=== mc_control_fsm ===
### src/rtl/mips_pkg.sv
// Shared opcodes, FSM state encoding and control-field codes for the
// multi-cycle MIPS control unit.
package mips_pkg;

  localparam logic [5:0] OP_RTYPE = 6'b000000;
  localparam logic [5:0] OP_LW    = 6'b100011;
  localparam logic [5:0] OP_SW    = 6'b101011;
  localparam logic [5:0] OP_BEQ   = 6'b000100;
  localparam logic [5:0] OP_ADDI  = 6'b001000;
  localparam logic [5:0] OP_J     = 6'b000010;
  localparam logic [5:0] OP_ANDI  = 6'b001100;
  localparam logic [5:0] OP_ORI   = 6'b001101;
  localparam logic [5:0] OP_SLTI  = 6'b001010;
  localparam logic [5:0] OP_BNE   = 6'b000101;

  localparam logic [2:0] ALU_ADD   = 3'b000;
  localparam logic [2:0] ALU_SUB   = 3'b001;
  localparam logic [2:0] ALU_FUNCT = 3'b010;
  localparam logic [2:0] ALU_AND   = 3'b011;
  localparam logic [2:0] ALU_OR    = 3'b100;
  localparam logic [2:0] ALU_SLT   = 3'b101;

  localparam logic [1:0] PC_ALU    = 2'b00;
  localparam logic [1:0] PC_ALUOUT = 2'b01;
  localparam logic [1:0] PC_JUMP   = 2'b10;

  localparam logic [1:0] SRCB_RT    = 2'b00;
  localparam logic [1:0] SRCB_FOUR  = 2'b01;
  localparam logic [1:0] SRCB_IMM   = 2'b10;
  localparam logic [1:0] SRCB_IMMSH = 2'b11;

  typedef enum logic [3:0] {
    S_FETCH  = 4'd0,
    S_DECODE = 4'd1,
    S_MEMADR = 4'd2,
    S_MEMRD  = 4'd3,
    S_MEMWB  = 4'd4,
    S_MEMWR  = 4'd5,
    S_EXEC   = 4'd6,
    S_ALUWB  = 4'd7,
    S_BEQ    = 4'd8,
    S_BNE    = 4'd9,
    S_ADDIEX = 4'd10,
    S_IEXEC  = 4'd11,
    S_IWB    = 4'd12,
    S_JUMP   = 4'd13
  } state_t;

  typedef struct packed {
    logic       mem_req;
    logic       iord;
    logic       irwrite;
    logic       pcwrite;
    logic       branch;
    logic       branch_ne;
    logic [1:0] pcsrc;
    logic       alusrca;
    logic [1:0] alusrcb;
    logic       zeroext;
    logic [2:0] aluop;
    logic       memwrite;
    logic       memtoreg;
    logic       regwrite;
    logic       regdst;
    logic       instr_done;
    logic       illegal_op;
  } ctrl_t;

  function automatic logic is_base_op(input logic [5:0] op);
    return (op == OP_RTYPE) || (op == OP_LW) || (op == OP_SW) ||
           (op == OP_BEQ) || (op == OP_ADDI) || (op == OP_J);
  endfunction

  function automatic logic is_ext_op(input logic [5:0] op);
    return (op == OP_ANDI) || (op == OP_ORI) || (op == OP_SLTI) || (op == OP_BNE);
  endfunction

endpackage

### src/rtl/mc_ctrl_decode.sv
// Combinational control word for the current FSM state (and opcode/ready
// where a strobe or done pulse depends on them).
module mc_ctrl_decode
  import mips_pkg::*;
#(
  parameter int unsigned EXT_OPS = 1
) (
  input  state_t     i_state,
  input  logic [5:0] i_op,
  input  logic       i_rdy,
  input  logic       i_started,
  output ctrl_t      o_ctrl
);

  logic w_legal;
  assign w_legal = is_base_op(i_op) || ((EXT_OPS != 0) && is_ext_op(i_op));

  // Per-state control word; fields not set for a state stay 0.
  always_comb begin
    o_ctrl = '0;
    case (i_state)
      S_FETCH: begin
        // Fetch strobes are held off until the first clock after reset release.
        o_ctrl.mem_req = i_started;
        o_ctrl.irwrite = i_started & i_rdy;
        o_ctrl.pcwrite = i_started & i_rdy;
        o_ctrl.alusrcb = SRCB_FOUR;
        o_ctrl.aluop   = ALU_ADD;
        o_ctrl.pcsrc   = PC_ALU;
      end
      S_DECODE: begin
        o_ctrl.alusrcb    = SRCB_IMMSH;
        o_ctrl.aluop      = ALU_ADD;
        o_ctrl.illegal_op = ~w_legal;
      end
      S_MEMADR: begin
        o_ctrl.alusrca = 1'b1;
        o_ctrl.alusrcb = SRCB_IMM;
        o_ctrl.aluop   = ALU_ADD;
      end
      S_MEMRD: begin
        o_ctrl.mem_req = 1'b1;
        o_ctrl.iord    = 1'b1;
      end
      S_MEMWB: begin
        o_ctrl.regwrite   = 1'b1;
        o_ctrl.memtoreg   = 1'b1;
        o_ctrl.instr_done = 1'b1;
      end
      S_MEMWR: begin
        o_ctrl.mem_req    = 1'b1;
        o_ctrl.iord       = 1'b1;
        o_ctrl.memwrite   = i_rdy;
        o_ctrl.instr_done = i_rdy;
      end
      S_EXEC: begin
        o_ctrl.alusrca = 1'b1;
        o_ctrl.alusrcb = SRCB_RT;
        o_ctrl.aluop   = ALU_FUNCT;
      end
      S_ALUWB: begin
        o_ctrl.regwrite   = 1'b1;
        o_ctrl.regdst     = 1'b1;
        o_ctrl.instr_done = 1'b1;
      end
      S_BEQ: begin
        o_ctrl.alusrca    = 1'b1;
        o_ctrl.alusrcb    = SRCB_RT;
        o_ctrl.aluop      = ALU_SUB;
        o_ctrl.pcsrc      = PC_ALUOUT;
        o_ctrl.branch     = 1'b1;
        o_ctrl.instr_done = 1'b1;
      end
      S_BNE: begin
        o_ctrl.alusrca    = 1'b1;
        o_ctrl.alusrcb    = SRCB_RT;
        o_ctrl.aluop      = ALU_SUB;
        o_ctrl.pcsrc      = PC_ALUOUT;
        o_ctrl.branch_ne  = (EXT_OPS != 0);
        o_ctrl.instr_done = 1'b1;
      end
      S_ADDIEX: begin
        o_ctrl.alusrca = 1'b1;
        o_ctrl.alusrcb = SRCB_IMM;
        o_ctrl.aluop   = ALU_ADD;
      end
      S_IEXEC: begin
        o_ctrl.alusrca = 1'b1;
        o_ctrl.alusrcb = SRCB_IMM;
        case (i_op)
          OP_ANDI: begin o_ctrl.aluop = ALU_AND; o_ctrl.zeroext = 1'b1; end
          OP_ORI:  begin o_ctrl.aluop = ALU_OR;  o_ctrl.zeroext = 1'b1; end
          default: o_ctrl.aluop = ALU_SLT;
        endcase
      end
      S_IWB: begin
        o_ctrl.regwrite   = 1'b1;
        o_ctrl.instr_done = 1'b1;
      end
      S_JUMP: begin
        o_ctrl.pcsrc      = PC_JUMP;
        o_ctrl.pcwrite    = 1'b1;
        o_ctrl.instr_done = 1'b1;
      end
      default: o_ctrl = '0;
    endcase
  end

endmodule

### src/rtl/mc_control_fsm.sv
// Multi-cycle MIPS control unit: state sequencing and retired-instruction
// counter; the control word itself comes from mc_ctrl_decode.
module mc_control_fsm
  import mips_pkg::*;
#(
  parameter int unsigned EXT_OPS  = 1,
  parameter int unsigned MEM_WAIT = 1,
  parameter int unsigned CNT_W    = 32
) (
  input  logic             clk,
  input  logic             rst_n,
  input  logic [5:0]       op,
  input  logic             mem_ready,
  output logic             mem_req,
  output logic             iord,
  output logic             irwrite,
  output logic             pcwrite,
  output logic             branch,
  output logic             branch_ne,
  output logic [1:0]       pcsrc,
  output logic             alusrca,
  output logic [1:0]       alusrcb,
  output logic             zeroext,
  output logic [2:0]       aluop,
  output logic             memwrite,
  output logic             memtoreg,
  output logic             regwrite,
  output logic             regdst,
  output logic             instr_done,
  output logic             illegal_op,
  output logic [CNT_W-1:0] retired
);

  state_t           r_state;
  logic             r_started;
  logic [CNT_W-1:0] r_retired;
  logic             w_rdy;
  ctrl_t            w_ctrl;

  assign w_rdy = (MEM_WAIT != 0) ? mem_ready : 1'b1;

  mc_ctrl_decode #(.EXT_OPS(EXT_OPS)) u_decode (
    .i_state   (r_state),
    .i_op      (op),
    .i_rdy     (w_rdy),
    .i_started (r_started),
    .o_ctrl    (w_ctrl)
  );

  // State sequencing, first-clock tracking and retired-instruction count.
  always_ff @(posedge clk or negedge rst_n) begin
    if (!rst_n) begin
      r_state   <= S_FETCH;
      r_started <= 1'b0;
      r_retired <= '0;
    end else begin
      r_started <= 1'b1;
      if (w_ctrl.instr_done) r_retired <= r_retired + 1'b1;
      case (r_state)
        // Fetch only completes once the gated fetch strobes were actually issued.
        S_FETCH:  if (r_started && w_rdy) r_state <= S_DECODE;
        S_DECODE: begin
          case (op)
            OP_LW, OP_SW: r_state <= S_MEMADR;
            OP_RTYPE:     r_state <= S_EXEC;
            OP_BEQ:       r_state <= S_BEQ;
            OP_ADDI:      r_state <= S_ADDIEX;
            OP_J:         r_state <= S_JUMP;
            OP_ANDI, OP_ORI, OP_SLTI:
                          r_state <= (EXT_OPS != 0) ? S_IEXEC : S_FETCH;
            OP_BNE:       r_state <= (EXT_OPS != 0) ? S_BNE : S_FETCH;
            default:      r_state <= S_FETCH;
          endcase
        end
        S_MEMADR: r_state <= (op == OP_SW) ? S_MEMWR : S_MEMRD;
        S_MEMRD:  if (w_rdy) r_state <= S_MEMWB;
        S_MEMWR:  if (w_rdy) r_state <= S_FETCH;
        S_EXEC:   r_state <= S_ALUWB;
        S_ADDIEX: r_state <= S_IWB;
        S_IEXEC:  r_state <= S_IWB;
        default:  r_state <= S_FETCH;
      endcase
    end
  end

  assign mem_req    = w_ctrl.mem_req;
  assign iord       = w_ctrl.iord;
  assign irwrite    = w_ctrl.irwrite;
  assign pcwrite    = w_ctrl.pcwrite;
  assign branch     = w_ctrl.branch;
  assign branch_ne  = w_ctrl.branch_ne;
  assign pcsrc      = w_ctrl.pcsrc;
  assign alusrca    = w_ctrl.alusrca;
  assign alusrcb    = w_ctrl.alusrcb;
  assign zeroext    = w_ctrl.zeroext;
  assign aluop      = w_ctrl.aluop;
  assign memwrite   = w_ctrl.memwrite;
  assign memtoreg   = w_ctrl.memtoreg;
  assign regwrite   = w_ctrl.regwrite;
  assign regdst     = w_ctrl.regdst;
  assign instr_done = w_ctrl.instr_done;
  assign illegal_op = w_ctrl.illegal_op;
  assign retired    = r_retired;

endmodule

### config.mk
export PLATFORM = sky130hd
export DESIGN_NAME = mc_control_fsm
export DESIGN_NICKNAME = d
export VERILOG_FILES = /design/src/rtl/mips_pkg.sv /design/src/rtl/mc_ctrl_decode.sv /design/src/rtl/mc_control_fsm.sv
export SDC_FILE = /design/constraint.sdc
export NUM_CORES = 1
export LEC_CHECK = 0
export CORE_ASPECT_RATIO = 1.75
export CORE_UTILIZATION = 40
export DETAILED_ROUTE_END_ITERATION = 10
export PLACE_DENSITY = 0.75
export SLEW_MARGIN = 20
export SYNTH_ARGS = -nofsm -noshare
export SYNTH_HDL_FRONTEND = slang
export SYNTH_SLANG_ARGS = --single-unit
### constraint.sdc
create_clock -name clk -period 5 [get_ports clk]
set_input_delay 0.75 -clock clk [delete_from_list [all_inputs] [get_ports clk]]
set_output_delay 0.75 -clock clk [all_outputs]
set_load 0.03 [all_outputs]
==> results_dict.tcl <==
# yosys + openroad results
set metrics [dict create \
    drt_first_pass_iters 8 \
    ff_count 37 \
    nNetsFinal 294 \
    p_leak_nw 1.244 \
    clkLatencyLatePin_ns 0.28 \
    drc 6 \
    cp_slowest_cell "clkdlybuf4s50_1" \
    area_delta_synth_final_pct 33.06 \
    yosysMostFrequentCell "dfrtp_1" \
    antenna_found_initial 0 \
    regArea_um2 925.9 \
    clkPwrFrac_pct 17.4 \
    fin_tns_setup_ns 0 \
    min_to "retired[31]" \
    insertedDiodeCount 0 \
    grt_usage_pct 18.28 \
    slew_viol_final 0 \
    period_used_pct 69.99 \
    final_area_um2 2850 \
    worst-path-buf-inv 2 \
    power_leader "combinational logic" \
    seq-power_mw 0.429 \
    cts_hold_buf 0 \
    place.detailed.hpwl_um 3565 \
    comb_share_pct 40.47 \
    crit_type "input port to primary output" \
    clk_path_buf_depth 2 \
    max-slew-margin-rel_pct 45.90 \
    seq_power_share_pct 36.4 \
    gp_congestion 0.8044 \
    syn_area_um2 2142 \
    whs_path_depth 1 \
    p_clk_mw 0.205 \
    power.switching_mw 0.5013 \
    status "finished with violations" \
    clock_sinks 37 \
    edf_count 0 \
    drtAntennaViolNets 0 \
    powerDensity_nw_per_um2 413.8 \
    ios 62 \
    clock_area_share_pct 3.029 \
    finalPower_mw 1.179 \
    crit_family "buffers and inverters" \
    vias 1839 \
    yosysChipArea_um2 2142 \
    intPower_mw 0.6780 \
    first_iter_violations 98 \
    r2r_cells 5 \
    failed_checks "DRC" \
    core-area_um2 5062 \
    critical_path_required_ns 4.25 \
    n_all_buffers 61 \
    drive_gt1_share_pct 5.634 \
]
[routing by layer]
layer	vias up	wire [µm]	global-route usage [%]
li1	906	-	-
met1	858	1871	21.77
met2	67	2566	31.40
met3	8	297	2.887
met4	0	102	9.006
met5	-	0	0
[cells by family after synthesis]
| logic type | after synthesis | share of synthesized area, % |
|---|---|---|
| other | 1 | 0.1751 |
| and+or+nand+nor | 112 | 29.56 |
| buffers and inverters | 14 | 2.921 |
| adders and majority gates | 1 | 0.5840 |
| AOI/OAI and AO/OA | 28 | 9.521 |
| xor gates and xnor gates | 33 | 13.49 |
| DFF | 37 | 43.22 |
| muxes | 1 | 0.5257 |
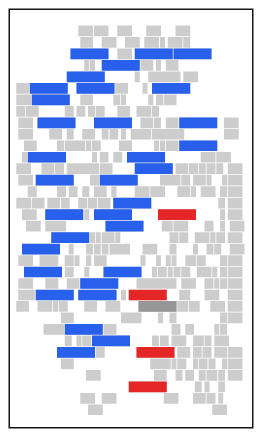
(mc_control_fsm/ff_map.png)
Other sequential cells in the stronger grey, the rest of the logic in the fainter grey.
legend:
  retired:
    colour: blue
    flops: 32
  r_state:
    colour: red
    flops: 4
not coloured: 1


=== encoder_frontend ===
==> encoder_frontend/pinout.png <==
Pins as bars across the die edge, other pins in grey.
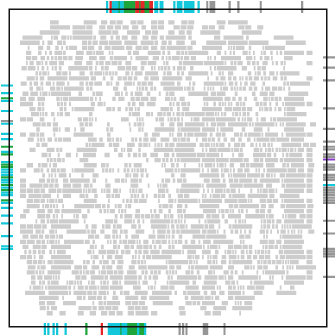
<file path="src/rtl/encoder_frontend.sv">
// N-channel quadrature encoder front end: sync, glitch filter, x4 decode into wrapping
// positions, windowed saturating velocity, sticky illegal-step flags and a selected control state.
module encoder_frontend #(
    parameter int NUM_CH     = 2,
    parameter int POS_W      = 32,
    parameter int VEL_W      = 16,
    parameter int FILT_LEN   = 4,
    parameter int VEL_WINDOW = 16000
) (
    input  logic                      CLK,
    input  logic                      reset_n,
    input  logic [NUM_CH-1:0]         enc_a,
    input  logic [NUM_CH-1:0]         enc_b,
    input  logic [NUM_CH-1:0]         set_origin,
    input  logic [NUM_CH-1:0]         err_clear,
    input  logic [7:0]                sel,
    output logic [NUM_CH*POS_W-1:0]   position,
    output logic [NUM_CH*VEL_W-1:0]   velocity,
    output logic                      vel_valid,
    output logic [NUM_CH-1:0]         direction,
    output logic [NUM_CH-1:0]         error,
    output logic [POS_W-1:0]          state
);

    localparam int NB        = 2 * NUM_CH;
    localparam int FC_W      = $clog2(FILT_LEN + 1);
    localparam int PRIME_LEN = FILT_LEN + 2;
    localparam int PR_W      = $clog2(PRIME_LEN + 1);
    localparam int WIN_W     = $clog2(VEL_WINDOW + 1);

    // Bit k < NUM_CH is A of channel k, bit NUM_CH+k is B of channel k.
    logic [NB-1:0]     sync1_q, sync2_q, filt_q, prev_q;
    logic [FC_W-1:0]   fcnt_q [NB];
    logic [PR_W-1:0]   prime_q;
    logic [WIN_W-1:0]  win_q;
    logic [POS_W-1:0]  pos_q [NUM_CH];
    logic [VEL_W-1:0]  acc_q [NUM_CH];
    logic [VEL_W-1:0]  vel_q [NUM_CH];
    logic [NUM_CH-1:0] dir_q, err_q;
    logic              vel_valid_q;
    logic [POS_W-1:0]  state_q;

    logic              priming, win_last;
    logic [NUM_CH-1:0] inc_d, dec_d, bad_d;
    logic [VEL_W-1:0]  acc_d [NUM_CH];
    logic [POS_W-1:0]  state_d;

    function automatic logic [1:0] pick_ab(input logic [NB-1:0] v, input int c);
        return {v[c], v[NUM_CH+c]};
    endfunction

    // Forward order in {A,B}: 00 -> 10 -> 11 -> 01 -> 00.
    function automatic logic [1:0] fwd_next(input logic [1:0] ab);
        case (ab)
            2'b00:   return 2'b10;
            2'b10:   return 2'b11;
            2'b11:   return 2'b01;
            default: return 2'b00;
        endcase
    endfunction

    function automatic logic [VEL_W-1:0] sat_step(input logic [VEL_W-1:0] a,
                                                  input logic up, input logic dn);
        logic [VEL_W:0] s;
        s = {a[VEL_W-1], a};
        if (up)      s = s + {{VEL_W{1'b0}}, 1'b1};
        else if (dn) s = s - {{VEL_W{1'b0}}, 1'b1};
        if (s[VEL_W] != s[VEL_W-1])
            return s[VEL_W] ? {1'b1, {(VEL_W-1){1'b0}}} : {1'b0, {(VEL_W-1){1'b1}}};
        return s[VEL_W-1:0];
    endfunction

    assign priming  = (prime_q < PR_W'(PRIME_LEN));
    assign win_last = (win_q == WIN_W'(VEL_WINDOW - 1));

    always_comb begin
        for (int c = 0; c < NUM_CH; c++) begin
            inc_d[c] = !priming && (fwd_next(pick_ab(prev_q, c)) == pick_ab(filt_q, c));
            dec_d[c] = !priming && (fwd_next(pick_ab(filt_q, c)) == pick_ab(prev_q, c));
            bad_d[c] = !priming && ((pick_ab(prev_q, c) ^ pick_ab(filt_q, c)) == 2'b11);
            acc_d[c] = sat_step(acc_q[c], inc_d[c], dec_d[c]);
        end
    end

    always_comb begin
        state_d = '0;
        for (int c = 0; c < NUM_CH; c++) begin
            if (sel == 8'(c)) state_d = pos_q[c];
        end
        if (sel == 8'(NUM_CH)) state_d = pos_q[1] - pos_q[0];
    end

    always_ff @(posedge CLK) begin
        if (!reset_n) begin
            sync1_q     <= '0;
            sync2_q     <= '0;
            filt_q      <= '0;
            prev_q      <= '0;
            prime_q     <= '0;
            win_q       <= '0;
            vel_valid_q <= 1'b0;
            dir_q       <= '0;
            err_q       <= '0;
            state_q     <= '0;
            for (int k = 0; k < NB; k++) fcnt_q[k] <= '0;
            for (int c = 0; c < NUM_CH; c++) begin
                pos_q[c] <= '0;
                acc_q[c] <= '0;
                vel_q[c] <= '0;
            end
        end else begin
            sync1_q <= {enc_b, enc_a};
            sync2_q <= sync1_q;
            // While priming, track the synced levels directly so the idle level never counts.
            if (priming) begin
                prime_q <= prime_q + 1'b1;
                filt_q  <= sync2_q;
                prev_q  <= sync2_q;
                for (int k = 0; k < NB; k++) fcnt_q[k] <= '0;
            end else begin
                prev_q <= filt_q;
                for (int k = 0; k < NB; k++) begin
                    if (sync2_q[k] != filt_q[k]) begin
                        if (fcnt_q[k] == FC_W'(FILT_LEN - 1)) begin
                            filt_q[k] <= sync2_q[k];
                            fcnt_q[k] <= '0;
                        end else begin
                            fcnt_q[k] <= fcnt_q[k] + 1'b1;
                        end
                    end else begin
                        fcnt_q[k] <= '0;
                    end
                end
            end

            win_q       <= win_last ? '0 : win_q + 1'b1;
            vel_valid_q <= win_last;

            for (int c = 0; c < NUM_CH; c++) begin
                if (set_origin[c])  pos_q[c] <= '0;
                else if (inc_d[c])  pos_q[c] <= pos_q[c] + 1'b1;
                else if (dec_d[c])  pos_q[c] <= pos_q[c] - 1'b1;
                if (inc_d[c] || dec_d[c]) dir_q[c] <= dec_d[c];
                if (bad_d[c])           err_q[c] <= 1'b1;
                else if (err_clear[c])  err_q[c] <= 1'b0;
                if (win_last) begin
                    vel_q[c] <= acc_d[c];
                    acc_q[c] <= '0;
                end else begin
                    acc_q[c] <= acc_d[c];
                end
            end

            state_q <= state_d;
        end
    end

    always_comb begin
        for (int c = 0; c < NUM_CH; c++) begin
            position[c*POS_W +: POS_W] = pos_q[c];
            velocity[c*VEL_W +: VEL_W] = vel_q[c];
        end
    end

    assign vel_valid = vel_valid_q;
    assign direction = dir_q;
    assign error     = err_q;
    assign state     = state_q;

endmodule

</file>
<file path="config.mk">
export PLATFORM = sky130hd
export DESIGN_NAME = encoder_frontend
export DESIGN_NICKNAME = d
export VERILOG_FILES = /design/src/rtl/encoder_frontend.sv
export SDC_FILE = /design/constraint.sdc
export NUM_CORES = 1
export LEC_CHECK = 0
export ABC_CLOCK_PERIOD_IN_PS = 12400
export CAP_MARGIN = 20
export CORE_MARGIN = 5
export CORE_UTILIZATION = 55
export CTS_BUF_LIST = sky130_fd_sc_hd__clkbuf_2 sky130_fd_sc_hd__clkbuf_4 sky130_fd_sc_hd__clkbuf_8
export DETAILED_ROUTE_END_ITERATION = 10
export HOLD_SLACK_MARGIN = 0.02
export MAX_ROUTING_LAYER = met4
export PLACE_DENSITY_LB_ADDON = 0.3
export REMOVE_ABC_BUFFERS = 1
export SETUP_SLACK_MARGIN = 0.02
export SLEW_MARGIN = 10
export SYNTH_ARGS = -nofsm -noshare
export SYNTH_HDL_FRONTEND = slang
export SYNTH_SLANG_ARGS = --single-unit
</file>
<file path="constraint.sdc">
create_clock -name CLK -period 12.4 [get_ports CLK]
set_input_delay 2.48 -clock CLK [delete_from_list [all_inputs] [get_ports CLK]]
set_output_delay 2.48 -clock CLK [all_outputs]
set_load 0.02 [all_outputs]
</file>
==> results_dict.tcl <==
# yosys + openroad results
set metrics [dict create \
    status "complete, no violations" \
    synth_cell_types 77 \
    cts_hold_buf 0 \
    clock_buffers 54 \
    min_to "sync2_q[2]" \
    crit_start "reset_n" \
    htree_levels 2 \
    insertedDiodeCount 0 \
    vias 12440 \
    grt_max_degree 46 \
    antenna_found_initial 0 \
    rsz0062_at_grt "no" \
    crit_type "input port to register" \
    finalSetupViolations 0 \
    max-slew-margin-rel_pct 32.51 \
    finalHoldWorstSlack_ns 0.4448 \
    crit_chain "clkdlybuf4s50_1, buf_4, nor2b_1, and2_1, buf_4, ha_1, a21oi_1, o211ai_1, a41oi_1, o21bai_1, a211o_1, a41oi_1, o21ai_0, xnor2_1, nor2_1" \
    ctsResizeCount 0 \
    grt_pass1_wl_um 60390 \
    powerDensity_nw_per_um2 110.0 \
    r2r_slack_ns 7.91 \
    warnings 28 \
    whs_path_depth 1 \
    rr_startpoint "filt_q[3]" \
    dr.max_layer_used "met4" \
    chip_area_um2 28360 \
    synthTopCellsByArea "edfxtp_1, dfxtp_1, ha_1, a21oi_1, nor2_1" \
    met3_usage_pct 4.085 \
    cp_slowest_cell "clkdlybuf4s50_1" \
    clock_area_share_pct 4.352 \
    endpoint "pos_q[1][31]" \
]
About encoder_frontend/pinout.png:
legend:
  vel_valid:
    colour: purple
    pins: 1
    direction: output
    edge: east
  sel:
    colour: red
    pins: 8
    direction: input
    edge: 7 north, 1 south
  state:
    colour: green
    pins: 32
    direction: output
    edge: 12 north, 11 south, 9 west
  position:
    colour: cyan
    pins: 64
    direction: output
    edge: 24 west, 22 north, 17 south, 1 east
Die Height: 168.4 µm
PortBufs: 150
Die W: 168.4 µm

[where the power goes]
part	internal [mW]	switching (mW)	total (mW)
Clock	0.339	0.283	0.623
Combinational	0.143	0.204	0.347
Sequential	0.783	0.0569	0.840
[flip-flops by register name, summed over array words and instances (netlist names), 2 cells and up]
register and cells:
win_q 14, acc_q 32, sync2_q 4, error 2, prev_q 4, filt_q 4
direction 2, vel_q 32, prime_q 3, fcnt_q 12, sync1_q 4, state 32
pos_q 64

=== hazard_scoreboard ===
==> hazard_scoreboard/clock_nets.png <==
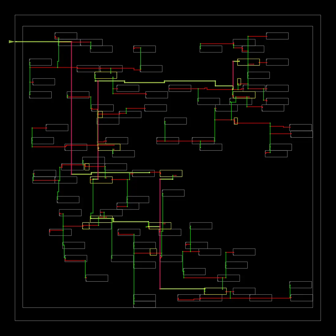
==> hazard_scoreboard/ff_map.png <==
Other sequential cells in the stronger grey, the rest of the logic in the fainter grey.
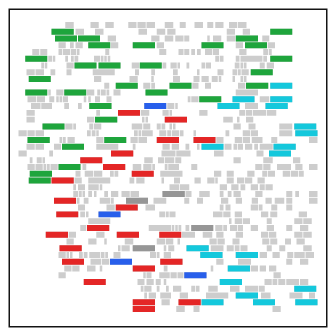
`src/rtl/hazard_pkg.sv`:
```
// Shared types and helpers for the ID-stage hazard scoreboard.
package hazard_pkg;

  localparam int unsigned LOAD_LAT_DEF = 1;
  localparam int unsigned MUL_LAT_DEF  = 3;
  localparam int unsigned DIV_LAT_DEF  = 33;

  typedef enum logic {
    KIND_LOAD = 1'b0,
    KIND_MD   = 1'b1
  } kind_e;

  // Externally visible part of a slot; the countdown stays private to
  // hazard_slot because its width depends on the latency parameters.
  typedef struct packed {
    logic       valid;
    logic [4:0] rd;
    kind_e      kind;
  } hz_slot_t;

  // Countdown width needed to hold the largest of the three latencies.
  function automatic int unsigned cnt_width(input int unsigned lat_a,
                                            input int unsigned lat_b,
                                            input int unsigned lat_c);
    int unsigned m;
    m = lat_a;
    if (lat_b > m) m = lat_b;
    if (lat_c > m) m = lat_c;
    return $clog2(m + 1);
  endfunction

endpackage

```
`src/rtl/hazard_slot.sv`:
```
// One in-flight long-latency write: destination, class and remaining
// cycles until the result can be forwarded.
module hazard_slot
  import hazard_pkg::*;
#(
  parameter int unsigned CNT_W = 6
) (
  input  logic             clk_i,
  input  logic             rst_ni,
  input  logic             alloc_i,
  input  logic [4:0]       rd_i,
  input  kind_e            kind_i,
  input  logic [CNT_W-1:0] lat_i,
  input  logic [4:0]       rs1_i,
  input  logic             rs1_used_i,
  input  logic [4:0]       rs2_i,
  input  logic             rs2_used_i,
  output hz_slot_t         slot_o,
  output logic             match_o
);

  logic             valid_q, valid_d;
  logic [4:0]       rd_q, rd_d;
  kind_e            kind_q, kind_d;
  logic [CNT_W-1:0] cnt_q, cnt_d;

  // Load on allocation (only offered while free), otherwise count down and
  // retire after the cycle in which the count reads one.
  always_comb begin
    valid_d = valid_q;
    rd_d    = rd_q;
    kind_d  = kind_q;
    cnt_d   = cnt_q;
    if (alloc_i) begin
      valid_d = 1'b1;
      rd_d    = rd_i;
      kind_d  = kind_i;
      cnt_d   = lat_i;
    end else if (valid_q) begin
      cnt_d = cnt_q - CNT_W'(1);
      if (cnt_q == CNT_W'(1)) valid_d = 1'b0;
    end
  end

  // Slot state register.
  always_ff @(posedge clk_i or negedge rst_ni) begin
    if (!rst_ni) begin
      valid_q <= 1'b0;
      rd_q    <= 5'd0;
      kind_q  <= KIND_LOAD;
      cnt_q   <= '0;
    end else begin
      valid_q <= valid_d;
      rd_q    <= rd_d;
      kind_q  <= kind_d;
      cnt_q   <= cnt_d;
    end
  end

  // Source-operand RAW match; x0 never matches.
  always_comb begin
    match_o = valid_q &
              ((rs1_used_i & (rs1_i != 5'd0) & (rs1_i == rd_q)) |
               (rs2_used_i & (rs2_i != 5'd0) & (rs2_i == rd_q)));
  end

  assign slot_o = '{valid: valid_q, rd: rd_q, kind: kind_q};

endmodule

```
`src/rtl/hazard_scoreboard.sv`:
```
// ID-stage hazard controller: tracks long-latency writes, raises
// stall/bubble on RAW/WAW/structural hazards, lets EX redirects win.
module hazard_scoreboard
  import hazard_pkg::*;
#(
  parameter int unsigned NSLOT    = 4,
  parameter int unsigned LOAD_LAT = LOAD_LAT_DEF,
  parameter int unsigned MUL_LAT  = MUL_LAT_DEF,
  parameter int unsigned DIV_LAT  = DIV_LAT_DEF,
  parameter int unsigned PERF_W   = 32
) (
  input  logic              clk,
  input  logic              rst_n,
  input  logic              id_valid,
  input  logic [4:0]        id_rs1,
  input  logic [4:0]        id_rs2,
  input  logic              id_rs1_used,
  input  logic              id_rs2_used,
  input  logic [4:0]        id_rd,
  input  logic              id_we,
  input  logic              id_is_load,
  input  logic              id_is_mul,
  input  logic              id_is_div,
  input  logic              ex_redirect,
  output logic              stall,
  output logic              bubble,
  output logic              flush,
  output logic              md_busy,
  output logic [PERF_W-1:0] stall_cycles
);

  localparam int unsigned CNT_W = cnt_width(LOAD_LAT, MUL_LAT, DIV_LAT);
  localparam logic [CNT_W-1:0] LOAD_CNT = CNT_W'(LOAD_LAT);
  localparam logic [CNT_W-1:0] MUL_CNT  = CNT_W'(MUL_LAT);
  localparam logic [CNT_W-1:0] DIV_CNT  = CNT_W'(DIV_LAT);

  hz_slot_t         slot [NSLOT];
  logic [NSLOT-1:0] src_match;
  logic [NSLOT-1:0] slot_valid;
  logic [NSLOT-1:0] slot_md;
  logic [NSLOT-1:0] alloc;
  logic             found;
  logic             waw;
  logic             id_md;
  logic             long_lat;
  logic             any_free;
  logic             hazard;
  logic             issue;
  kind_e            new_kind;
  logic [CNT_W-1:0] new_lat;
  logic [PERF_W-1:0] stall_cycles_q, stall_cycles_d;

  for (genvar g = 0; g < NSLOT; g++) begin : g_slot
    hazard_slot #(.CNT_W(CNT_W)) u_slot (
      .clk_i      (clk),
      .rst_ni     (rst_n),
      .alloc_i    (alloc[g]),
      .rd_i       (id_rd),
      .kind_i     (new_kind),
      .lat_i      (new_lat),
      .rs1_i      (id_rs1),
      .rs1_used_i (id_rs1_used),
      .rs2_i      (id_rs2),
      .rs2_used_i (id_rs2_used),
      .slot_o     (slot[g]),
      .match_o    (src_match[g])
    );
    assign slot_valid[g] = slot[g].valid;
    assign slot_md[g]    = slot[g].valid & (slot[g].kind == KIND_MD);
  end

  assign id_md    = id_is_mul | id_is_div;
  assign long_lat = id_we & (id_rd != 5'd0) & (id_is_load | id_md);
  assign any_free = ~&slot_valid;
  assign md_busy  = |slot_md;

  // Class of the instruction being allocated selects kind and countdown.
  always_comb begin
    new_kind = id_is_load ? KIND_LOAD : KIND_MD;
    new_lat  = id_is_load ? LOAD_CNT : (id_is_mul ? MUL_CNT : DIV_CNT);
  end

  // Destination check against every tracked rd (WAW).
  always_comb begin
    waw = 1'b0;
    for (int i = 0; i < NSLOT; i++) begin
      if (slot[i].valid && id_we && (id_rd != 5'd0) && (slot[i].rd == id_rd)) waw = 1'b1;
    end
  end

  // Hazard reduction and redirect priority.
  always_comb begin
    hazard = id_valid & ((|src_match) | waw | (id_md & md_busy) | (long_lat & ~any_free));
    stall  = ~ex_redirect & hazard;
    bubble = ex_redirect | hazard;
    flush  = ex_redirect;
    issue  = id_valid & ~stall & ~ex_redirect;
  end

  // Allocate the lowest-index slot that was free at the start of the cycle.
  always_comb begin
    alloc = '0;
    found = 1'b0;
    for (int i = 0; i < NSLOT; i++) begin
      if (!slot_valid[i] && !found) begin
        alloc[i] = issue & long_lat;
        found    = 1'b1;
      end
    end
  end

  // Saturating stall-cycle count.
  always_comb begin
    stall_cycles_d = stall_cycles_q;
    if (stall && (stall_cycles_q != '1)) stall_cycles_d = stall_cycles_q + PERF_W'(1);
  end

  // Perf counter register.
  always_ff @(posedge clk or negedge rst_n) begin
    if (!rst_n) stall_cycles_q <= '0;
    else        stall_cycles_q <= stall_cycles_d;
  end

  assign stall_cycles = stall_cycles_q;

endmodule

```
`config.mk`:
```
export PLATFORM = sky130hd
export DESIGN_NAME = hazard_scoreboard
export DESIGN_NICKNAME = d
export VERILOG_FILES = /design/src/rtl/hazard_pkg.sv /design/src/rtl/hazard_slot.sv /design/src/rtl/hazard_scoreboard.sv
export SDC_FILE = /design/constraint.sdc
export NUM_CORES = 1
export LEC_CHECK = 0
export ABC_CLOCK_PERIOD_IN_PS = 3950
export CORE_MARGIN = 3
export CORE_UTILIZATION = 34
export CTS_BUF_LIST = sky130_fd_sc_hd__clkbuf_16
export DETAILED_ROUTE_END_ITERATION = 7
export PLACE_DENSITY_LB_ADDON = 0.05
export SYNTH_ARGS = -nofsm -noshare
export SYNTH_HDL_FRONTEND = slang
export SYNTH_SLANG_ARGS = --single-unit
```
`constraint.sdc`:
```
create_clock -name clk -period 3.95 [get_ports clk]
set_input_delay 0.79 -clock clk [delete_from_list [all_inputs] [get_ports clk]]
set_output_delay 0.79 -clock clk [all_outputs]
set_load 0.05 [all_outputs]
```
==> results_dict.tcl <==
# yosys + openroad results
set metrics [dict create \
    warnings 30 \
    antenna_found_initial 0 \
    finalSetupViolations 0 \
    vias 3645 \
    drive_gt1_share_pct 11.45 \
    p_comb_mw 1.54 \
    cp.arrival_ns 3.05 \
    overflow 0 \
    drv_cap 0 \
    worstMarginPinSlew_ns 1.003 \
    ys_ff 84 \
    place.detailed.hpwl_um 9193 \
    seq_power_share_pct 40.7 \
    cts_buffers 9 \
    final_cell_mix "dfrtp_1, xor2_1, clkdlybuf4s50_1" \
    ys_seq_share_pct 42.20 \
    clockRootBuffer "clkbuf_16" \
    crit_family "simple AND/OR/NAND/NOR gates" \
    viasPerCell 4.993 \
    startpoint_type "input port" \
    nNetsFinal 580 \
    rsz0062_at_grt "no" \
    status "complete, no violations" \
    fmax_ghz 0.2604 \
    ys_cells 481 \
    grt_pass1_vias 3815 \
    post_cts_buffers 0 \
    critical_path_peak_fanout 5 \
    max-slew-margin-rel_pct 33.16 \
    reg2reg_to "g_slot[3].u_slot.cnt_q[1]" \
    rr_startpoint "g_slot[1].u_slot.valid_q" \
    grt_pass1_wl_um 20880 \
    fp.dieW_um 127.0 \
    intPower_mw 2.305 \
    chip_area_um2 16140 \
    cp-end-kind "primary output" \
    placed_area_um2 5819 \
    post-route-util_pct 43.17 \
    worst-path-buf-inv 2 \
    die_y_um 127.0 \
    powerDensity_nw_per_um2 635.4 \
    critical_path_depth 9 \
    post-place-ws_ns 0.08282 \
    skew_ns 0.01088 \
    sw_frac_of_total_pct 40.40 \
    area_delta_synth_final_pct 22.18 \
    power.switching_mw 1.562 \
    top_cells_by_count "dfrtp_1, xor2_1, xnor2_1" \
    period_used_pct 97.24 \
    gp_congestion 0.8551 \
    xor_share_pct 18.81 \
    synth_top_cell_by_area "dfrtp_1" \
    clkPwrFrac_pct 19.4 \
    routed_wl_um 12700 \
]
## Picture notes: hazard_scoreboard/clock_nets.png
seq_cells: 84
CTS Sinks: 84
Insertion Delay late pin: 0.35 ns
clock buf count: 9
P_clk: 0.752 mW

## Picture notes: hazard_scoreboard/ff_map.png
legend:
  stall_cycles:
    colour: green
    flops: 32
  g_slot.u_slot.valid_q:
    colour: blue
    flops: 4
  g_slot.u_slot.rd_q:
    colour: cyan
    flops: 20
  g_slot.u_slot.cnt_q:
    colour: red
    flops: 24
not coloured: 4

-- layout make-up --
cell class | instances | area, µm²
Clock buffer | 9 | 225.2
Inverter | 18 | 67.56
Clock inverter | 6 | 32.53
Multi-Input combinational cell | 351 | 2673
Sequential cell | 84 | 2102
Fill cell | 1357 | 8010
Tap cell | 180 | 225.2
Timing Repair Buffer | 82 | 760.7
-- layer usage --
metal  part of all wire, %  up-vias  track usage, %
li1                      -     1794               -
met1                    49     1769           23.01
met2                    46       66           24.72
met3                   3.7       16           3.763
met4                   2.1        0           5.994
met5                     0        -               0

=== regfile_wr_arbiter_flat ===
File: config.mk
export PLATFORM = sky130hd
export DESIGN_NAME = regfile_wr_arbiter_flat
export DESIGN_NICKNAME = d
export VERILOG_FILES = /design/src/rtl/regfile_wr_arbiter_if.sv /design/src/rtl/regfile_wr_arbiter.sv /design/src/flat_wrapper.sv
export SDC_FILE = /design/constraint.sdc
export NUM_CORES = 1
export LEC_CHECK = 0
export ABC_AREA = 1
export CORE_ASPECT_RATIO = 0.6
export CORE_MARGIN = 8
export CORE_UTILIZATION = 48
export CTS_BUF_LIST = sky130_fd_sc_hd__clkbuf_8
export DETAILED_ROUTE_END_ITERATION = 10
export PLACE_DENSITY = 0.9
export SLEW_MARGIN = 40
export SYNTH_ARGS = -nofsm -noshare
export SYNTH_HDL_FRONTEND = slang
export SYNTH_SLANG_ARGS = --single-unit
File: constraint.sdc
create_clock -name clk_i -period 6.7 [get_ports clk_i]
set_clock_uncertainty 0.1 [all_clocks]
set_input_delay 1.34 -clock clk_i [delete_from_list [all_inputs] [get_ports clk_i]]
set_output_delay 1.34 -clock clk_i [all_outputs]
set_load 0.01 [all_outputs]
File: src/rtl/regfile_wr_arbiter_if.sv
// Write-request bundle between the requesters, the write arbiter and the register file write ports.
// Handshake: a write transfers when req_valid_i & req_ready_o are both high; a requester holds valid/addr/data until ready.
interface regfile_wr_arbiter_if #(
  parameter int DATA_WIDTH     = 32,
  parameter int NR_REQ         = 4,
  parameter int NR_WRITE_PORTS = 2
);
  logic [NR_REQ-1:0]                         req_valid_i;
  logic [NR_REQ-1:0]                         req_ready_o;
  logic [NR_REQ-1:0][4:0]                    req_addr_i;
  logic [NR_REQ-1:0][DATA_WIDTH-1:0]         req_data_i;
  logic [NR_WRITE_PORTS-1:0][4:0]            waddr_o;
  logic [NR_WRITE_PORTS-1:0][DATA_WIDTH-1:0] wdata_o;
  logic [NR_WRITE_PORTS-1:0]                 we_o;
  logic                                      init_done_o;
  logic                                      dbg_run_o;

  modport slave (
    input  req_valid_i, req_addr_i, req_data_i,
    output req_ready_o, waddr_o, wdata_o, we_o, init_done_o, dbg_run_o
  );

  modport master (
    output req_valid_i, req_addr_i, req_data_i,
    input  req_ready_o, waddr_o, wdata_o, we_o, init_done_o, dbg_run_o
  );
endinterface

File: src/rtl/regfile_wr_arbiter.sv
// Round-robin arbiter sharing the register file write ports among several writers,
// with a post-reset sequencer that zeroes all 32 registers before serving requests.
module regfile_wr_arbiter #(
  parameter int DATA_WIDTH     = 32,
  parameter int NR_REQ         = 4,
  parameter int NR_WRITE_PORTS = 2,
  parameter bit ZERO_REG_ZERO  = 1'b0,
  parameter bit INIT_ON_RESET  = 1'b1
) (
  input  logic                 clk_i,
  input  logic                 rst_ni,
  regfile_wr_arbiter_if.slave  bus
);
  localparam int RR_W = $clog2(NR_REQ);

  typedef enum logic {INIT = 1'b0, RUN = 1'b1} fsm_e;

  fsm_e                                      fsm_q, fsm_d;
  logic [5:0]                                init_cnt_q, init_cnt_d;
  logic [RR_W-1:0]                           rr_ptr_q, rr_ptr_d;
  logic [NR_REQ-1:0]                         ready_d;
  logic [NR_WRITE_PORTS-1:0][4:0]            waddr_d;
  logic [NR_WRITE_PORTS-1:0][DATA_WIDTH-1:0] wdata_d;
  logic [NR_WRITE_PORTS-1:0]                 we_d;

  always_ff @(posedge clk_i) begin
    if (!rst_ni) begin
      fsm_q      <= INIT_ON_RESET ? INIT : RUN;
      init_cnt_q <= '0;
      rr_ptr_q   <= '0;
    end else begin
      fsm_q      <= fsm_d;
      init_cnt_q <= init_cnt_d;
      rr_ptr_q   <= rr_ptr_d;
    end
  end

  always_comb begin : arb
    logic [6:0]      init_addr;
    logic [RR_W-1:0] idx;
    logic [RR_W-1:0] last;
    logic            conflict;
    logic            any;
    int              slot;

    fsm_d      = fsm_q;
    init_cnt_d = init_cnt_q;
    rr_ptr_d   = rr_ptr_q;
    ready_d    = '0;
    waddr_d    = '0;
    wdata_d    = '0;
    we_d       = '0;
    init_addr  = '0;
    idx        = '0;
    last       = rr_ptr_q;
    conflict   = 1'b0;
    any        = 1'b0;
    slot       = 0;

    case (fsm_q)
      INIT: begin
        // Slots past register 31 in the final init beat stay disabled.
        for (int p = 0; p < NR_WRITE_PORTS; p++) begin
          init_addr  = {1'b0, init_cnt_q} + 7'(p);
          waddr_d[p] = init_addr[4:0];
          we_d[p]    = (init_addr < 7'd32);
        end
        init_cnt_d = init_cnt_q + 6'(NR_WRITE_PORTS);
        if (({1'b0, init_cnt_q} + 7'(NR_WRITE_PORTS)) >= 7'd32) fsm_d = RUN;
      end
      RUN: begin
        for (int k = 0; k < NR_REQ; k++) begin
          idx      = RR_W'((int'(rr_ptr_q) + k) % NR_REQ);
          conflict = 1'b0;
          // A same-address loser is skipped; the scan continues past it.
          for (int q = 0; q < NR_WRITE_PORTS; q++) begin
            if (q < slot && waddr_d[q] == bus.req_addr_i[idx]) conflict = 1'b1;
          end
          if (bus.req_valid_i[idx] && !conflict && slot < NR_WRITE_PORTS) begin
            for (int q = 0; q < NR_WRITE_PORTS; q++) begin
              if (q == slot) begin
                waddr_d[q] = bus.req_addr_i[idx];
                wdata_d[q] = bus.req_data_i[idx];
                we_d[q]    = !(ZERO_REG_ZERO && bus.req_addr_i[idx] == 5'd0);
              end
            end
            ready_d[idx] = 1'b1;
            last         = idx;
            any          = 1'b1;
            slot         = slot + 1;
          end
        end
        if (any) rr_ptr_d = RR_W'((int'(last) + 1) % NR_REQ);
      end
      default: fsm_d = INIT;
    endcase
  end

  // Reset gates the strobes combinationally so nothing is written or acknowledged while it is held.
  assign bus.req_ready_o = rst_ni ? ready_d : '0;
  assign bus.we_o        = rst_ni ? we_d : '0;
  assign bus.waddr_o     = waddr_d;
  assign bus.wdata_o     = wdata_d;
  assign bus.init_done_o = rst_ni && (fsm_q == RUN);
  assign bus.dbg_run_o   = (fsm_q == RUN);
endmodule

File: src/flat_wrapper.sv
// flat-port wrapper written by rule: the top's interface ports become plain ports
module regfile_wr_arbiter_flat 
#(
  parameter int DATA_WIDTH     = 32,
  parameter int NR_REQ         = 4,
  parameter int NR_WRITE_PORTS = 2,
  parameter bit ZERO_REG_ZERO  = 1'b0,
  parameter bit INIT_ON_RESET  = 1'b1
)
  (clk_i, rst_ni, bus_req_valid_i, bus_req_addr_i, bus_req_data_i, bus_req_ready_o, bus_waddr_o, bus_wdata_o, bus_we_o, bus_init_done_o, bus_dbg_run_o);
  regfile_wr_arbiter_if #(.DATA_WIDTH(DATA_WIDTH), .NR_REQ(NR_REQ), .NR_WRITE_PORTS(NR_WRITE_PORTS)) bus_i ();
  input  logic clk_i;
  input  logic rst_ni;
  input wire logic [$bits(bus_i.req_valid_i)-1:0] bus_req_valid_i;
  input wire logic [$bits(bus_i.req_addr_i)-1:0] bus_req_addr_i;
  input wire logic [$bits(bus_i.req_data_i)-1:0] bus_req_data_i;
  output wire logic [$bits(bus_i.req_ready_o)-1:0] bus_req_ready_o;
  output wire logic [$bits(bus_i.waddr_o)-1:0] bus_waddr_o;
  output wire logic [$bits(bus_i.wdata_o)-1:0] bus_wdata_o;
  output wire logic [$bits(bus_i.we_o)-1:0] bus_we_o;
  output wire logic [$bits(bus_i.init_done_o)-1:0] bus_init_done_o;
  output wire logic [$bits(bus_i.dbg_run_o)-1:0] bus_dbg_run_o;
  assign bus_i.req_valid_i = bus_req_valid_i;
  assign bus_i.req_addr_i = bus_req_addr_i;
  assign bus_i.req_data_i = bus_req_data_i;
  assign bus_req_ready_o = bus_i.req_ready_o;
  assign bus_waddr_o = bus_i.waddr_o;
  assign bus_wdata_o = bus_i.wdata_o;
  assign bus_we_o = bus_i.we_o;
  assign bus_init_done_o = bus_i.init_done_o;
  assign bus_dbg_run_o = bus_i.dbg_run_o;
  regfile_wr_arbiter #(.DATA_WIDTH(DATA_WIDTH), .NR_REQ(NR_REQ), .NR_WRITE_PORTS(NR_WRITE_PORTS), .ZERO_REG_ZERO(ZERO_REG_ZERO), .INIT_ON_RESET(INIT_ON_RESET)) u_core (.clk_i(clk_i), .rst_ni(rst_ni), .bus(bus_i));
endmodule
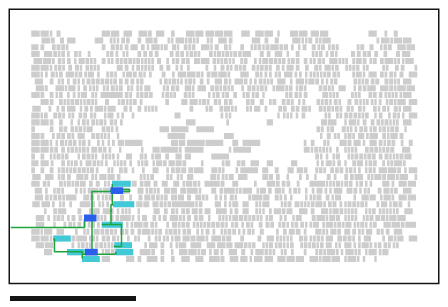
(regfile_wr_arbiter_flat/clock_wires.png)
Scale bar: 50 µm.
legend:
  clock wires:
    colour: green
    length: 159 µm
  flip-flops:
    colour: cyan
    count: 8
  clock-net drivers:
    colour: blue
    count: 3
flops lie: south-west
routed clock nets: 4
Insertion Delay late pin: 0.24 ns
clock group share of total power: 3.8%
P_clk: 0.0625 mW

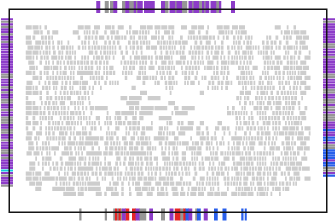
(regfile_wr_arbiter_flat/pinout.png)
Pins as bars across the die edge, other pins in grey.
legend:
  bus_req_data_i:
    colour: purple
    pins: 128
    direction: input
    edge: 44 west, 38 north, 34 east, 12 south
  clk_i:
    colour: cyan
    pins: 1
    direction: input
    edge: west
  bus_waddr_o:
    colour: red
    pins: 10
    direction: output
    edge: south
  bus_req_addr_i:
    colour: blue
    pins: 20
    direction: input
    edge: 10 south, 10 east
all pins by edge: 67 west, 63 east, 60 north, 46 south

==> results_dict.tcl <==
# yosys + openroad results
set metrics [dict create \
    async_flop_share_pct 0 \
    place.detailed.hpwl_um 22250 \
    placed_area_um2 9622 \
    cts_tree "built" \
    synth_top_cell_by_area "nand2_1" \
    gr-usage-met2_pct 46.62 \
    top_cells_by_count "nand2_1, o21ai_0, inv_1" \
    slew_viol_final 0 \
    io_buffers 235 \
    logic_gate_count 1197 \
    status "complete, no violations" \
    antenna_found_initial 0 \
    ys_ff 8 \
    gr-usage-met1_pct 40.31 \
    nNetsFinal 1857 \
    overflow 0 \
    top_area_share_pct 30.75 \
    post-route-util_pct 67.24 \
    min_period_ns 6.589 \
    vias 10670 \
    yosysChipArea_um2 6873 \
    cts_buffers 3 \
    largest_reg_flops 5 \
    nWellTaps 198 \
    r2r_cells 25 \
    fillers 1351 \
    edf_count 0 \
    lay_top_count "nand2_1" \
    worst_path_largest_cell_delay_ns 0.49 \
    fin_tns_setup_ns 0 \
    viasPerCell 5.635 \
    drtAntennaViolNets 0 \
    fp.dieW_um 170.5 \
    powerDensity_nw_per_um2 171.8 \
    clock_sinks 8 \
    sh_seq_area_pct 1.763 \
    ys_cells 1486 \
    clock_area_share_pct 0.4700 \
    fp-row-count 34 \
    regArea_um2 168.9 \
    final_area_um2 9583 \
    grt_pass1_wl_um 45670 \
    drt_first_pass_iters 6 \
    grt_max_degree 100 \
    m1WireLength_um 12320 \
    die_y_um 108.7 \
    comb_share_pct 58.81 \
    fp_nets 1646 \
    synthTopCellsByArea "nand2_1, o21ai_0, inv_1, a21oi_1, clkbuf_1" \
    dr.max_layer_used "met4" \
    final_hold_viol_count 0 \
]
==> logic make-up after synthesis <==
family	Yosys count	share of synthesized area [%]
AOI/OAI and AO/OA	494	37.92
adders and majority gates	6	1.092
xor gates and xnor gates	5	0.6373
DFF	8	2.330
and+or+nand+nor	692	40.85
buffers and inverters	281	17.17
==> power by group <==
part	internal [mW]	switching [mW]	total [mW]
clock network	0.0400	0.0225	0.0625
logic	0.586	0.933	1.52
registers	0.0526	0.0123	0.0649
total	0.678	0.968	1.65

=== control_sequencer ===
`src/rtl/control_sequencer.sv`:
```
// SAP-1 control sequencer: a T-state ring plus microcode decode that turns the IR
// opcode and latched flags into every bus enable/load strobe on the 8-bit bus.
module control_sequencer #(
    parameter int OPW     = 4,
    parameter int TSTATES = 5
) (
    input  logic           clk,
    input  logic           rst,
    input  logic [OPW-1:0] opcode,
    input  logic           carry_flag,
    input  logic           zero_flag,
    output logic           pc_en,
    output logic           pc_out,
    output logic           pc_load,
    output logic           mar_in,
    output logic           ram_out,
    output logic           ram_in,
    output logic           ir_in,
    output logic           ir_out,
    output logic           a_in,
    output logic           a_lower_in,
    output logic           a_out,
    output logic           b_in,
    output logic           alu_out,
    output logic           sub,
    output logic           flags_in,
    output logic           out_in,
    output logic           halted,
    output logic [2:0]     tstate
);

    typedef struct packed {
        logic pc_en;
        logic pc_out;
        logic pc_load;
        logic mar_in;
        logic ram_out;
        logic ram_in;
        logic ir_in;
        logic ir_out;
        logic a_in;
        logic a_lower_in;
        logic a_out;
        logic b_in;
        logic alu_out;
        logic sub;
        logic flags_in;
        logic out_in;
    } ctrl_t;

    localparam logic [OPW-1:0] OP_LDA = OPW'(4'h1);
    localparam logic [OPW-1:0] OP_ADD = OPW'(4'h2);
    localparam logic [OPW-1:0] OP_SUB = OPW'(4'h3);
    localparam logic [OPW-1:0] OP_STA = OPW'(4'h4);
    localparam logic [OPW-1:0] OP_LDI = OPW'(4'h5);
    localparam logic [OPW-1:0] OP_JMP = OPW'(4'h6);
    localparam logic [OPW-1:0] OP_JC  = OPW'(4'h7);
    localparam logic [OPW-1:0] OP_JZ  = OPW'(4'h8);
    localparam logic [OPW-1:0] OP_OUT = OPW'(4'he);
    localparam logic [OPW-1:0] OP_HLT = OPW'(4'hf);

    localparam logic [2:0] T_LAST = 3'(TSTATES - 1);

    logic [2:0] tstate_q, tstate_d;
    logic       halted_q, halted_d;
    ctrl_t      cw;

    // HLT freezes the ring on the edge that ends T2; only reset releases it.
    always_comb begin
        tstate_d = tstate_q;
        halted_d = halted_q;
        if (!halted_q) begin
            if (tstate_q == 3'd2 && opcode == OP_HLT) begin
                halted_d = 1'b1;
            end else if (tstate_q == T_LAST) begin
                tstate_d = '0;
            end else begin
                tstate_d = tstate_q + 3'd1;
            end
        end
    end

    always_ff @(posedge clk or negedge rst) begin
        if (!rst) begin
            tstate_q <= '0;
            halted_q <= 1'b0;
        end else begin
            // NOTE: non-blocking so every flop samples pre-edge values regardless of order.
            tstate_q <= tstate_d;
            halted_q <= halted_d;
        end
    end

    always_comb begin
        // NOTE: the whole word defaults to zero first, so no strobe can infer a latch.
        cw = '0;
        if (rst && !halted_q) begin
            case (tstate_q)
                3'd0: begin
                    cw.pc_out = 1'b1;
                    cw.mar_in = 1'b1;
                end
                3'd1: begin
                    cw.ram_out = 1'b1;
                    cw.ir_in   = 1'b1;
                    cw.pc_en   = 1'b1;
                end
                3'd2: begin
                    case (opcode)
                        OP_LDA, OP_ADD, OP_SUB, OP_STA: begin
                            cw.ir_out = 1'b1;
                            cw.mar_in = 1'b1;
                        end
                        OP_LDI: begin
                            cw.ir_out     = 1'b1;
                            cw.a_lower_in = 1'b1;
                        end
                        OP_JMP: begin
                            cw.ir_out  = 1'b1;
                            cw.pc_load = 1'b1;
                        end
                        OP_JC: begin
                            cw.ir_out  = 1'b1;
                            cw.pc_load = carry_flag;
                        end
                        OP_JZ: begin
                            cw.ir_out  = 1'b1;
                            cw.pc_load = zero_flag;
                        end
                        OP_OUT: begin
                            cw.a_out  = 1'b1;
                            cw.out_in = 1'b1;
                        end
                        default: ;
                    endcase
                end
                3'd3: begin
                    case (opcode)
                        OP_LDA: begin
                            cw.ram_out = 1'b1;
                            cw.a_in    = 1'b1;
                        end
                        OP_ADD, OP_SUB: begin
                            cw.ram_out = 1'b1;
                            cw.b_in    = 1'b1;
                        end
                        OP_STA: begin
                            cw.a_out  = 1'b1;
                            cw.ram_in = 1'b1;
                        end
                        default: ;
                    endcase
                end
                3'd4: begin
                    if (opcode == OP_ADD || opcode == OP_SUB) begin
                        cw.alu_out  = 1'b1;
                        cw.a_in     = 1'b1;
                        cw.flags_in = 1'b1;
                        cw.sub      = (opcode == OP_SUB);
                    end
                end
                default: ;
            endcase
        end
    end

    assign pc_en      = cw.pc_en;
    assign pc_out     = cw.pc_out;
    assign pc_load    = cw.pc_load;
    assign mar_in     = cw.mar_in;
    assign ram_out    = cw.ram_out;
    assign ram_in     = cw.ram_in;
    assign ir_in      = cw.ir_in;
    assign ir_out     = cw.ir_out;
    assign a_in       = cw.a_in;
    assign a_lower_in = cw.a_lower_in;
    assign a_out      = cw.a_out;
    assign b_in       = cw.b_in;
    assign alu_out    = cw.alu_out;
    assign sub        = cw.sub;
    assign flags_in   = cw.flags_in;
    assign out_in     = cw.out_in;
    assign halted     = halted_q;
    assign tstate     = tstate_q;

endmodule
```
`config.mk`:
```
export PLATFORM = sky130hd
export DESIGN_NAME = control_sequencer
export DESIGN_NICKNAME = d
export VERILOG_FILES = /design/src/rtl/control_sequencer.sv
export SDC_FILE = /design/constraint.sdc
export NUM_CORES = 1
export LEC_CHECK = 0
export ABC_AREA = 1
export CAP_MARGIN = 20
export CORE_MARGIN = 1
export CORE_UTILIZATION = 36
export CTS_CLUSTER_SIZE = 14
export DETAILED_ROUTE_END_ITERATION = 7
export GPL_ROUTABILITY_DRIVEN = 1
export MAX_ROUTING_LAYER = met4
export PLACE_DENSITY = 0.76
export SKIP_LAST_GASP = 1
export SYNTH_ARGS = -nofsm -noshare
export SYNTH_HDL_FRONTEND = slang
export SYNTH_SLANG_ARGS = --single-unit
```
`constraint.sdc`:
```
create_clock -name clk -period 2.1 [get_ports clk]
set_clock_uncertainty 0.1 [all_clocks]
set_input_delay 0.42 -clock clk [delete_from_list [all_inputs] [get_ports clk]]
set_output_delay 0.42 -clock clk [all_outputs]
set_load 0.005 [all_outputs]
```
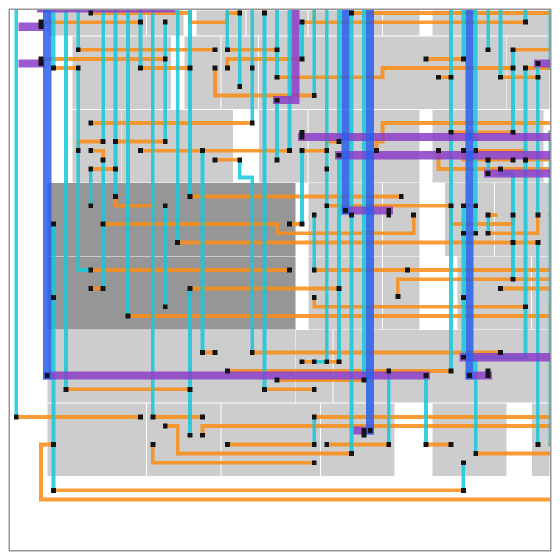
(control_sequencer/closeup.png)
Window x 0 to 20, y 0 to 20 µm. Cells in grey, sequential cells in the stronger grey; small squares are vias.
legend:
  M3:
    colour: purple
  M2:
    colour: cyan
  M4:
    colour: blue
  M1:
    colour: orange
sequential cells in the window: 2
cells with their middle in the window: 28
most frequent: buf_4 (6), nand2_1 (5)
netlist names of flops here include: halted (1), tstate (1)

[critical path, delay by kind of cell, from the launching register on]
family	cells	cell delay [ns]
adders and majority gates	1	0.19
buffers and inverters	4	0.67
DFF	1	0.40
and+or+nand+nor	2	0.12
[cell families (layout without fill, tap and decap cells)]
| kind of cell | Yosys count | after routing | synth area share [%] |
|---|---|---|---|
| compound gates | 11 | 11 | 12.44 |
| fa+ha+maj | 5 | 5 | 12.69 |
| buf+inv | 13 | 69 | 11.42 |
| flops | 4 | 4 | 20.31 |
| simple gates | 47 | 47 | 43.15 |
[registers in the layout (all words and copies together), names as in the netlist]
register  count
halted        1
tstate        3
==> results_dict.tcl <==
# yosys + openroad results
set metrics [dict create \
    hold_class "input port to asynchronous set/reset pin" \
    die_y_um 39.01 \
    critical_path_peak_fanout 3 \
    avgSynthCellArea_um2 6.162 \
    cp.arrival_ns 1.61 \
    r2r_cells 8 \
    sw_frac_of_total_pct 28.96 \
    finalSetupViolations 5 \
    endpoint "pc_en" \
    grt_usage_pct 31.53 \
    clock_sinks 4 \
    n_all_inverters 11 \
    drive_gt1_share_pct 46.32 \
    routedWlPerCell_um 16.45 \
    syn_inst 80 \
    status "finished with violations" \
    post_cts_buffers 8 \
    largest_class "non-clock buffers" \
    setup_ws_ns -0.03454 \
    critPathMostFrequentCell "buf_4" \
    clkLatencyLatePin_ns 0.25 \
    bufAreaShareNonClock_pct 41.89 \
    critical_path_required_ns 1.58 \
    wl_met3_um 173 \
    ys_warn_count 0 \
    post-route-util_pct 89.13 \
    dr.max_layer_used "met4" \
    io_buffers 27 \
    ys_ff 4 \
    gp_congestion 0.8032 \
    m1WireLength_um 955 \
    finalPower_mw 0.2341 \
    syn_area_um2 493.0 \
    clk_path_buf_depth 2 \
    powerDensity_nw_per_um2 221.4 \
    nNetsFinal 151 \
    failed_checks "setup timing" \
    insertedDiodeCount 0 \
    power_leader "the clock network" \
    antenna_found_initial 0 \
    grt_pass1_vias 730 \
    met3_usage_pct 1.734 \
    synth_cell_types 18 \
    yosysMostFrequentCell "nand2_1" \
    chip_area_um2 1521 \
    first_iter_violations 24 \
    clock_area_share_pct 2.130 \
    regArea_um2 100.1 \
]

=== cd_tx_frame_flat ===
<file path="src/rtl/cd_tx_frame_if.sv">
// cd_tx_frame_if: byte stream from the TX frame sequencer to the UART serializer.
// Master drives data/valid; slave returns ready. A byte moves when tx_valid & tx_ready.
interface cd_tx_frame_if;
  logic [7:0] tx_data;
  logic       tx_valid;
  logic       tx_ready;

  modport master (output tx_data, output tx_valid, input tx_ready);
  modport slave  (input tx_data, input tx_valid, output tx_ready);
endinterface

</file>
<file path="src/rtl/cd_tx_frame.sv">
// cd_tx_frame: reads src/dst/len/payload from the TX frame RAM and streams it byte-by-byte.
// Optional CRC-16/MODBUS trailer (low byte first) is built in when CD_TX_CRC_EN is defined.
module cd_tx_frame #(
  parameter int MAX_LEN = 253
) (
  input  logic          clk,
  input  logic          reset_n,
  input  logic          unread,
  output logic          rd_en,
  output logic [7:0]    rd_addr,
  input  logic [7:0]    rd_byte,
  output logic          rd_done,
  input  logic          tx_permit,
  cd_tx_frame_if.master tx,
  output logic          busy,
  output logic          tx_done,
  output logic          len_err
);

  localparam logic [7:0] MaxLenB = 8'(MAX_LEN);

  typedef enum logic [2:0] {
    IDLE  = 3'd0,
    FETCH = 3'd1,
    WAIT  = 3'd2,
    SEND  = 3'd3,
    CRC_L = 3'd4,
    CRC_H = 3'd5,
    FIN   = 3'd6
  } state_e;

  state_e     state_q;
  logic       rd_en_q;
  logic [7:0] rd_addr_q;
  logic       rd_done_q;
  logic [7:0] tx_data_q;
  logic       tx_valid_q;
  logic       busy_q;
  logic       tx_done_q;
  logic       len_err_q;
  logic [7:0] len_q;

  logic hs_s;
  logic last_s;

  assign hs_s   = tx_valid_q & tx.tx_ready;
  // 9-bit compare so len+2 cannot wrap
  assign last_s = ({1'b0, rd_addr_q} == ({1'b0, len_q} + 9'd2));

`ifdef CD_TX_CRC_EN
  function automatic logic [15:0] crc16_upd(input logic [15:0] crc, input logic [7:0] data);
    logic [15:0] c;
    c = crc ^ {8'h00, data};
    for (int i = 0; i < 8; i++) begin
      c = c[0] ? ((c >> 1) ^ 16'hA001) : (c >> 1);
    end
    return c;
  endfunction

  logic [15:0] crc_q;
  logic [15:0] crc_d;
  assign crc_d = crc16_upd(crc_q, tx_data_q);
`endif

  // Frame sequencer: all outputs are registered and cleared asynchronously
  always_ff @(posedge clk or negedge reset_n) begin
    if (!reset_n) begin
      state_q    <= IDLE;
      rd_en_q    <= 1'b0;
      rd_addr_q  <= 8'd0;
      rd_done_q  <= 1'b0;
      tx_data_q  <= 8'd0;
      tx_valid_q <= 1'b0;
      busy_q     <= 1'b0;
      tx_done_q  <= 1'b0;
      len_err_q  <= 1'b0;
      len_q      <= 8'd0;
`ifdef CD_TX_CRC_EN
      crc_q      <= 16'hFFFF;
`endif
    end else begin
      rd_en_q   <= 1'b0;
      rd_done_q <= 1'b0;
      tx_done_q <= 1'b0;
      len_err_q <= 1'b0;
      case (state_q)
        IDLE: begin
          if (unread && tx_permit) begin
            rd_addr_q <= 8'd0;
            len_q     <= 8'd0;
            busy_q    <= 1'b1;
            rd_en_q   <= 1'b1;
`ifdef CD_TX_CRC_EN
            crc_q     <= 16'hFFFF;
`endif
            state_q   <= FETCH;
          end else begin
            state_q <= IDLE;
          end
        end
        FETCH: begin
          state_q <= WAIT;
        end
        WAIT: begin
          // Oversized length aborts before the length byte reaches the wire
          if ((rd_addr_q == 8'd2) && (rd_byte > MaxLenB)) begin
            rd_done_q <= 1'b1;
            len_err_q <= 1'b1;
            state_q   <= FIN;
          end else begin
            if (rd_addr_q == 8'd2) begin
              len_q <= rd_byte;
            end else begin
              len_q <= len_q;
            end
            tx_data_q  <= rd_byte;
            tx_valid_q <= 1'b1;
            state_q    <= SEND;
          end
        end
        SEND: begin
          if (hs_s) begin
`ifdef CD_TX_CRC_EN
            crc_q <= crc_d;
`endif
            if (last_s) begin
`ifdef CD_TX_CRC_EN
              tx_data_q <= crc_d[7:0];
              state_q   <= CRC_L;
`else
              tx_valid_q <= 1'b0;
              rd_done_q  <= 1'b1;
              tx_done_q  <= 1'b1;
              state_q    <= FIN;
`endif
            end else begin
              tx_valid_q <= 1'b0;
              rd_addr_q  <= rd_addr_q + 8'd1;
              rd_en_q    <= 1'b1;
              state_q    <= FETCH;
            end
          end else begin
            state_q <= SEND;
          end
        end
`ifdef CD_TX_CRC_EN
        CRC_L: begin
          if (hs_s) begin
            tx_data_q <= crc_q[15:8];
            state_q   <= CRC_H;
          end else begin
            state_q <= CRC_L;
          end
        end
        CRC_H: begin
          if (hs_s) begin
            tx_valid_q <= 1'b0;
            rd_done_q  <= 1'b1;
            tx_done_q  <= 1'b1;
            state_q    <= FIN;
          end else begin
            state_q <= CRC_H;
          end
        end
`endif
        FIN: begin
          busy_q  <= 1'b0;
          state_q <= IDLE;
        end
        default: begin
          state_q <= IDLE;
        end
      endcase
    end
  end

  assign rd_en       = rd_en_q;
  assign rd_addr     = rd_addr_q;
  assign rd_done     = rd_done_q;
  assign tx.tx_data  = tx_data_q;
  assign tx.tx_valid = tx_valid_q;
  assign busy        = busy_q;
  assign tx_done     = tx_done_q;
  assign len_err     = len_err_q;

endmodule

</file>
<file path="src/flat_wrapper.sv">
// flat-port wrapper written by rule: the top's interface ports become plain ports
module cd_tx_frame_flat 
#(
  parameter int MAX_LEN = 253
)
  (clk, reset_n, unread, rd_en, rd_addr, rd_byte, rd_done, tx_permit, busy, tx_done, len_err, tx_tx_data, tx_tx_valid, tx_tx_ready);
  cd_tx_frame_if tx_i ();
  input  logic clk;
  input  logic reset_n;
  input  logic unread;
  output logic rd_en;
  output logic [7:0] rd_addr;
  input  logic [7:0] rd_byte;
  output logic rd_done;
  input  logic tx_permit;
  output logic busy;
  output logic tx_done;
  output logic len_err;
  output wire logic [$bits(tx_i.tx_data)-1:0] tx_tx_data;
  output wire logic [$bits(tx_i.tx_valid)-1:0] tx_tx_valid;
  input wire logic [$bits(tx_i.tx_ready)-1:0] tx_tx_ready;
  assign tx_tx_data = tx_i.tx_data;
  assign tx_tx_valid = tx_i.tx_valid;
  assign tx_i.tx_ready = tx_tx_ready;
  cd_tx_frame #(.MAX_LEN(MAX_LEN)) u_core (.clk(clk), .reset_n(reset_n), .unread(unread), .rd_en(rd_en), .rd_addr(rd_addr), .rd_byte(rd_byte), .rd_done(rd_done), .tx_permit(tx_permit), .tx(tx_i), .busy(busy), .tx_done(tx_done), .len_err(len_err));
endmodule
</file>
<file path="config.mk">
export PLATFORM = sky130hd
export DESIGN_NAME = cd_tx_frame_flat
export DESIGN_NICKNAME = d
export VERILOG_FILES = /design/src/rtl/cd_tx_frame_if.sv /design/src/rtl/cd_tx_frame.sv /design/src/flat_wrapper.sv
export SDC_FILE = /design/constraint.sdc
export NUM_CORES = 1
export LEC_CHECK = 0
export CORE_MARGIN = 2
export CORE_UTILIZATION = 46
export DETAILED_ROUTE_END_ITERATION = 10
export HOLD_SLACK_MARGIN = 0.03
export PLACE_DENSITY = 0.74
export RECOVER_POWER = 25
export SETUP_SLACK_MARGIN = 0.02
export SYNTH_ARGS = -nofsm -noshare
export SYNTH_HDL_FRONTEND = slang
export SYNTH_SLANG_ARGS = --single-unit
</file>
<file path="constraint.sdc">
create_clock -name clk -period 2.2 [get_ports clk]
set_input_delay 0.66 -clock clk [delete_from_list [all_inputs] [get_ports clk]]
set_output_delay 0.66 -clock clk [all_outputs]
set_load 0.005 [all_outputs]
</file>
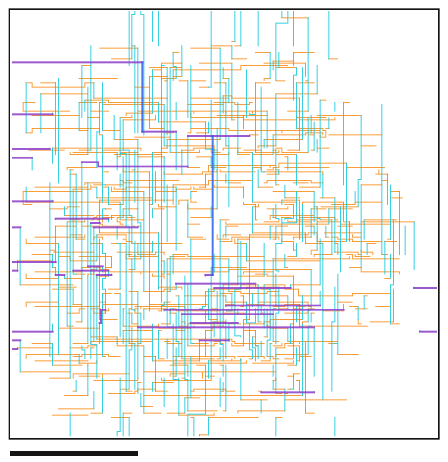
(cd_tx_frame_flat/layers.png)
Scale bar: 20 µm.
legend:
  M4:
    colour: blue
    wire_length: 32.6 µm
  M1:
    colour: orange
    wire_length: 2030 µm
  M2:
    colour: cyan
    wire_length: 2170 µm
  M3:
    colour: purple
    wire_length: 258 µm
All-Layer GR Usage: 22.00%
total number of vias: 1651
Routed Wire Length: 4492 µm

==> results_dict.tcl <==
# yosys + openroad results
set metrics [dict create \
    status "complete, no violations" \
    yosysMostFrequentCell "dfrtp_1" \
    rr_startpoint "u_core.rd_addr[5]" \
    overflow 0 \
    met2_length_um 2170 \
    endpoint "u_core.len_q[4]" \
    syn_area_um2 1826 \
    hold_start "u_core.tx.tx_data[1]" \
    synthTopCellsByArea "dfrtp_1, nand2_1, o21ai_0, mux2_2, nor2_1" \
    power_leader "combinational logic" \
    cp_slowest_cell "or4b_4" \
    whs_path_depth 1 \
    routedWlPerCell_um 15.07 \
    top_cells_by_count "dfrtp_1, nand2_1, o21ai_0" \
    final_area_um2 2532 \
    aoi_share_pct 14.80 \
    clock_sinks 33 \
]
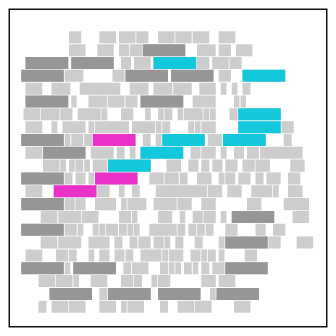
(cd_tx_frame_flat/ff_map.png)
Other sequential cells in the stronger grey, the rest of the logic in the fainter grey.
legend:
  u_core.len_q:
    colour: cyan
    flops: 8
  u_core.state_q:
    colour: magenta
    flops: 3
not coloured: 22
fin util: 67.65%
flop share of the area: 32.61%
Seq group: 1.06 mW

[cell type report]
cell class	count	area, µm²	area share (%)
Clock buffer	7	86.33	3.409
Clock inverter	1	30.03	1.186
Inverter	2	7.507	0.2964
Multi-Input combinational cell	146	965.9	38.14
Sequential cell	33	825.8	32.61
Tap cell	48	60.06	2.372
Timing Repair Buffer	61	556.8	21.99
[registers in the layout, indices dropped and copies added, names as in the netlist]
name,flops
u_core.len_q,8
u_core.tx.tx_data,8
u_core.len_err,1
u_core.rd_addr,8
u_core.tx_done,1
u_core.rd_en,1
u_core.rd_done,1
u_core.busy,1
u_core.state_q,3
u_core.tx.tx_valid,1

=== operand_fetch ===
<file path="config.mk">
export PLATFORM = sky130hd
export DESIGN_NAME = operand_fetch
export DESIGN_NICKNAME = d
export VERILOG_FILES = /design/src/rtl/operand_fetch_pkg.sv /design/src/rtl/operand_fetch_fwd_mux.sv /design/src/rtl/operand_fetch.sv
export SDC_FILE = /design/constraint.sdc
export NUM_CORES = 1
export LEC_CHECK = 0
export CORE_AREA = 2 2 153 155
export DETAILED_ROUTE_END_ITERATION = 10
export DIE_AREA = 0 0 155 157
export DONT_BUFFER_PORTS = 1
export MAX_ROUTING_LAYER = met4
export PLACE_DENSITY_LB_ADDON = 0.08
export SETUP_SLACK_MARGIN = 0.1
export SYNTH_ARGS = -nofsm -noshare
export SYNTH_HDL_FRONTEND = slang
export SYNTH_SLANG_ARGS = --single-unit
</file>
<file path="constraint.sdc">
create_clock -name clk -period 5.3 [get_ports clk]
set_input_delay 0.795 -clock clk [delete_from_list [all_inputs] [get_ports clk]]
set_output_delay 0.795 -clock clk [all_outputs]
set_load 0.02 [all_outputs]
</file>
<file path="src/rtl/operand_fetch_pkg.sv">
// operand_fetch_pkg
// Shared definitions for the decode/operand-fetch stage and the execute stage
// that consumes its output register.
//   OF_DATA_WIDTH    : operand / data width
//   OF_ADDRESS_WIDTH : architectural register index width
//   id_ex_t          : ID/EX pipeline register payload
package operand_fetch_pkg;

    localparam int OF_DATA_WIDTH    = 32;
    localparam int OF_ADDRESS_WIDTH = 5;

    typedef struct packed {
        logic [OF_ADDRESS_WIDTH-1:0] rd;
        logic                        wb_en;
        logic                        is_load;
        logic [OF_DATA_WIDTH-1:0]    pc;
        logic [OF_DATA_WIDTH-1:0]    imm;
        logic [OF_DATA_WIDTH-1:0]    rs1_val;
        logic [OF_DATA_WIDTH-1:0]    rs2_val;
    } id_ex_t;

endpackage

</file>
<file path="src/rtl/operand_fetch_fwd_mux.sv">
// operand_fetch_fwd_mux
// Combinational operand selector for one source register.
// Priority: x0 -> 0, EX result (non-load only), MEM result, register file.
// Ports:
//   rs                                    : source register index
//   rf_data                               : register file read data
//   ex_valid, ex_is_load, ex_rd, ex_data  : EX-stage forwarding source
//   mem_valid, mem_rd, mem_data           : MEM-stage forwarding source
//   val                                   : resolved operand
module operand_fetch_fwd_mux #(
    parameter int DATA_WIDTH    = 32,
    parameter int ADDRESS_WIDTH = 5
) (
    input  logic [ADDRESS_WIDTH-1:0] rs,
    input  logic [DATA_WIDTH-1:0]    rf_data,
    input  logic                     ex_valid,
    input  logic                     ex_is_load,
    input  logic [ADDRESS_WIDTH-1:0] ex_rd,
    input  logic [DATA_WIDTH-1:0]    ex_data,
    input  logic                     mem_valid,
    input  logic [ADDRESS_WIDTH-1:0] mem_rd,
    input  logic [DATA_WIDTH-1:0]    mem_data,
    output logic [DATA_WIDTH-1:0]    val
);

    always_comb begin
        val = rf_data;
        if (rs == '0) begin
            // x0 is hardwired; forwarding a write to x0 must never leak through.
            val = '0;
        end else if (ex_valid && !ex_is_load && (ex_rd == rs)) begin
            // A load in EX has no data yet; that case is a load-use stall.
            val = ex_data;
        end else if (mem_valid && (mem_rd == rs)) begin
            val = mem_data;
        end
    end

endmodule

</file>
<file path="src/rtl/operand_fetch.sv">
// operand_fetch
// Decode/operand-fetch stage: drives the register file read ports, resolves
// RAW hazards by forwarding from EX/MEM, stalls on load-use and registers the
// resolved instruction into the ID/EX pipeline register.
// Ports:
//   clk, rst                        : clock, synchronous active-high reset
//   in_*                            : decoded instruction (valid/ready)
//   rf_rd_addr1/2, rf_rd_data1/2    : register file read ports
//   ex_fwd_*, mem_fwd_*             : forwarding sources
//   flush                           : kill capture and held output
//   out_*                           : ID/EX register (valid/ready)
//   stall_count                     : saturating load-use stall cycle count
//
// Handshake: a transfer happens on a posedge where valid && ready. The
// producer holds valid and payload stable until that transfer; ready may
// depend combinationally on valid, never the other way round. in_ready here
// depends on in_valid (through load_use) and out_ready.
module operand_fetch
    import operand_fetch_pkg::*;
#(
    parameter int DATA_WIDTH      = OF_DATA_WIDTH,
    parameter int ADDRESS_WIDTH   = OF_ADDRESS_WIDTH,
    parameter int STALL_CNT_WIDTH = 16
) (
    input  logic                       clk,
    input  logic                       rst,
    input  logic                       in_valid,
    output logic                       in_ready,
    input  logic [ADDRESS_WIDTH-1:0]   in_rs1,
    input  logic [ADDRESS_WIDTH-1:0]   in_rs2,
    input  logic [ADDRESS_WIDTH-1:0]   in_rd,
    input  logic                       in_use_rs1,
    input  logic                       in_use_rs2,
    input  logic                       in_wb_en,
    input  logic                       in_is_load,
    input  logic [DATA_WIDTH-1:0]      in_pc,
    input  logic [DATA_WIDTH-1:0]      in_imm,
    output logic [ADDRESS_WIDTH-1:0]   rf_rd_addr1,
    output logic [ADDRESS_WIDTH-1:0]   rf_rd_addr2,
    input  logic [DATA_WIDTH-1:0]      rf_rd_data1,
    input  logic [DATA_WIDTH-1:0]      rf_rd_data2,
    input  logic                       ex_fwd_valid,
    input  logic                       ex_fwd_is_load,
    input  logic [ADDRESS_WIDTH-1:0]   ex_fwd_rd,
    input  logic [DATA_WIDTH-1:0]      ex_fwd_data,
    input  logic                       mem_fwd_valid,
    input  logic [ADDRESS_WIDTH-1:0]   mem_fwd_rd,
    input  logic [DATA_WIDTH-1:0]      mem_fwd_data,
    input  logic                       flush,
    output logic                       out_valid,
    input  logic                       out_ready,
    output logic [DATA_WIDTH-1:0]      out_rs1_val,
    output logic [DATA_WIDTH-1:0]      out_rs2_val,
    output logic [ADDRESS_WIDTH-1:0]   out_rd,
    output logic                       out_wb_en,
    output logic                       out_is_load,
    output logic [DATA_WIDTH-1:0]      out_pc,
    output logic [DATA_WIDTH-1:0]      out_imm,
    output logic [STALL_CNT_WIDTH-1:0] stall_count
);

    logic [DATA_WIDTH-1:0]      rs1_val;
    logic [DATA_WIDTH-1:0]      rs2_val;
    logic                       load_use;
    logic                       capture;
    id_ex_t                     payload_q;
    logic                       out_valid_q;
    logic [STALL_CNT_WIDTH-1:0] stall_count_q;

    // Register file writes on negedge, so a same-cycle WB is already visible.
    assign rf_rd_addr1 = in_rs1;
    assign rf_rd_addr2 = in_rs2;

    operand_fetch_fwd_mux #(
        .DATA_WIDTH   (DATA_WIDTH),
        .ADDRESS_WIDTH(ADDRESS_WIDTH)
    ) u_fwd_rs1 (
        .rs        (in_rs1),
        .rf_data   (rf_rd_data1),
        .ex_valid  (ex_fwd_valid),
        .ex_is_load(ex_fwd_is_load),
        .ex_rd     (ex_fwd_rd),
        .ex_data   (ex_fwd_data),
        .mem_valid (mem_fwd_valid),
        .mem_rd    (mem_fwd_rd),
        .mem_data  (mem_fwd_data),
        .val       (rs1_val)
    );

    operand_fetch_fwd_mux #(
        .DATA_WIDTH   (DATA_WIDTH),
        .ADDRESS_WIDTH(ADDRESS_WIDTH)
    ) u_fwd_rs2 (
        .rs        (in_rs2),
        .rf_data   (rf_rd_data2),
        .ex_valid  (ex_fwd_valid),
        .ex_is_load(ex_fwd_is_load),
        .ex_rd     (ex_fwd_rd),
        .ex_data   (ex_fwd_data),
        .mem_valid (mem_fwd_valid),
        .mem_rd    (mem_fwd_rd),
        .mem_data  (mem_fwd_data),
        .val       (rs2_val)
    );

    // A load in EX whose rd is actually read by this instruction: its data only
    // appears on the MEM path next cycle, so hold the instruction one cycle.
    assign load_use = in_valid && ex_fwd_valid && ex_fwd_is_load && (ex_fwd_rd != '0) &&
                      ((in_use_rs1 && (in_rs1 == ex_fwd_rd)) ||
                       (in_use_rs2 && (in_rs2 == ex_fwd_rd)));

    assign in_ready = !load_use && (!out_valid_q || out_ready);
    assign capture  = in_valid && in_ready;

    always_ff @(posedge clk) begin
        if (rst) begin
            payload_q     <= '0;
            out_valid_q   <= 1'b0;
            stall_count_q <= '0;
        end else begin
            // Data may load during a flush; it is don't-care while out_valid=0.
            if (capture) begin
                payload_q.rd      <= in_rd;
                payload_q.wb_en   <= in_wb_en;
                payload_q.is_load <= in_is_load;
                payload_q.pc      <= in_pc;
                payload_q.imm     <= in_imm;
                payload_q.rs1_val <= rs1_val;
                payload_q.rs2_val <= rs2_val;
            end

            if (flush) begin
                out_valid_q <= 1'b0;
            end else if (capture) begin
                out_valid_q <= 1'b1;
            end else if (out_ready) begin
                out_valid_q <= 1'b0;
            end

            if (load_use && !flush && (stall_count_q != '1)) begin
                stall_count_q <= stall_count_q + 1'b1;
            end
        end
    end

    assign out_valid   = out_valid_q;
    assign out_rd      = payload_q.rd;
    assign out_wb_en   = payload_q.wb_en;
    assign out_is_load = payload_q.is_load;
    assign out_pc      = payload_q.pc;
    assign out_imm     = payload_q.imm;
    assign out_rs1_val = payload_q.rs1_val;
    assign out_rs2_val = payload_q.rs2_val;
    assign stall_count = stall_count_q;

endmodule

</file>
==> results_dict.tcl <==
# yosys + openroad results
set metrics [dict create \
    fmax_ghz 0.3236 \
    largest_class "combinational gates" \
    vias 5617 \
    clockRootBuffer "clkbuf_16" \
    min_period_ns 3.090 \
    fp-utilization_pct 30.93 \
    met3_usage_pct 7.159 \
    overflow 0 \
    synth_top_cell_by_area "dfxtp_1" \
    avgSynthCellArea_um2 8.800 \
    clock_area_share_pct 7.547 \
    nNetsFinal 980 \
    r2r_slack_ns 3.03 \
    cp-end-kind "primary output" \
    synthTopCellsByArea "dfxtp_1, mux2i_1, nand2_1, a21oi_1, mux2_2" \
    regArea_um2 3043 \
    r2r_cells 8 \
    adder_share_pct 0.1798 \
    skew_ns 0.01414 \
    bufAreaShareNonClock_pct 0.6860 \
    fillers 2372 \
    ys_warn_count 0 \
    power.switching_mw 0.7737 \
    path_clk_slew_ns 0.08 \
    cts_tree "built" \
    seq_power_share_pct 48.9 \
    xor_share_pct 3.146 \
    crit_chain "or4_1, o2111ai_2, inv_2, a21boi_0" \
    rsz0062_at_grt "no" \
    aoi_share_pct 17.71 \
    htree_levels 4 \
    status "complete, no violations" \
    netlist_logic_family_top "AND-OR/OR-AND gates" \
    gr-usage-met1_pct 20.88 \
    powerDensity_nw_per_um2 358.3 \
    post_cts_buffers 0 \
    viasPerCell 5.355 \
    worst_path_largest_cell_delay_ns 0.58 \
    grt_usage_pct 18.39 \
    intPower_mw 1.971 \
    endpoint "in_ready" \
    critical_path_required_ns 4.51 \
    fin_tns_setup_ns 0 \
    fp-row-count 55 \
    critical_path_depth 4 \
    p_comb_mw 0.198 \
    logic_gate_count 565 \
    reg2reg_to "stall_count[11]" \
    insertedDiodeCount 1 \
    ys_cells 791 \
    area_delta_synth_final_pct 10.05 \
    io_buffers 0 \
    yosysChipArea_um2 6960 \
    routedWlPerCell_um 21.57 \
    fp.dieW_um 155 \
    sh_seq_area_pct 39.73 \
    top_area_share_pct 43.72 \
    rr_startpoint "stall_count[0]" \
    core-area_um2 22500 \
    grt_max_degree 96 \
    worstMarginPinSlew_ns 1.098 \
    cp_slowest_cell "a21boi_0" \
    edf_count 0 \
    syn_inst 791 \
    fp_nets 1021 \
    vdd_drop_max_v 0.0001781 \
    drv_cap 0 \
    cts_hold_buf 0 \
]
-- metal layers --
metal,vias to the layer above,share of wire [%]
met2,299,47
met5,-,0
met3,23,12
met1,2612,39
li1,2683,-
met4,0,2.0
-- through the flow --
step / instance area, µm² / hold WS, ns / power (mW) / util (%)
after detailed placement: 7079 / 0.5448 / 1.571 / 31.46
after CTS: 7657 / 0.4106 / 2.795 / 34.03
after global routing: 7660 / 0.4097 / 2.877 / 34.04
after global placement: 7079 / 0.5426 / 1.565 / 31.46
after floorplan: 6960 / 0.5334 / 1.527 / -
final: 7660 / 0.4417 / 2.744 / 34.04
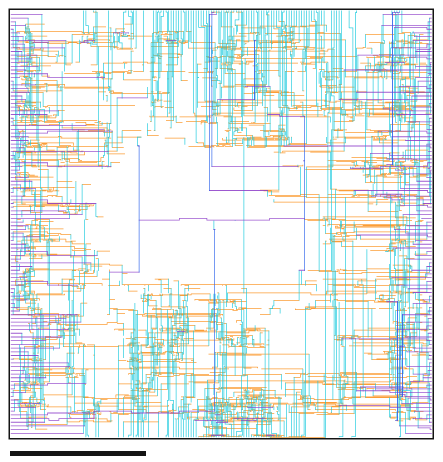
(operand_fetch/layers.png)
Scale bar: 50 µm.
legend:
  M2:
    colour: cyan
    wire_length: 10700 µm
  M4:
    colour: blue
    wire_length: 459 µm
  M1:
    colour: orange
    wire_length: 8790 µm
  M3:
    colour: purple
    wire_length: 2640 µm

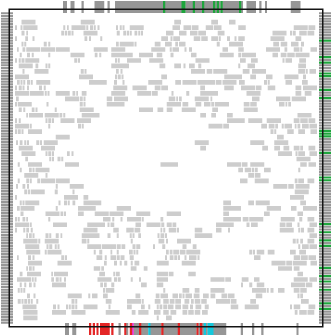
(operand_fetch/pinout.png)
Pins as bars across the die edge, other pins in grey.
legend:
  mem_fwd_data:
    colour: green
    pins: 32
    direction: input
    edge: 23 east, 9 north
  in_rs1:
    colour: cyan
    pins: 5
    direction: input
    edge: south
  out_ready:
    colour: magenta
    pins: 1
    direction: input
    edge: south
  stall_count:
    colour: red
    pins: 16
    direction: output
    edge: south
all pins by edge: 114 west, 114 east, 92 north, 72 south


=== logcap_cmd_issuer ===
<file path="config.mk">
export PLATFORM = sky130hd
export DESIGN_NAME = logcap_cmd_issuer
export DESIGN_NICKNAME = d
export VERILOG_FILES = /design/src/rtl/logcap_cmd_issuer.sv
export SDC_FILE = /design/constraint.sdc
export NUM_CORES = 1
export LEC_CHECK = 0
export ABC_AREA = 1
export CAP_MARGIN = 20
export CORE_ASPECT_RATIO = 0.75
export CORE_MARGIN = 3
export CORE_UTILIZATION = 39
export DETAILED_ROUTE_END_ITERATION = 6
export GPL_TIMING_DRIVEN = 0
export PLACE_DENSITY = 0.74
export RECOVER_POWER = 100
export SLEW_MARGIN = 30
export SYNTH_ARGS = -nofsm -noshare
export SYNTH_HDL_FRONTEND = slang
export SYNTH_SLANG_ARGS = --single-unit
</file>
<file path="constraint.sdc">
create_clock -name clk -period 2.19 [get_ports clk]
set_input_delay 0.657 -clock clk [delete_from_list [all_inputs] [get_ports clk]]
set_output_delay 0.657 -clock clk [all_outputs]
set_load 0.05 [all_outputs]
</file>
<file path="src/rtl/logcap_cmd_issuer.sv">
// logcap_cmd_issuer: hub-side initiator for the logic-capture peripheral.
// Takes one host request, loads the peripheral input registers, pulses the
// command, waits for ack, captures the output registers, clears the ack with
// CMD_ACK and returns the result on a valid/ready response channel.
module logcap_cmd_issuer #(
   parameter int unsigned TIMEOUT_CYCLES = 1024,  // must be >= 4
   parameter int unsigned ACK_BIT        = 3
) (
   input  logic        clk,
   input  logic        reset,
   input  logic        req_valid,
   output logic        req_ready,
   input  logic [7:0]  req_cmd,
   input  logic [63:0] req_arg,
   output logic        rsp_valid,
   input  logic        rsp_ready,
   output logic [63:0] rsp_data,
   output logic        rsp_timeout,
   output logic [7:0]  rsp_status,
   output logic [63:0] periph_reg_in,
   output logic [7:0]  periph_command,
   output logic        periph_command_strobe,
   input  logic [63:0] periph_reg_out,
   input  logic [7:0]  periph_status,
   output logic        busy,
   output logic [15:0] timeout_count
);

   localparam int unsigned   CW      = (TIMEOUT_CYCLES > 2) ? $clog2(TIMEOUT_CYCLES) : 1;
   localparam logic [CW-1:0] CNT_END = CW'(TIMEOUT_CYCLES - 1);
   localparam logic [7:0]    CMD_NOP = 8'h00;
   localparam logic [7:0]    CMD_ACK = 8'h08;

   typedef enum logic [2:0] {
      IDLE, PRECLR, WAIT_PRECLR, ISSUE, WAIT_ACK, CLR, WAIT_CLR, RESP
   } state_t;

   state_t         r_state;
   logic [7:0]     r_cmd;
   logic [63:0]    r_reg_in;
   logic [7:0]     r_cmd_out;
   logic           r_strobe;
   logic [CW-1:0]  r_cnt;
   logic           r_rsp_valid;
   logic [63:0]    r_rsp_data;
   logic           r_rsp_timeout;
   logic [7:0]     r_rsp_status;
   logic [15:0]    r_to_count;
   logic           w_ack;
   logic           w_cnt_end;

   assign w_ack     = periph_status[ACK_BIT];
   assign w_cnt_end = (r_cnt == CNT_END);

   // Transaction sequencer; strobe/command are registered on entry to the
   // strobing states (PRECLR, ISSUE, CLR) so they are high for exactly that
   // state's single cycle.
   always_ff @(posedge clk) begin
      if (reset) begin
         r_state       <= IDLE;
         r_cmd         <= '0;
         r_reg_in      <= '0;
         r_cmd_out     <= '0;
         r_strobe      <= 1'b0;
         r_cnt         <= '0;
         r_rsp_valid   <= 1'b0;
         r_rsp_data    <= '0;
         r_rsp_timeout <= 1'b0;
         r_rsp_status  <= '0;
         r_to_count    <= '0;
      end else begin
         r_strobe  <= 1'b0;
         r_cmd_out <= '0;
         case (r_state)
            IDLE: begin
               if (req_valid) begin
                  r_cmd         <= req_cmd;
                  r_reg_in      <= req_arg;
                  r_rsp_data    <= '0;
                  r_rsp_status  <= '0;
                  r_rsp_timeout <= 1'b0;
                  r_strobe      <= 1'b1;
                  if (w_ack) begin
                     r_state   <= PRECLR;
                     r_cmd_out <= CMD_ACK;
                  end else begin
                     r_state   <= ISSUE;
                     r_cmd_out <= req_cmd;
                  end
               end
            end
            PRECLR: begin
               r_state <= WAIT_PRECLR;
               r_cnt   <= '0;
            end
            WAIT_PRECLR: begin
               if (!w_ack) begin
                  r_state   <= ISSUE;
                  r_strobe  <= 1'b1;
                  r_cmd_out <= r_cmd;
               end else if (w_cnt_end) begin
                  r_state       <= RESP;
                  r_rsp_valid   <= 1'b1;
                  r_rsp_timeout <= 1'b1;
                  if (r_to_count != '1) r_to_count <= r_to_count + 1'b1;
               end else begin
                  r_cnt <= r_cnt + 1'b1;
               end
            end
            ISSUE: begin
               r_cnt <= '0;
               if (r_cmd == CMD_NOP) begin
                  r_state     <= RESP;
                  r_rsp_valid <= 1'b1;
               end else if (r_cmd == CMD_ACK) begin
                  r_state <= WAIT_CLR;
               end else begin
                  r_state <= WAIT_ACK;
               end
            end
            WAIT_ACK: begin
               if (w_ack) begin
                  r_rsp_data   <= periph_reg_out;
                  r_rsp_status <= periph_status;
                  r_state      <= CLR;
                  r_strobe     <= 1'b1;
                  r_cmd_out    <= CMD_ACK;
               end else if (w_cnt_end) begin
                  r_state       <= RESP;
                  r_rsp_valid   <= 1'b1;
                  r_rsp_timeout <= 1'b1;
                  if (r_to_count != '1) r_to_count <= r_to_count + 1'b1;
               end else begin
                  r_cnt <= r_cnt + 1'b1;
               end
            end
            CLR: begin
               r_state <= WAIT_CLR;
               r_cnt   <= '0;
            end
            WAIT_CLR: begin
               if (!w_ack) begin
                  r_state     <= RESP;
                  r_rsp_valid <= 1'b1;
               end else if (w_cnt_end) begin
                  r_state       <= RESP;
                  r_rsp_valid   <= 1'b1;
                  r_rsp_timeout <= 1'b1;
                  if (r_to_count != '1) r_to_count <= r_to_count + 1'b1;
               end else begin
                  r_cnt <= r_cnt + 1'b1;
               end
            end
            RESP: begin
               if (rsp_ready) begin
                  r_rsp_valid <= 1'b0;
                  r_state     <= IDLE;
               end
            end
            default: r_state <= IDLE;
         endcase
      end
   end

   assign req_ready             = (r_state == IDLE);
   assign busy                  = (r_state != IDLE);
   assign rsp_valid             = r_rsp_valid;
   assign rsp_data              = r_rsp_data;
   assign rsp_timeout           = r_rsp_timeout;
   assign rsp_status            = r_rsp_status;
   assign periph_reg_in         = r_reg_in;
   assign periph_command        = r_cmd_out;
   assign periph_command_strobe = r_strobe;
   assign timeout_count         = r_to_count;

endmodule

</file>
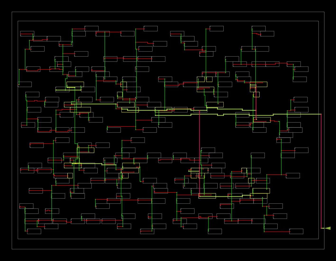
(logcap_cmd_issuer/clock_nets.png)
P_clk: 3.04 mW
CTS Sinks: 184

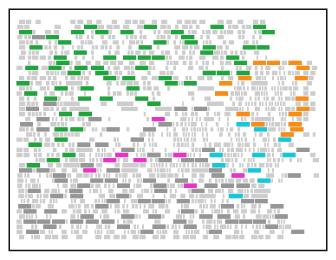
(logcap_cmd_issuer/ff_map.png)
Other sequential cells in the stronger grey, the rest of the logic in the fainter grey.
legend:
  timeout_count:
    colour: orange
    flops: 16
  r_cnt:
    colour: cyan
    flops: 10
    where: east
  rsp_data:
    colour: green
    flops: 64
  periph_command:
    colour: magenta
    flops: 8
not coloured: 86
Seq group: 3.77 mW
flop share of the area: 32.31%

==> results_dict.tcl <==
# yosys + openroad results
set metrics [dict create \
    powerDensity_nw_per_um2 836.1 \
    grt_usage_pct 24.47 \
    io_buffers 311 \
    routed_wl_um 26610 \
    grt_pass1_vias 7831 \
    yosysMostFrequentCell "dfxtp_1" \
    reg2reg_to "timeout_count[5]" \
    r2r_cells 9 \
    antenna_found_initial 0 \
    vias 8233 \
    viasPerCell 5.165 \
    critical_path_required_ns 1.53 \
    first_iter_violations 580 \
    p_comb_share_pct 28.5 \
    cp-end-kind "primary output" \
    max-slew-margin-rel_pct 54.24 \
    cts_tree "built" \
    top_area_share_pct 48.14 \
    path_clk_slew_ns 0.07 \
    status "complete, no violations" \
    largest_class "flip-flops and latches" \
    edf_count 0 \
    critical_path_peak_fanout 8 \
    critical_path_depth 5 \
    ff_count 184 \
    die_y_um 127.3 \
    gp_congestion 0.8628 \
    wl_met3_um 2039 \
    power_leader "registers" \
    slew_viol_final 0 \
    ios 313 \
    post-route-util_pct 60.40 \
    syn_area_um2 7651 \
    regArea_um2 3685 \
    synthTopCellsByArea "dfxtp_1, nor2_1, a21oi_1, nand4_1, nand3_1" \
    n_all_buffers 391 \
    ys_ff 184 \
    final_area_um2 11410 \
    chip_area_um2 21350 \
    cp.arrival_ns 1.46 \
]
==> state kept, by name (all words and copies together), names as in the netlist <==
name,flops
rsp_status,8
rsp_valid,1
periph_reg_in,64
timeout_count,16
r_cmd,8
rsp_data,64
r_state,3
periph_command,8
r_cnt,10
periph_command_strobe,1
rsp_timeout,1
==> worst min-delay path, stage by stage (launching register included) <==
cell and delay, ns:
dfxtp_1 0.31, nand2_1 0.06, a21oi_1 0.05
==> kinds of logic after synthesis <==
group	Yosys count	synth area share (%)
fa+ha+maj	2	0.3270
xor+xnor	14	1.603
compound gates	199	13.77
flops	184	48.14
simple gates	487	29.53
buf+inv	118	6.623

=== pipeline_ctrl_flat ===
==> pipeline_ctrl_flat/layers.png <==
Scale bar: 20 µm.
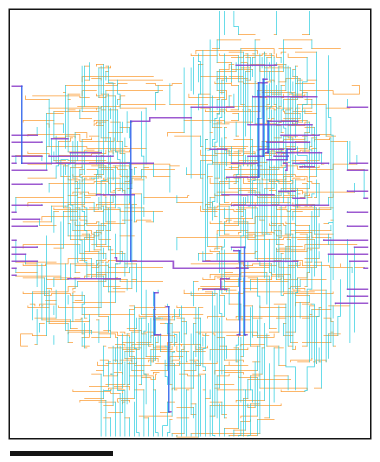
## src/rtl/pipeline_ctrl_if.sv

```systemverilog
// -----------------------------------------------------------------------------
// pipeline_ctrl_if
// Bundles everything that passes between the hazard/stall controller and the
// five-stage datapath, so the two sides share one port.
//
// Signal summary
//   Datapath -> controller (hazard status)
//     ihit, dhit                  : fetch / data access completed this cycle
//     exmem_dREN, exmem_dWEN      : memory op sitting in MEM
//     exmem_branch, exmem_jump    : control transfer resolved in MEM
//     exmem_halt                  : halt instruction in MEM
//     idex_dREN, idex_rd          : load in EX and its destination register
//     ifid_rs1, ifid_rs2          : source registers of the instruction in ID
//   Controller -> datapath (pipeline control)
//     pc_en                       : PC update enable
//     ifid/idex/exmem/memwb _en   : pipeline latch enables
//     ifid/idex/exmem/memwb _flush: latch flush (bubble insert)
//     halt_o, state_o             : sticky halt flag, controller state
//     stall_cnt, redir_cnt        : saturating performance counters
//
// Modports
//   master : the controller (consumes status, drives control)
//   slave  : the datapath   (drives status, consumes control)
// -----------------------------------------------------------------------------
interface pipeline_ctrl_if;

   // hazard status from the datapath
   logic        ihit;
   logic        dhit;
   logic        exmem_dREN;
   logic        exmem_dWEN;
   logic        exmem_branch;
   logic        exmem_jump;
   logic        exmem_halt;
   logic        idex_dREN;
   logic [4:0]  idex_rd;
   logic [4:0]  ifid_rs1;
   logic [4:0]  ifid_rs2;

   // pipeline control back to the datapath
   logic        pc_en;
   logic        ifid_en;
   logic        idex_en;
   logic        exmem_en;
   logic        memwb_en;
   logic        ifid_flush;
   logic        idex_flush;
   logic        exmem_flush;
   logic        memwb_flush;
   logic        halt_o;
   logic [1:0]  state_o;
   logic [15:0] stall_cnt;
   logic [15:0] redir_cnt;

   modport master (
      input  ihit, dhit,
      input  exmem_dREN, exmem_dWEN, exmem_branch, exmem_jump, exmem_halt,
      input  idex_dREN, idex_rd, ifid_rs1, ifid_rs2,
      output pc_en,
      output ifid_en, idex_en, exmem_en, memwb_en,
      output ifid_flush, idex_flush, exmem_flush, memwb_flush,
      output halt_o, state_o, stall_cnt, redir_cnt
   );

   modport slave (
      output ihit, dhit,
      output exmem_dREN, exmem_dWEN, exmem_branch, exmem_jump, exmem_halt,
      output idex_dREN, idex_rd, ifid_rs1, ifid_rs2,
      input  pc_en,
      input  ifid_en, idex_en, exmem_en, memwb_en,
      input  ifid_flush, idex_flush, exmem_flush, memwb_flush,
      input  halt_o, state_o, stall_cnt, redir_cnt
   );

endinterface

```

## src/rtl/pipeline_ctrl.sv

```systemverilog
// -----------------------------------------------------------------------------
// pipeline_ctrl
// Hazard and stall controller for a five-stage pipeline. Every control output
// is a combinational function of the current state and the current hazard
// inputs (no added latency); only the FSM state and the two performance
// counters are registered.
//
// Ports
//   CLK  : clock
//   nRST : asynchronous, active-low reset
//   bus  : pipeline_ctrl_if.master -- hazard status in, latch control out
//
// Condition priority (highest first):
//   HALTED, data stall, halt, redirect, load-use, fetch miss, normal
//
// Latch vectors below are ordered {ifid, idex, exmem, memwb}.
// -----------------------------------------------------------------------------
module pipeline_ctrl (
   input  logic            CLK,
   input  logic            nRST,
   pipeline_ctrl_if.master bus
);

   typedef enum logic [1:0] {
      RUN    = 2'd0,
      DWAIT  = 2'd1,
      HALTED = 2'd2
   } state_t;

   localparam logic [15:0] CNT_MAX = 16'hFFFF;

   // Latch enable / flush patterns, {ifid, idex, exmem, memwb}
   localparam logic [3:0] LAT_NONE  = 4'b0000;
   localparam logic [3:0] LAT_ALL   = 4'b1111;
   localparam logic [3:0] LAT_MEMWB = 4'b0001;
   localparam logic [3:0] LAT_FRONT = 4'b1110;  // ifid, idex, exmem
   localparam logic [3:0] LAT_BACK  = 4'b0111;  // idex, exmem, memwb
   localparam logic [3:0] LAT_IDEX  = 4'b0100;
   localparam logic [3:0] LAT_IFID  = 4'b1000;

   // ------------------------------------------------------------------
   // Registered state
   // ------------------------------------------------------------------
   state_t      state_q, state_d;
   logic [15:0] stall_cnt_q, stall_cnt_d;
   logic [15:0] redir_cnt_q, redir_cnt_d;

   // ------------------------------------------------------------------
   // Hazard decode
   // ------------------------------------------------------------------
   logic dmem_pend;
   logic data_stall;
   logic load_use;
   logic redirect;
   logic rd_nonzero;
   logic rd_match;

   assign dmem_pend  = bus.exmem_dREN | bus.exmem_dWEN;
   assign data_stall = dmem_pend & ~bus.dhit;
   assign redirect   = bus.exmem_branch | bus.exmem_jump;
   assign rd_nonzero = (bus.idex_rd != 5'd0);
   assign rd_match   = (bus.idex_rd == bus.ifid_rs1) |
                       (bus.idex_rd == bus.ifid_rs2);
   // x0 is hard-wired zero, so a load targeting it can never create a hazard
   assign load_use   = bus.idex_dREN & rd_nonzero & rd_match;

   // ------------------------------------------------------------------
   // Raw (pre-reset-gating) control decisions
   // ------------------------------------------------------------------
   logic       pc_en_c;
   logic [3:0] en_c;
   logic [3:0] flush_c;
   logic       halt_c;
   logic       redir_take;

   // Next-state and control decode. Any state encoding other than DWAIT or
   // HALTED (including the unused 2'd3) takes the RUN path.
   always_comb begin
      pc_en_c    = 1'b0;
      en_c       = LAT_NONE;
      flush_c    = LAT_NONE;
      halt_c     = 1'b0;
      redir_take = 1'b0;
      state_d    = state_q;

      if (state_q == HALTED) begin
         // Frozen until reset; everything stays disabled.
         halt_c  = 1'b1;
         state_d = HALTED;
      end else begin
         // RUN and DWAIT share one decode: DWAIT only differs in that it is
         // entered by a data stall, and it is left as soon as the stall ends
         // (dhit arrives, or the memory op disappears).
         state_d = RUN;
         if (data_stall) begin
            // Hold everything upstream of MEM; drain WB with a bubble so the
            // stalled MEM instruction is not written back twice.
            en_c    = LAT_MEMWB;
            flush_c = LAT_MEMWB;
            state_d = DWAIT;
         end else if (bus.exmem_halt) begin
            // Let the halt retire into WB while squashing everything younger.
            en_c    = LAT_ALL;
            flush_c = LAT_FRONT;
            state_d = HALTED;
         end else if (redirect) begin
            // Younger instructions are on the wrong path; the PC takes the
            // new target this cycle, so load-use and fetch miss are moot.
            pc_en_c    = 1'b1;
            en_c       = LAT_ALL;
            flush_c    = LAT_FRONT;
            redir_take = 1'b1;
         end else if (load_use) begin
            // Keep the consumer in ID for one cycle, bubble into EX.
            en_c    = LAT_BACK;
            flush_c = LAT_IDEX;
         end else if (!bus.ihit) begin
            // Fetch not ready: hold PC, push a bubble into ID.
            en_c    = LAT_ALL;
            flush_c = LAT_IFID;
         end else begin
            pc_en_c = 1'b1;
            en_c    = LAT_ALL;
         end
      end
   end

   // ------------------------------------------------------------------
   // Performance counters (saturating)
   // ------------------------------------------------------------------
   always_comb begin
      stall_cnt_d = stall_cnt_q;
      redir_cnt_d = redir_cnt_q;

      // A halted core is not "stalled"; only count frozen-PC cycles while
      // the pipeline is live.
      if (!pc_en_c && (state_q != HALTED) && (stall_cnt_q != CNT_MAX)) begin
         stall_cnt_d = stall_cnt_q + 16'd1;
      end

      if (redir_take && (redir_cnt_q != CNT_MAX)) begin
         redir_cnt_d = redir_cnt_q + 16'd1;
      end
   end

   always_ff @(posedge CLK or negedge nRST) begin
      if (!nRST) begin
         state_q     <= RUN;
         stall_cnt_q <= 16'd0;
         redir_cnt_q <= 16'd0;
      end else begin
         state_q     <= state_d;
         stall_cnt_q <= stall_cnt_d;
         redir_cnt_q <= redir_cnt_d;
      end
   end

   // ------------------------------------------------------------------
   // Outputs. Control is combinational, so it is gated with nRST to keep
   // every latch idle while reset is held, independent of the inputs.
   // ------------------------------------------------------------------
   assign bus.pc_en       = nRST & pc_en_c;
   assign bus.ifid_en     = nRST & en_c[3];
   assign bus.idex_en     = nRST & en_c[2];
   assign bus.exmem_en    = nRST & en_c[1];
   assign bus.memwb_en    = nRST & en_c[0];
   assign bus.ifid_flush  = nRST & flush_c[3];
   assign bus.idex_flush  = nRST & flush_c[2];
   assign bus.exmem_flush = nRST & flush_c[1];
   assign bus.memwb_flush = nRST & flush_c[0];
   assign bus.halt_o      = nRST & halt_c;
   assign bus.state_o     = state_q;
   assign bus.stall_cnt   = stall_cnt_q;
   assign bus.redir_cnt   = redir_cnt_q;

endmodule

```

## src/flat_wrapper.sv

```systemverilog
// flat-port wrapper written by rule: the top's interface ports become plain ports
module pipeline_ctrl_flat 
  (CLK, nRST, bus_ihit, bus_dhit, bus_exmem_dREN, bus_exmem_dWEN, bus_exmem_branch, bus_exmem_jump, bus_exmem_halt, bus_idex_dREN, bus_idex_rd, bus_ifid_rs1, bus_ifid_rs2, bus_pc_en, bus_ifid_en, bus_idex_en, bus_exmem_en, bus_memwb_en, bus_ifid_flush, bus_idex_flush, bus_exmem_flush, bus_memwb_flush, bus_halt_o, bus_state_o, bus_stall_cnt, bus_redir_cnt);
  pipeline_ctrl_if bus_i ();
  input  logic CLK;
  input  logic nRST;
  input wire logic [$bits(bus_i.ihit)-1:0] bus_ihit;
  input wire logic [$bits(bus_i.dhit)-1:0] bus_dhit;
  input wire logic [$bits(bus_i.exmem_dREN)-1:0] bus_exmem_dREN;
  input wire logic [$bits(bus_i.exmem_dWEN)-1:0] bus_exmem_dWEN;
  input wire logic [$bits(bus_i.exmem_branch)-1:0] bus_exmem_branch;
  input wire logic [$bits(bus_i.exmem_jump)-1:0] bus_exmem_jump;
  input wire logic [$bits(bus_i.exmem_halt)-1:0] bus_exmem_halt;
  input wire logic [$bits(bus_i.idex_dREN)-1:0] bus_idex_dREN;
  input wire logic [$bits(bus_i.idex_rd)-1:0] bus_idex_rd;
  input wire logic [$bits(bus_i.ifid_rs1)-1:0] bus_ifid_rs1;
  input wire logic [$bits(bus_i.ifid_rs2)-1:0] bus_ifid_rs2;
  output wire logic [$bits(bus_i.pc_en)-1:0] bus_pc_en;
  output wire logic [$bits(bus_i.ifid_en)-1:0] bus_ifid_en;
  output wire logic [$bits(bus_i.idex_en)-1:0] bus_idex_en;
  output wire logic [$bits(bus_i.exmem_en)-1:0] bus_exmem_en;
  output wire logic [$bits(bus_i.memwb_en)-1:0] bus_memwb_en;
  output wire logic [$bits(bus_i.ifid_flush)-1:0] bus_ifid_flush;
  output wire logic [$bits(bus_i.idex_flush)-1:0] bus_idex_flush;
  output wire logic [$bits(bus_i.exmem_flush)-1:0] bus_exmem_flush;
  output wire logic [$bits(bus_i.memwb_flush)-1:0] bus_memwb_flush;
  output wire logic [$bits(bus_i.halt_o)-1:0] bus_halt_o;
  output wire logic [$bits(bus_i.state_o)-1:0] bus_state_o;
  output wire logic [$bits(bus_i.stall_cnt)-1:0] bus_stall_cnt;
  output wire logic [$bits(bus_i.redir_cnt)-1:0] bus_redir_cnt;
  assign bus_i.ihit = bus_ihit;
  assign bus_i.dhit = bus_dhit;
  assign bus_i.exmem_dREN = bus_exmem_dREN;
  assign bus_i.exmem_dWEN = bus_exmem_dWEN;
  assign bus_i.exmem_branch = bus_exmem_branch;
  assign bus_i.exmem_jump = bus_exmem_jump;
  assign bus_i.exmem_halt = bus_exmem_halt;
  assign bus_i.idex_dREN = bus_idex_dREN;
  assign bus_i.idex_rd = bus_idex_rd;
  assign bus_i.ifid_rs1 = bus_ifid_rs1;
  assign bus_i.ifid_rs2 = bus_ifid_rs2;
  assign bus_pc_en = bus_i.pc_en;
  assign bus_ifid_en = bus_i.ifid_en;
  assign bus_idex_en = bus_i.idex_en;
  assign bus_exmem_en = bus_i.exmem_en;
  assign bus_memwb_en = bus_i.memwb_en;
  assign bus_ifid_flush = bus_i.ifid_flush;
  assign bus_idex_flush = bus_i.idex_flush;
  assign bus_exmem_flush = bus_i.exmem_flush;
  assign bus_memwb_flush = bus_i.memwb_flush;
  assign bus_halt_o = bus_i.halt_o;
  assign bus_state_o = bus_i.state_o;
  assign bus_stall_cnt = bus_i.stall_cnt;
  assign bus_redir_cnt = bus_i.redir_cnt;
  pipeline_ctrl u_core (.CLK(CLK), .nRST(nRST), .bus(bus_i));
endmodule
```

## config.mk

```make
export PLATFORM = sky130hd
export DESIGN_NAME = pipeline_ctrl_flat
export DESIGN_NICKNAME = d
export VERILOG_FILES = /design/src/rtl/pipeline_ctrl_if.sv /design/src/rtl/pipeline_ctrl.sv /design/src/flat_wrapper.sv
export SDC_FILE = /design/constraint.sdc
export NUM_CORES = 1
export LEC_CHECK = 0
export ABC_AREA = 1
export CAP_MARGIN = 15
export CORE_ASPECT_RATIO = 1.2
export CORE_MARGIN = 2
export CORE_UTILIZATION = 42
export CTS_CLUSTER_DIAMETER = 80
export CTS_CLUSTER_SIZE = 16
export DETAILED_ROUTE_END_ITERATION = 12
export GPL_TIMING_DRIVEN = 1
export PLACE_DENSITY = 0.84
export SYNTH_ARGS = -nofsm -noshare
export SYNTH_HDL_FRONTEND = slang
export SYNTH_SLANG_ARGS = --single-unit
```

## constraint.sdc

```tcl
create_clock -name CLK -period 1.89 [get_ports CLK]
set_clock_uncertainty 0.15 [all_clocks]
set_input_delay 0.4725 -clock CLK [delete_from_list [all_inputs] [get_ports CLK]]
set_output_delay 0.4725 -clock CLK [all_outputs]
set_load 0.03 [all_outputs]
```

==> results_dict.tcl <==
# yosys + openroad results
set metrics [dict create \
    final_cell_mix "nand2_1, dlygate4sd2_1, dfrtp_1" \
    lay_top_count "nand2_1" \
    intPower_mw 1.570 \
    ctsResizeCount 145 \
    bufAreaShareNonClock_pct 26.05 \
    clkPwrFrac_pct 20.9 \
    slew_viol_final 0 \
    period_used_pct 115.0 \
    n_all_buffers 103 \
    cts_hold_buf 0 \
    p_comb_share_pct 42.7 \
    top_cells_by_count "nand2_1, inv_1, dfrtp_1" \
    yosysMostFrequentCell "nand2_1" \
    m1WireLength_um 2640 \
    powerDensity_nw_per_um2 778.8 \
    globalRoute.busiestLayer "met2" \
    setup_ws_ns -0.2838 \
    failed_checks "setup timing" \
    n_all_inverters 41 \
    r2r_slack_ns 0.07 \
    finalPower_mw 2.659 \
    drtAntennaViolNets 0 \
    cp_slowest_cell "o21ai_1" \
    antenna_found_initial 0 \
    sh_seq_area_pct 25.06 \
    fp-row-count 28 \
    r2r_cells 9 \
    cp-end-kind "primary output" \
    rr_startpoint "u_core.bus.stall_cnt[0]" \
    grt_max_degree 35 \
    ios 69 \
    xor_share_pct 11.19 \
    p_comb_mw 1.13 \
    first_iter_violations 199 \
    final_hold_viol_count 0 \
    place.detailed.hpwl_um 4515 \
    syn_area_um2 2192 \
    synth_top_cell_by_area "dfrtp_1" \
    clock_area_share_pct 2.675 \
    adder_share_pct 1.142 \
    worstMarginPinSlew_ns 0.4455 \
    io_buffers 68 \
    crit_type "input port to primary output" \
    clock_buffers 7 \
    finalHoldWorstSlack_ns 0.2316 \
    vdd_drop_max_v 0.0006019 \
    finalSetupViolations 9 \
    htree_levels 2 \
    ff_count 34 \
    status "finished with violations" \
    fmax_ghz 0.4600 \
    warnings 29 \
    chip_area_um2 5816 \
    sw_frac_of_total_pct 40.94 \
    syn_inst 303 \
    logic_gate_count 221 \
    cts_buffers 5 \
    grt_pass1_vias 2426 \
    yosysChipArea_um2 2192 \
    core-area_um2 4975 \
    startpoint_type "input port" \
    yosys.area_share.simple_pct 37.04 \
]
Notes on pipeline_ctrl_flat/layers.png above:
legend:
  M2:
    colour: cyan
    wire_length: 3570 µm
  M1:
    colour: orange
    wire_length: 2640 µm
  M3:
    colour: purple
    wire_length: 411 µm
  M4:
    colour: blue
    wire_length: 146 µm
DR WL/cell: 14.50 µm
total number of vias: 2454
All-Layer GR Usage: 22.54%
Routed Wire Length: 6770 µm

## worst max path at each step
stage	slack, ns	from	end	cells past startpoint
after floorplan	-0.46	u_core.bus.state_o[1]	bus_idex_flush	9
after global placement	-0.59	bus_idex_rd[3]	bus_pc_en	13
after detailed placement	-0.71	bus_idex_rd[0]	u_core.bus.stall_cnt[7]	15
after CTS	-0.28	bus_idex_rd[0]	bus_pc_en	13
after global routing	-0.37	u_core.bus.state_o[1]	bus_ifid_flush	10
final	-0.28	bus_idex_rd[1]	bus_pc_en	11

=== sync_fifo_prog ===
==> sync_fifo_prog/layers.png <==
Scale bar: 50 µm.
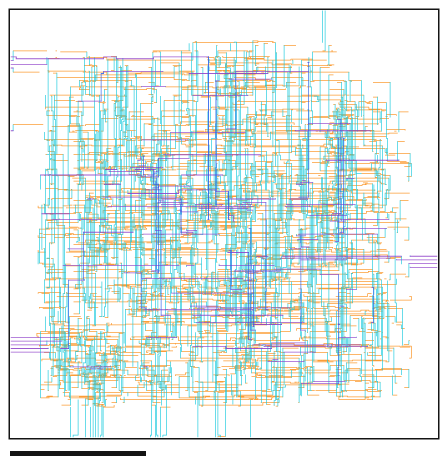
==> sync_fifo_prog/clock_nets.png <==
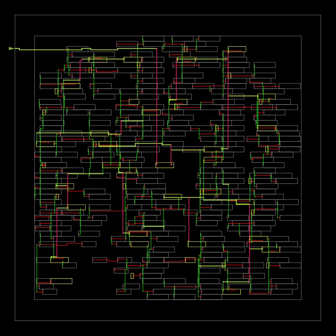
<file path="config.mk">
export PLATFORM = sky130hd
export DESIGN_NAME = sync_fifo_prog
export DESIGN_NICKNAME = d
export VERILOG_FILES = /design/src/rtl/fifo_pkg.sv /design/src/rtl/fifo_mem.sv /design/src/rtl/sync_fifo_prog.sv
export SDC_FILE = /design/constraint.sdc
export NUM_CORES = 1
export LEC_CHECK = 0
export CAP_MARGIN = 10
export CORE_MARGIN = 10
export CORE_UTILIZATION = 61
export CTS_CLUSTER_SIZE = 12
export DETAILED_ROUTE_END_ITERATION = 10
export PLACE_DENSITY_LB_ADDON = 0.15
export SLEW_MARGIN = 20
export SYNTH_ARGS = -nofsm -noshare
export SYNTH_HDL_FRONTEND = slang
export SYNTH_HIERARCHICAL = 1
export SYNTH_SLANG_ARGS = --single-unit
</file>
<file path="constraint.sdc">
create_clock -name clk_i -period 3.1 [get_ports clk_i]
set_input_delay 0.31 -clock clk_i [delete_from_list [all_inputs] [get_ports clk_i]]
set_output_delay 0.31 -clock clk_i [all_outputs]
set_load 0.02 [all_outputs]
</file>
<file path="src/rtl/fifo_pkg.sv">
// Shared constants and helpers for the single-clock programmable FIFO.
// Depth is derived from the address width, so pointers wrap without extra logic.
package fifo_pkg;

  localparam int FWFT_OFF = 0;
  localparam int FWFT_ON  = 1;

  localparam int ADDR_WIDTH_DEF  = 5;
  localparam int PTR_WIDTH_DEF   = ADDR_WIDTH_DEF;
  localparam int COUNT_WIDTH_DEF = ADDR_WIDTH_DEF + 1;

  function automatic int depth_of(input int addr_width);
    return 1 << addr_width;
  endfunction

  // One extra bit so the count can represent a completely full array.
  function automatic int cnt_width(input int addr_width);
    return addr_width + 1;
  endfunction

endpackage

</file>
<file path="src/rtl/fifo_mem.sv">
// Register-array RAM: one write port, one registered read port and one
// combinational read port that shares the read address.
module fifo_mem #(
  parameter int DATA_WIDTH = 8,
  parameter int ADDR_WIDTH = 5
) (
  input  logic                  clk_i,
  input  logic                  rst_i,
  input  logic                  we_i,
  input  logic [ADDR_WIDTH-1:0] waddr_i,
  input  logic [DATA_WIDTH-1:0] wdata_i,
  input  logic                  re_i,
  input  logic [ADDR_WIDTH-1:0] raddr_i,
  output logic [DATA_WIDTH-1:0] rdata_o,
  output logic [DATA_WIDTH-1:0] adata_o
);

  logic [DATA_WIDTH-1:0] mem_q [2**ADDR_WIDTH];
  logic [DATA_WIDTH-1:0] rdata_q;

  always_ff @(posedge clk_i) begin
    if (we_i) begin
      mem_q[waddr_i] <= wdata_i;
    end
  end

  // rst_i clears only the output register; the array itself is never reset.
  always_ff @(posedge clk_i) begin
    if (rst_i) begin
      rdata_q <= '0;
    end else if (re_i) begin
      rdata_q <= mem_q[raddr_i];
    end
  end

  assign rdata_o = rdata_q;
  assign adata_o = mem_q[raddr_i];

endmodule

</file>
<file path="src/rtl/sync_fifo_prog.sv">
// Single-clock FIFO with occupancy count, programmable almost-full/empty,
// sticky overflow/underflow, synchronous flush and selectable FWFT reads.
module sync_fifo_prog
  import fifo_pkg::*;
#(
  parameter int DATA_WIDTH    = 8,
  parameter int ADDR_WIDTH    = 5,
  parameter int AFULL_THRESH  = 28,
  parameter int AEMPTY_THRESH = 4,
  parameter int FWFT          = FWFT_OFF
) (
  input  logic                    clk_i,
  input  logic                    rst_i,
  input  logic                    wr_en_i,
  input  logic [DATA_WIDTH-1:0]   wr_data_i,
  input  logic                    rd_en_i,
  output logic [DATA_WIDTH-1:0]   rd_data_o,
  output logic                    rd_valid_o,
  input  logic                    flush_i,
  input  logic                    clr_err_i,
  output logic                    full_o,
  output logic                    empty_o,
  output logic                    almost_full_o,
  output logic                    almost_empty_o,
  output logic [ADDR_WIDTH:0]     count_o,
  output logic                    overflow_o,
  output logic                    underflow_o
);

  localparam int DEPTH = depth_of(ADDR_WIDTH);
  localparam int CW    = cnt_width(ADDR_WIDTH);

  localparam logic [CW-1:0] DEPTH_LVL = CW'(DEPTH);
  localparam logic [CW-1:0] AF_LVL    = CW'(AFULL_THRESH);
  localparam logic [CW-1:0] AE_LVL    = CW'(AEMPTY_THRESH);

  if (AFULL_THRESH < 1 || AFULL_THRESH > DEPTH) begin : g_bad_afull
    $error("sync_fifo_prog: AFULL_THRESH out of range 1..DEPTH");
  end
  if (AEMPTY_THRESH < 0 || AEMPTY_THRESH > DEPTH - 1) begin : g_bad_aempty
    $error("sync_fifo_prog: AEMPTY_THRESH out of range 0..DEPTH-1");
  end
  if (FWFT != FWFT_OFF && FWFT != FWFT_ON) begin : g_bad_mode
    $error("sync_fifo_prog: FWFT must be FWFT_OFF or FWFT_ON");
  end

  logic [ADDR_WIDTH-1:0] wr_ptr_q, rd_ptr_q;
  logic [CW-1:0]         count_q, count_d;
  logic                  empty_q, full_q, afull_q, aempty_q;
  logic                  rd_valid_q;
  logic                  ovf_q, udf_q;
  logic                  rd_acc, wr_acc, op_en;
  logic [DATA_WIDTH-1:0] mem_rdata, mem_adata;

  assign op_en  = ~rst_i & ~flush_i;
  assign rd_acc = rd_en_i & ~empty_q;
  assign wr_acc = wr_en_i & (~full_q | rd_acc);

  always_comb begin
    count_d = count_q;
    if (wr_acc & ~rd_acc) begin
      count_d = count_q + CW'(1);
    end else if (rd_acc & ~wr_acc) begin
      count_d = count_q - CW'(1);
    end
  end

  always_ff @(posedge clk_i) begin
    if (rst_i) begin
      wr_ptr_q   <= '0;
      rd_ptr_q   <= '0;
      count_q    <= '0;
      empty_q    <= 1'b1;
      full_q     <= 1'b0;
      aempty_q   <= 1'b1;
      afull_q    <= 1'b0;
      rd_valid_q <= 1'b0;
      ovf_q      <= 1'b0;
      udf_q      <= 1'b0;
    end else if (flush_i) begin
      // Error history survives a flush so software can still see it.
      wr_ptr_q   <= '0;
      rd_ptr_q   <= '0;
      count_q    <= '0;
      empty_q    <= 1'b1;
      full_q     <= 1'b0;
      aempty_q   <= 1'b1;
      afull_q    <= 1'b0;
      rd_valid_q <= 1'b0;
    end else begin
      if (wr_acc) wr_ptr_q <= wr_ptr_q + ADDR_WIDTH'(1);
      if (rd_acc) rd_ptr_q <= rd_ptr_q + ADDR_WIDTH'(1);
      count_q    <= count_d;
      empty_q    <= (count_d == '0);
      full_q     <= (count_d == DEPTH_LVL);
      aempty_q   <= (count_d <= AE_LVL);
      afull_q    <= (count_d >= AF_LVL);
      rd_valid_q <= rd_acc;
      ovf_q      <= (wr_en_i & ~wr_acc) | (ovf_q & ~clr_err_i);
      udf_q      <= (rd_en_i & ~rd_acc) | (udf_q & ~clr_err_i);
    end
  end

  fifo_mem #(
    .DATA_WIDTH (DATA_WIDTH),
    .ADDR_WIDTH (ADDR_WIDTH)
  ) u_mem (
    .clk_i   (clk_i),
    .rst_i   (~op_en),
    .we_i    (wr_acc & op_en),
    .waddr_i (wr_ptr_q),
    .wdata_i (wr_data_i),
    .re_i    (rd_acc & op_en),
    .raddr_i (rd_ptr_q),
    .rdata_o (mem_rdata),
    .adata_o (mem_adata)
  );

  // In FWFT mode the array is not reset, so the display is forced to 0 while empty.
  assign rd_data_o  = (FWFT == FWFT_ON) ? (empty_q ? '0 : mem_adata) : mem_rdata;
  assign rd_valid_o = (FWFT == FWFT_ON) ? ~empty_q : rd_valid_q;

  assign full_o         = full_q;
  assign empty_o        = empty_q;
  assign almost_full_o  = afull_q;
  assign almost_empty_o = aempty_q;
  assign count_o        = count_q;
  assign overflow_o     = ovf_q;
  assign underflow_o    = udf_q;

endmodule

</file>
==> results_dict.tcl <==
# yosys + openroad results
set metrics [dict create \
    gr-usage-met2_pct 35.42 \
    clock_sinks 287 \
    r2r_slack_ns 0.75 \
    wl_met3_um 1824 \
    top_register "u_mem/mem_q" \
    status "complete, no violations" \
    insertedDiodeCount 0 \
    fp-row-count 50 \
    routed_wl_um 25730 \
    overflow 0 \
    place.detailed.hpwl_um 16140 \
    grt_max_degree 45 \
    clk_path_buf_depth 3 \
    ys_warn_count 6 \
    fp_nets 753 \
    critical_path_peak_fanout 8 \
    drv_cap 0 \
    grt_usage_pct 20.89 \
    largest_reg_flops 256 \
    cp_slowest_cell "nand3b_1" \
    setup_ws_ns 0.7460 \
    synth_cell_types 45 \
    post-route-util_pct 70.99 \
    drtAntennaViolNets 0 \
    gr-usage-met1_pct 26.55 \
    first_iter_violations 511 \
    yosysChipArea_um2 11570 \
    fin_tns_setup_ns 0 \
    worst-path-buf-inv 1 \
    cts_tree "built" \
    cts_hold_buf 0 \
    ff_type "edfxtp_1" \
    ys_seq_share_pct 71.82 \
    fmax_ghz 0.4248 \
    grt_pass1_vias 6903 \
]
## Picture notes: sync_fifo_prog/layers.png
legend:
  M2:
    colour: cyan
    wire_length: 12800 µm
  M1:
    colour: orange
    wire_length: 10400 µm
  M4:
    colour: blue
    wire_length: 727 µm
  M3:
    colour: purple
    wire_length: 1820 µm

## Picture notes: sync_fifo_prog/clock_nets.png
Insertion Delay late pin: 0.53 ns
seq_cells: 287

==> layout make-up <==
| cell class | count | area, µm² |
|---|---|---|
| Clock buffer | 51 | 828.3 |
| Multi-Input combinational cell | 402 | 3010 |
| Tap cell | 234 | 292.8 |
| Clock inverter | 1 | 30.03 |
| Fill cell | 1182 | 5426 |
| Sequential cell | 287 | 8312 |
| Inverter | 4 | 15.01 |
| Timing Repair Buffer | 89 | 790.8 |
==> power breakdown <==
part	internal, mW	switching (mW)
Combinational	0.0852	0.147
Sequential	4.22	0.0141
Clock	1.87	1.30
Total	6.17	1.46


==> screenshots <==
Pin map.
Pins as bars across the die edge, other pins in grey.
image #1
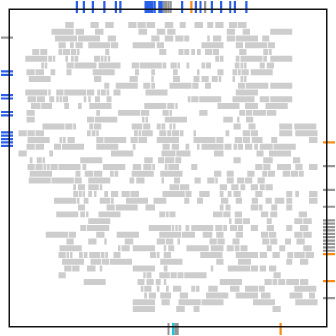
image #2
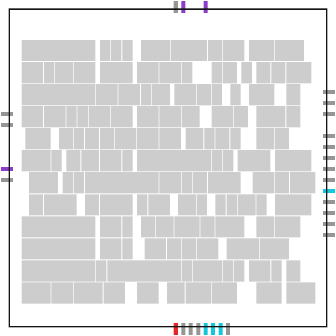
image #3
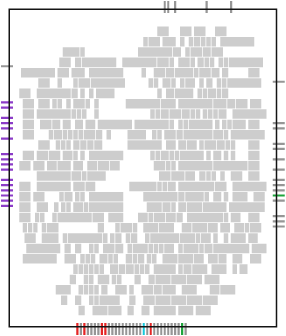
image #4
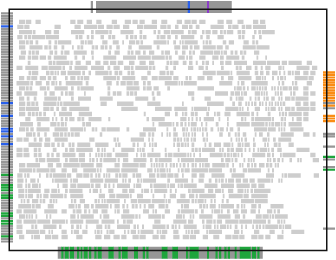
image #5
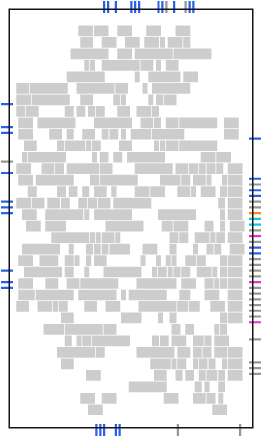
image #6
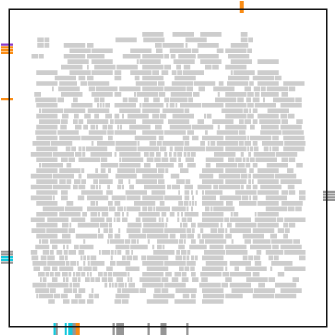
| from | picture |
|---|---|
| pipeline_ctrl_flat | image #3 |
| mc_control_fsm | image #5 |
| control_sequencer | image #2 |
| sync_fifo_prog | image #6 |
| hazard_scoreboard | image #1 |
| logcap_cmd_issuer | image #4 |
The one with the fewest pins is image #2.

Key to image #2:
legend:
  carry_flag:
    colour: red
    pins: 1
    direction: input
    edge: south
  opcode:
    colour: cyan
    pins: 4
    direction: input
    edge: 3 south, 1 east
  tstate:
    colour: purple
    pins: 3
    direction: output
    edge: 2 north, 1 west


==> gallery <==
Clock distribution.
shot_01.png
Scale bar: 20 µm.
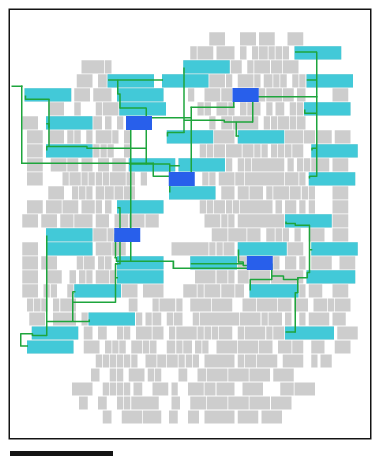
shot_02.png
Scale bar: 50 µm.
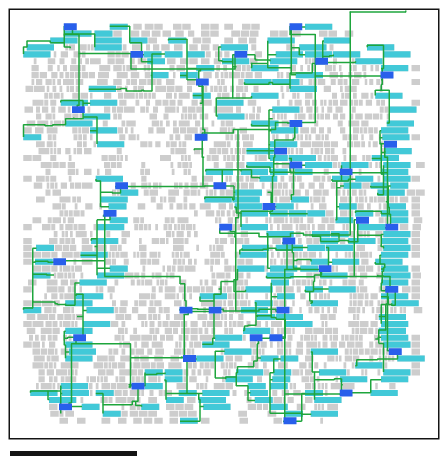
shot_03.png
Scale bar: 50 µm.
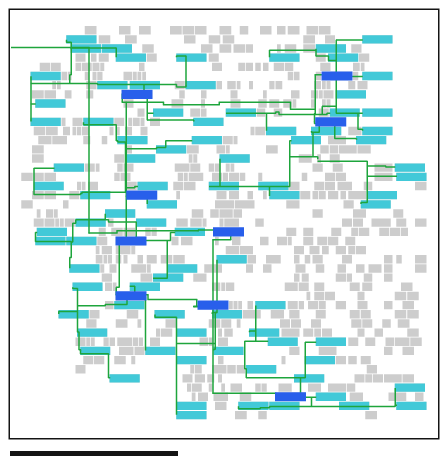
shot_04.png
Scale bar: 50 µm.
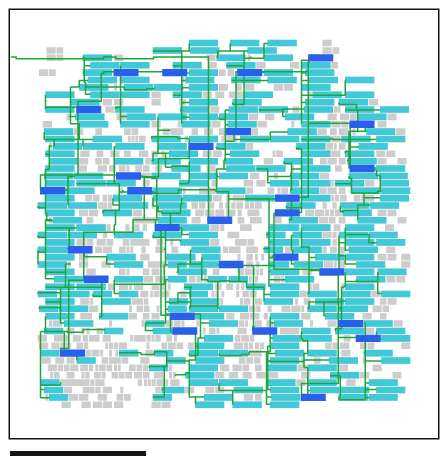
shot_05.png
Scale bar: 20 µm.
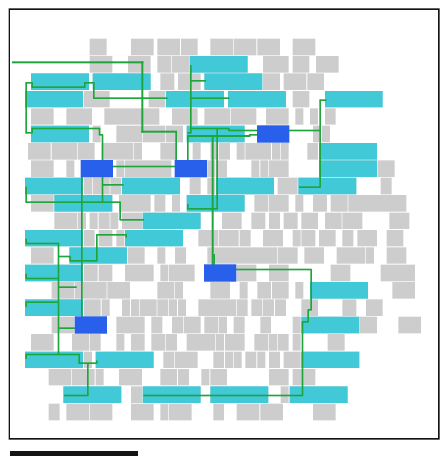
shot_06.png
Scale bar: 50 µm.
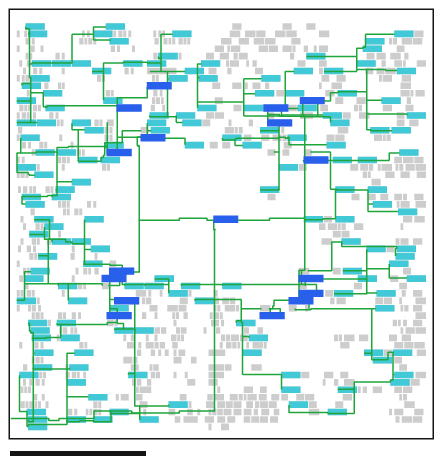
Of these, smallest die: shot_05.png
shot_03.png: hazard_scoreboard
shot_04.png: sync_fifo_prog
shot_06.png: operand_fetch
shot_01.png: pipeline_ctrl_flat
shot_05.png: cd_tx_frame_flat
shot_02.png: encoder_frontend

Key to shot_04.png:
legend:
  clock-net drivers:
    colour: blue
    count: 28
  flip-flops:
    colour: cyan
    count: 287
  clock wires:
    colour: green
    length: 2840 µm
routed clock nets: 29
flops lie: spread over the die

Power is estimated from default activity; no workload was simulated.
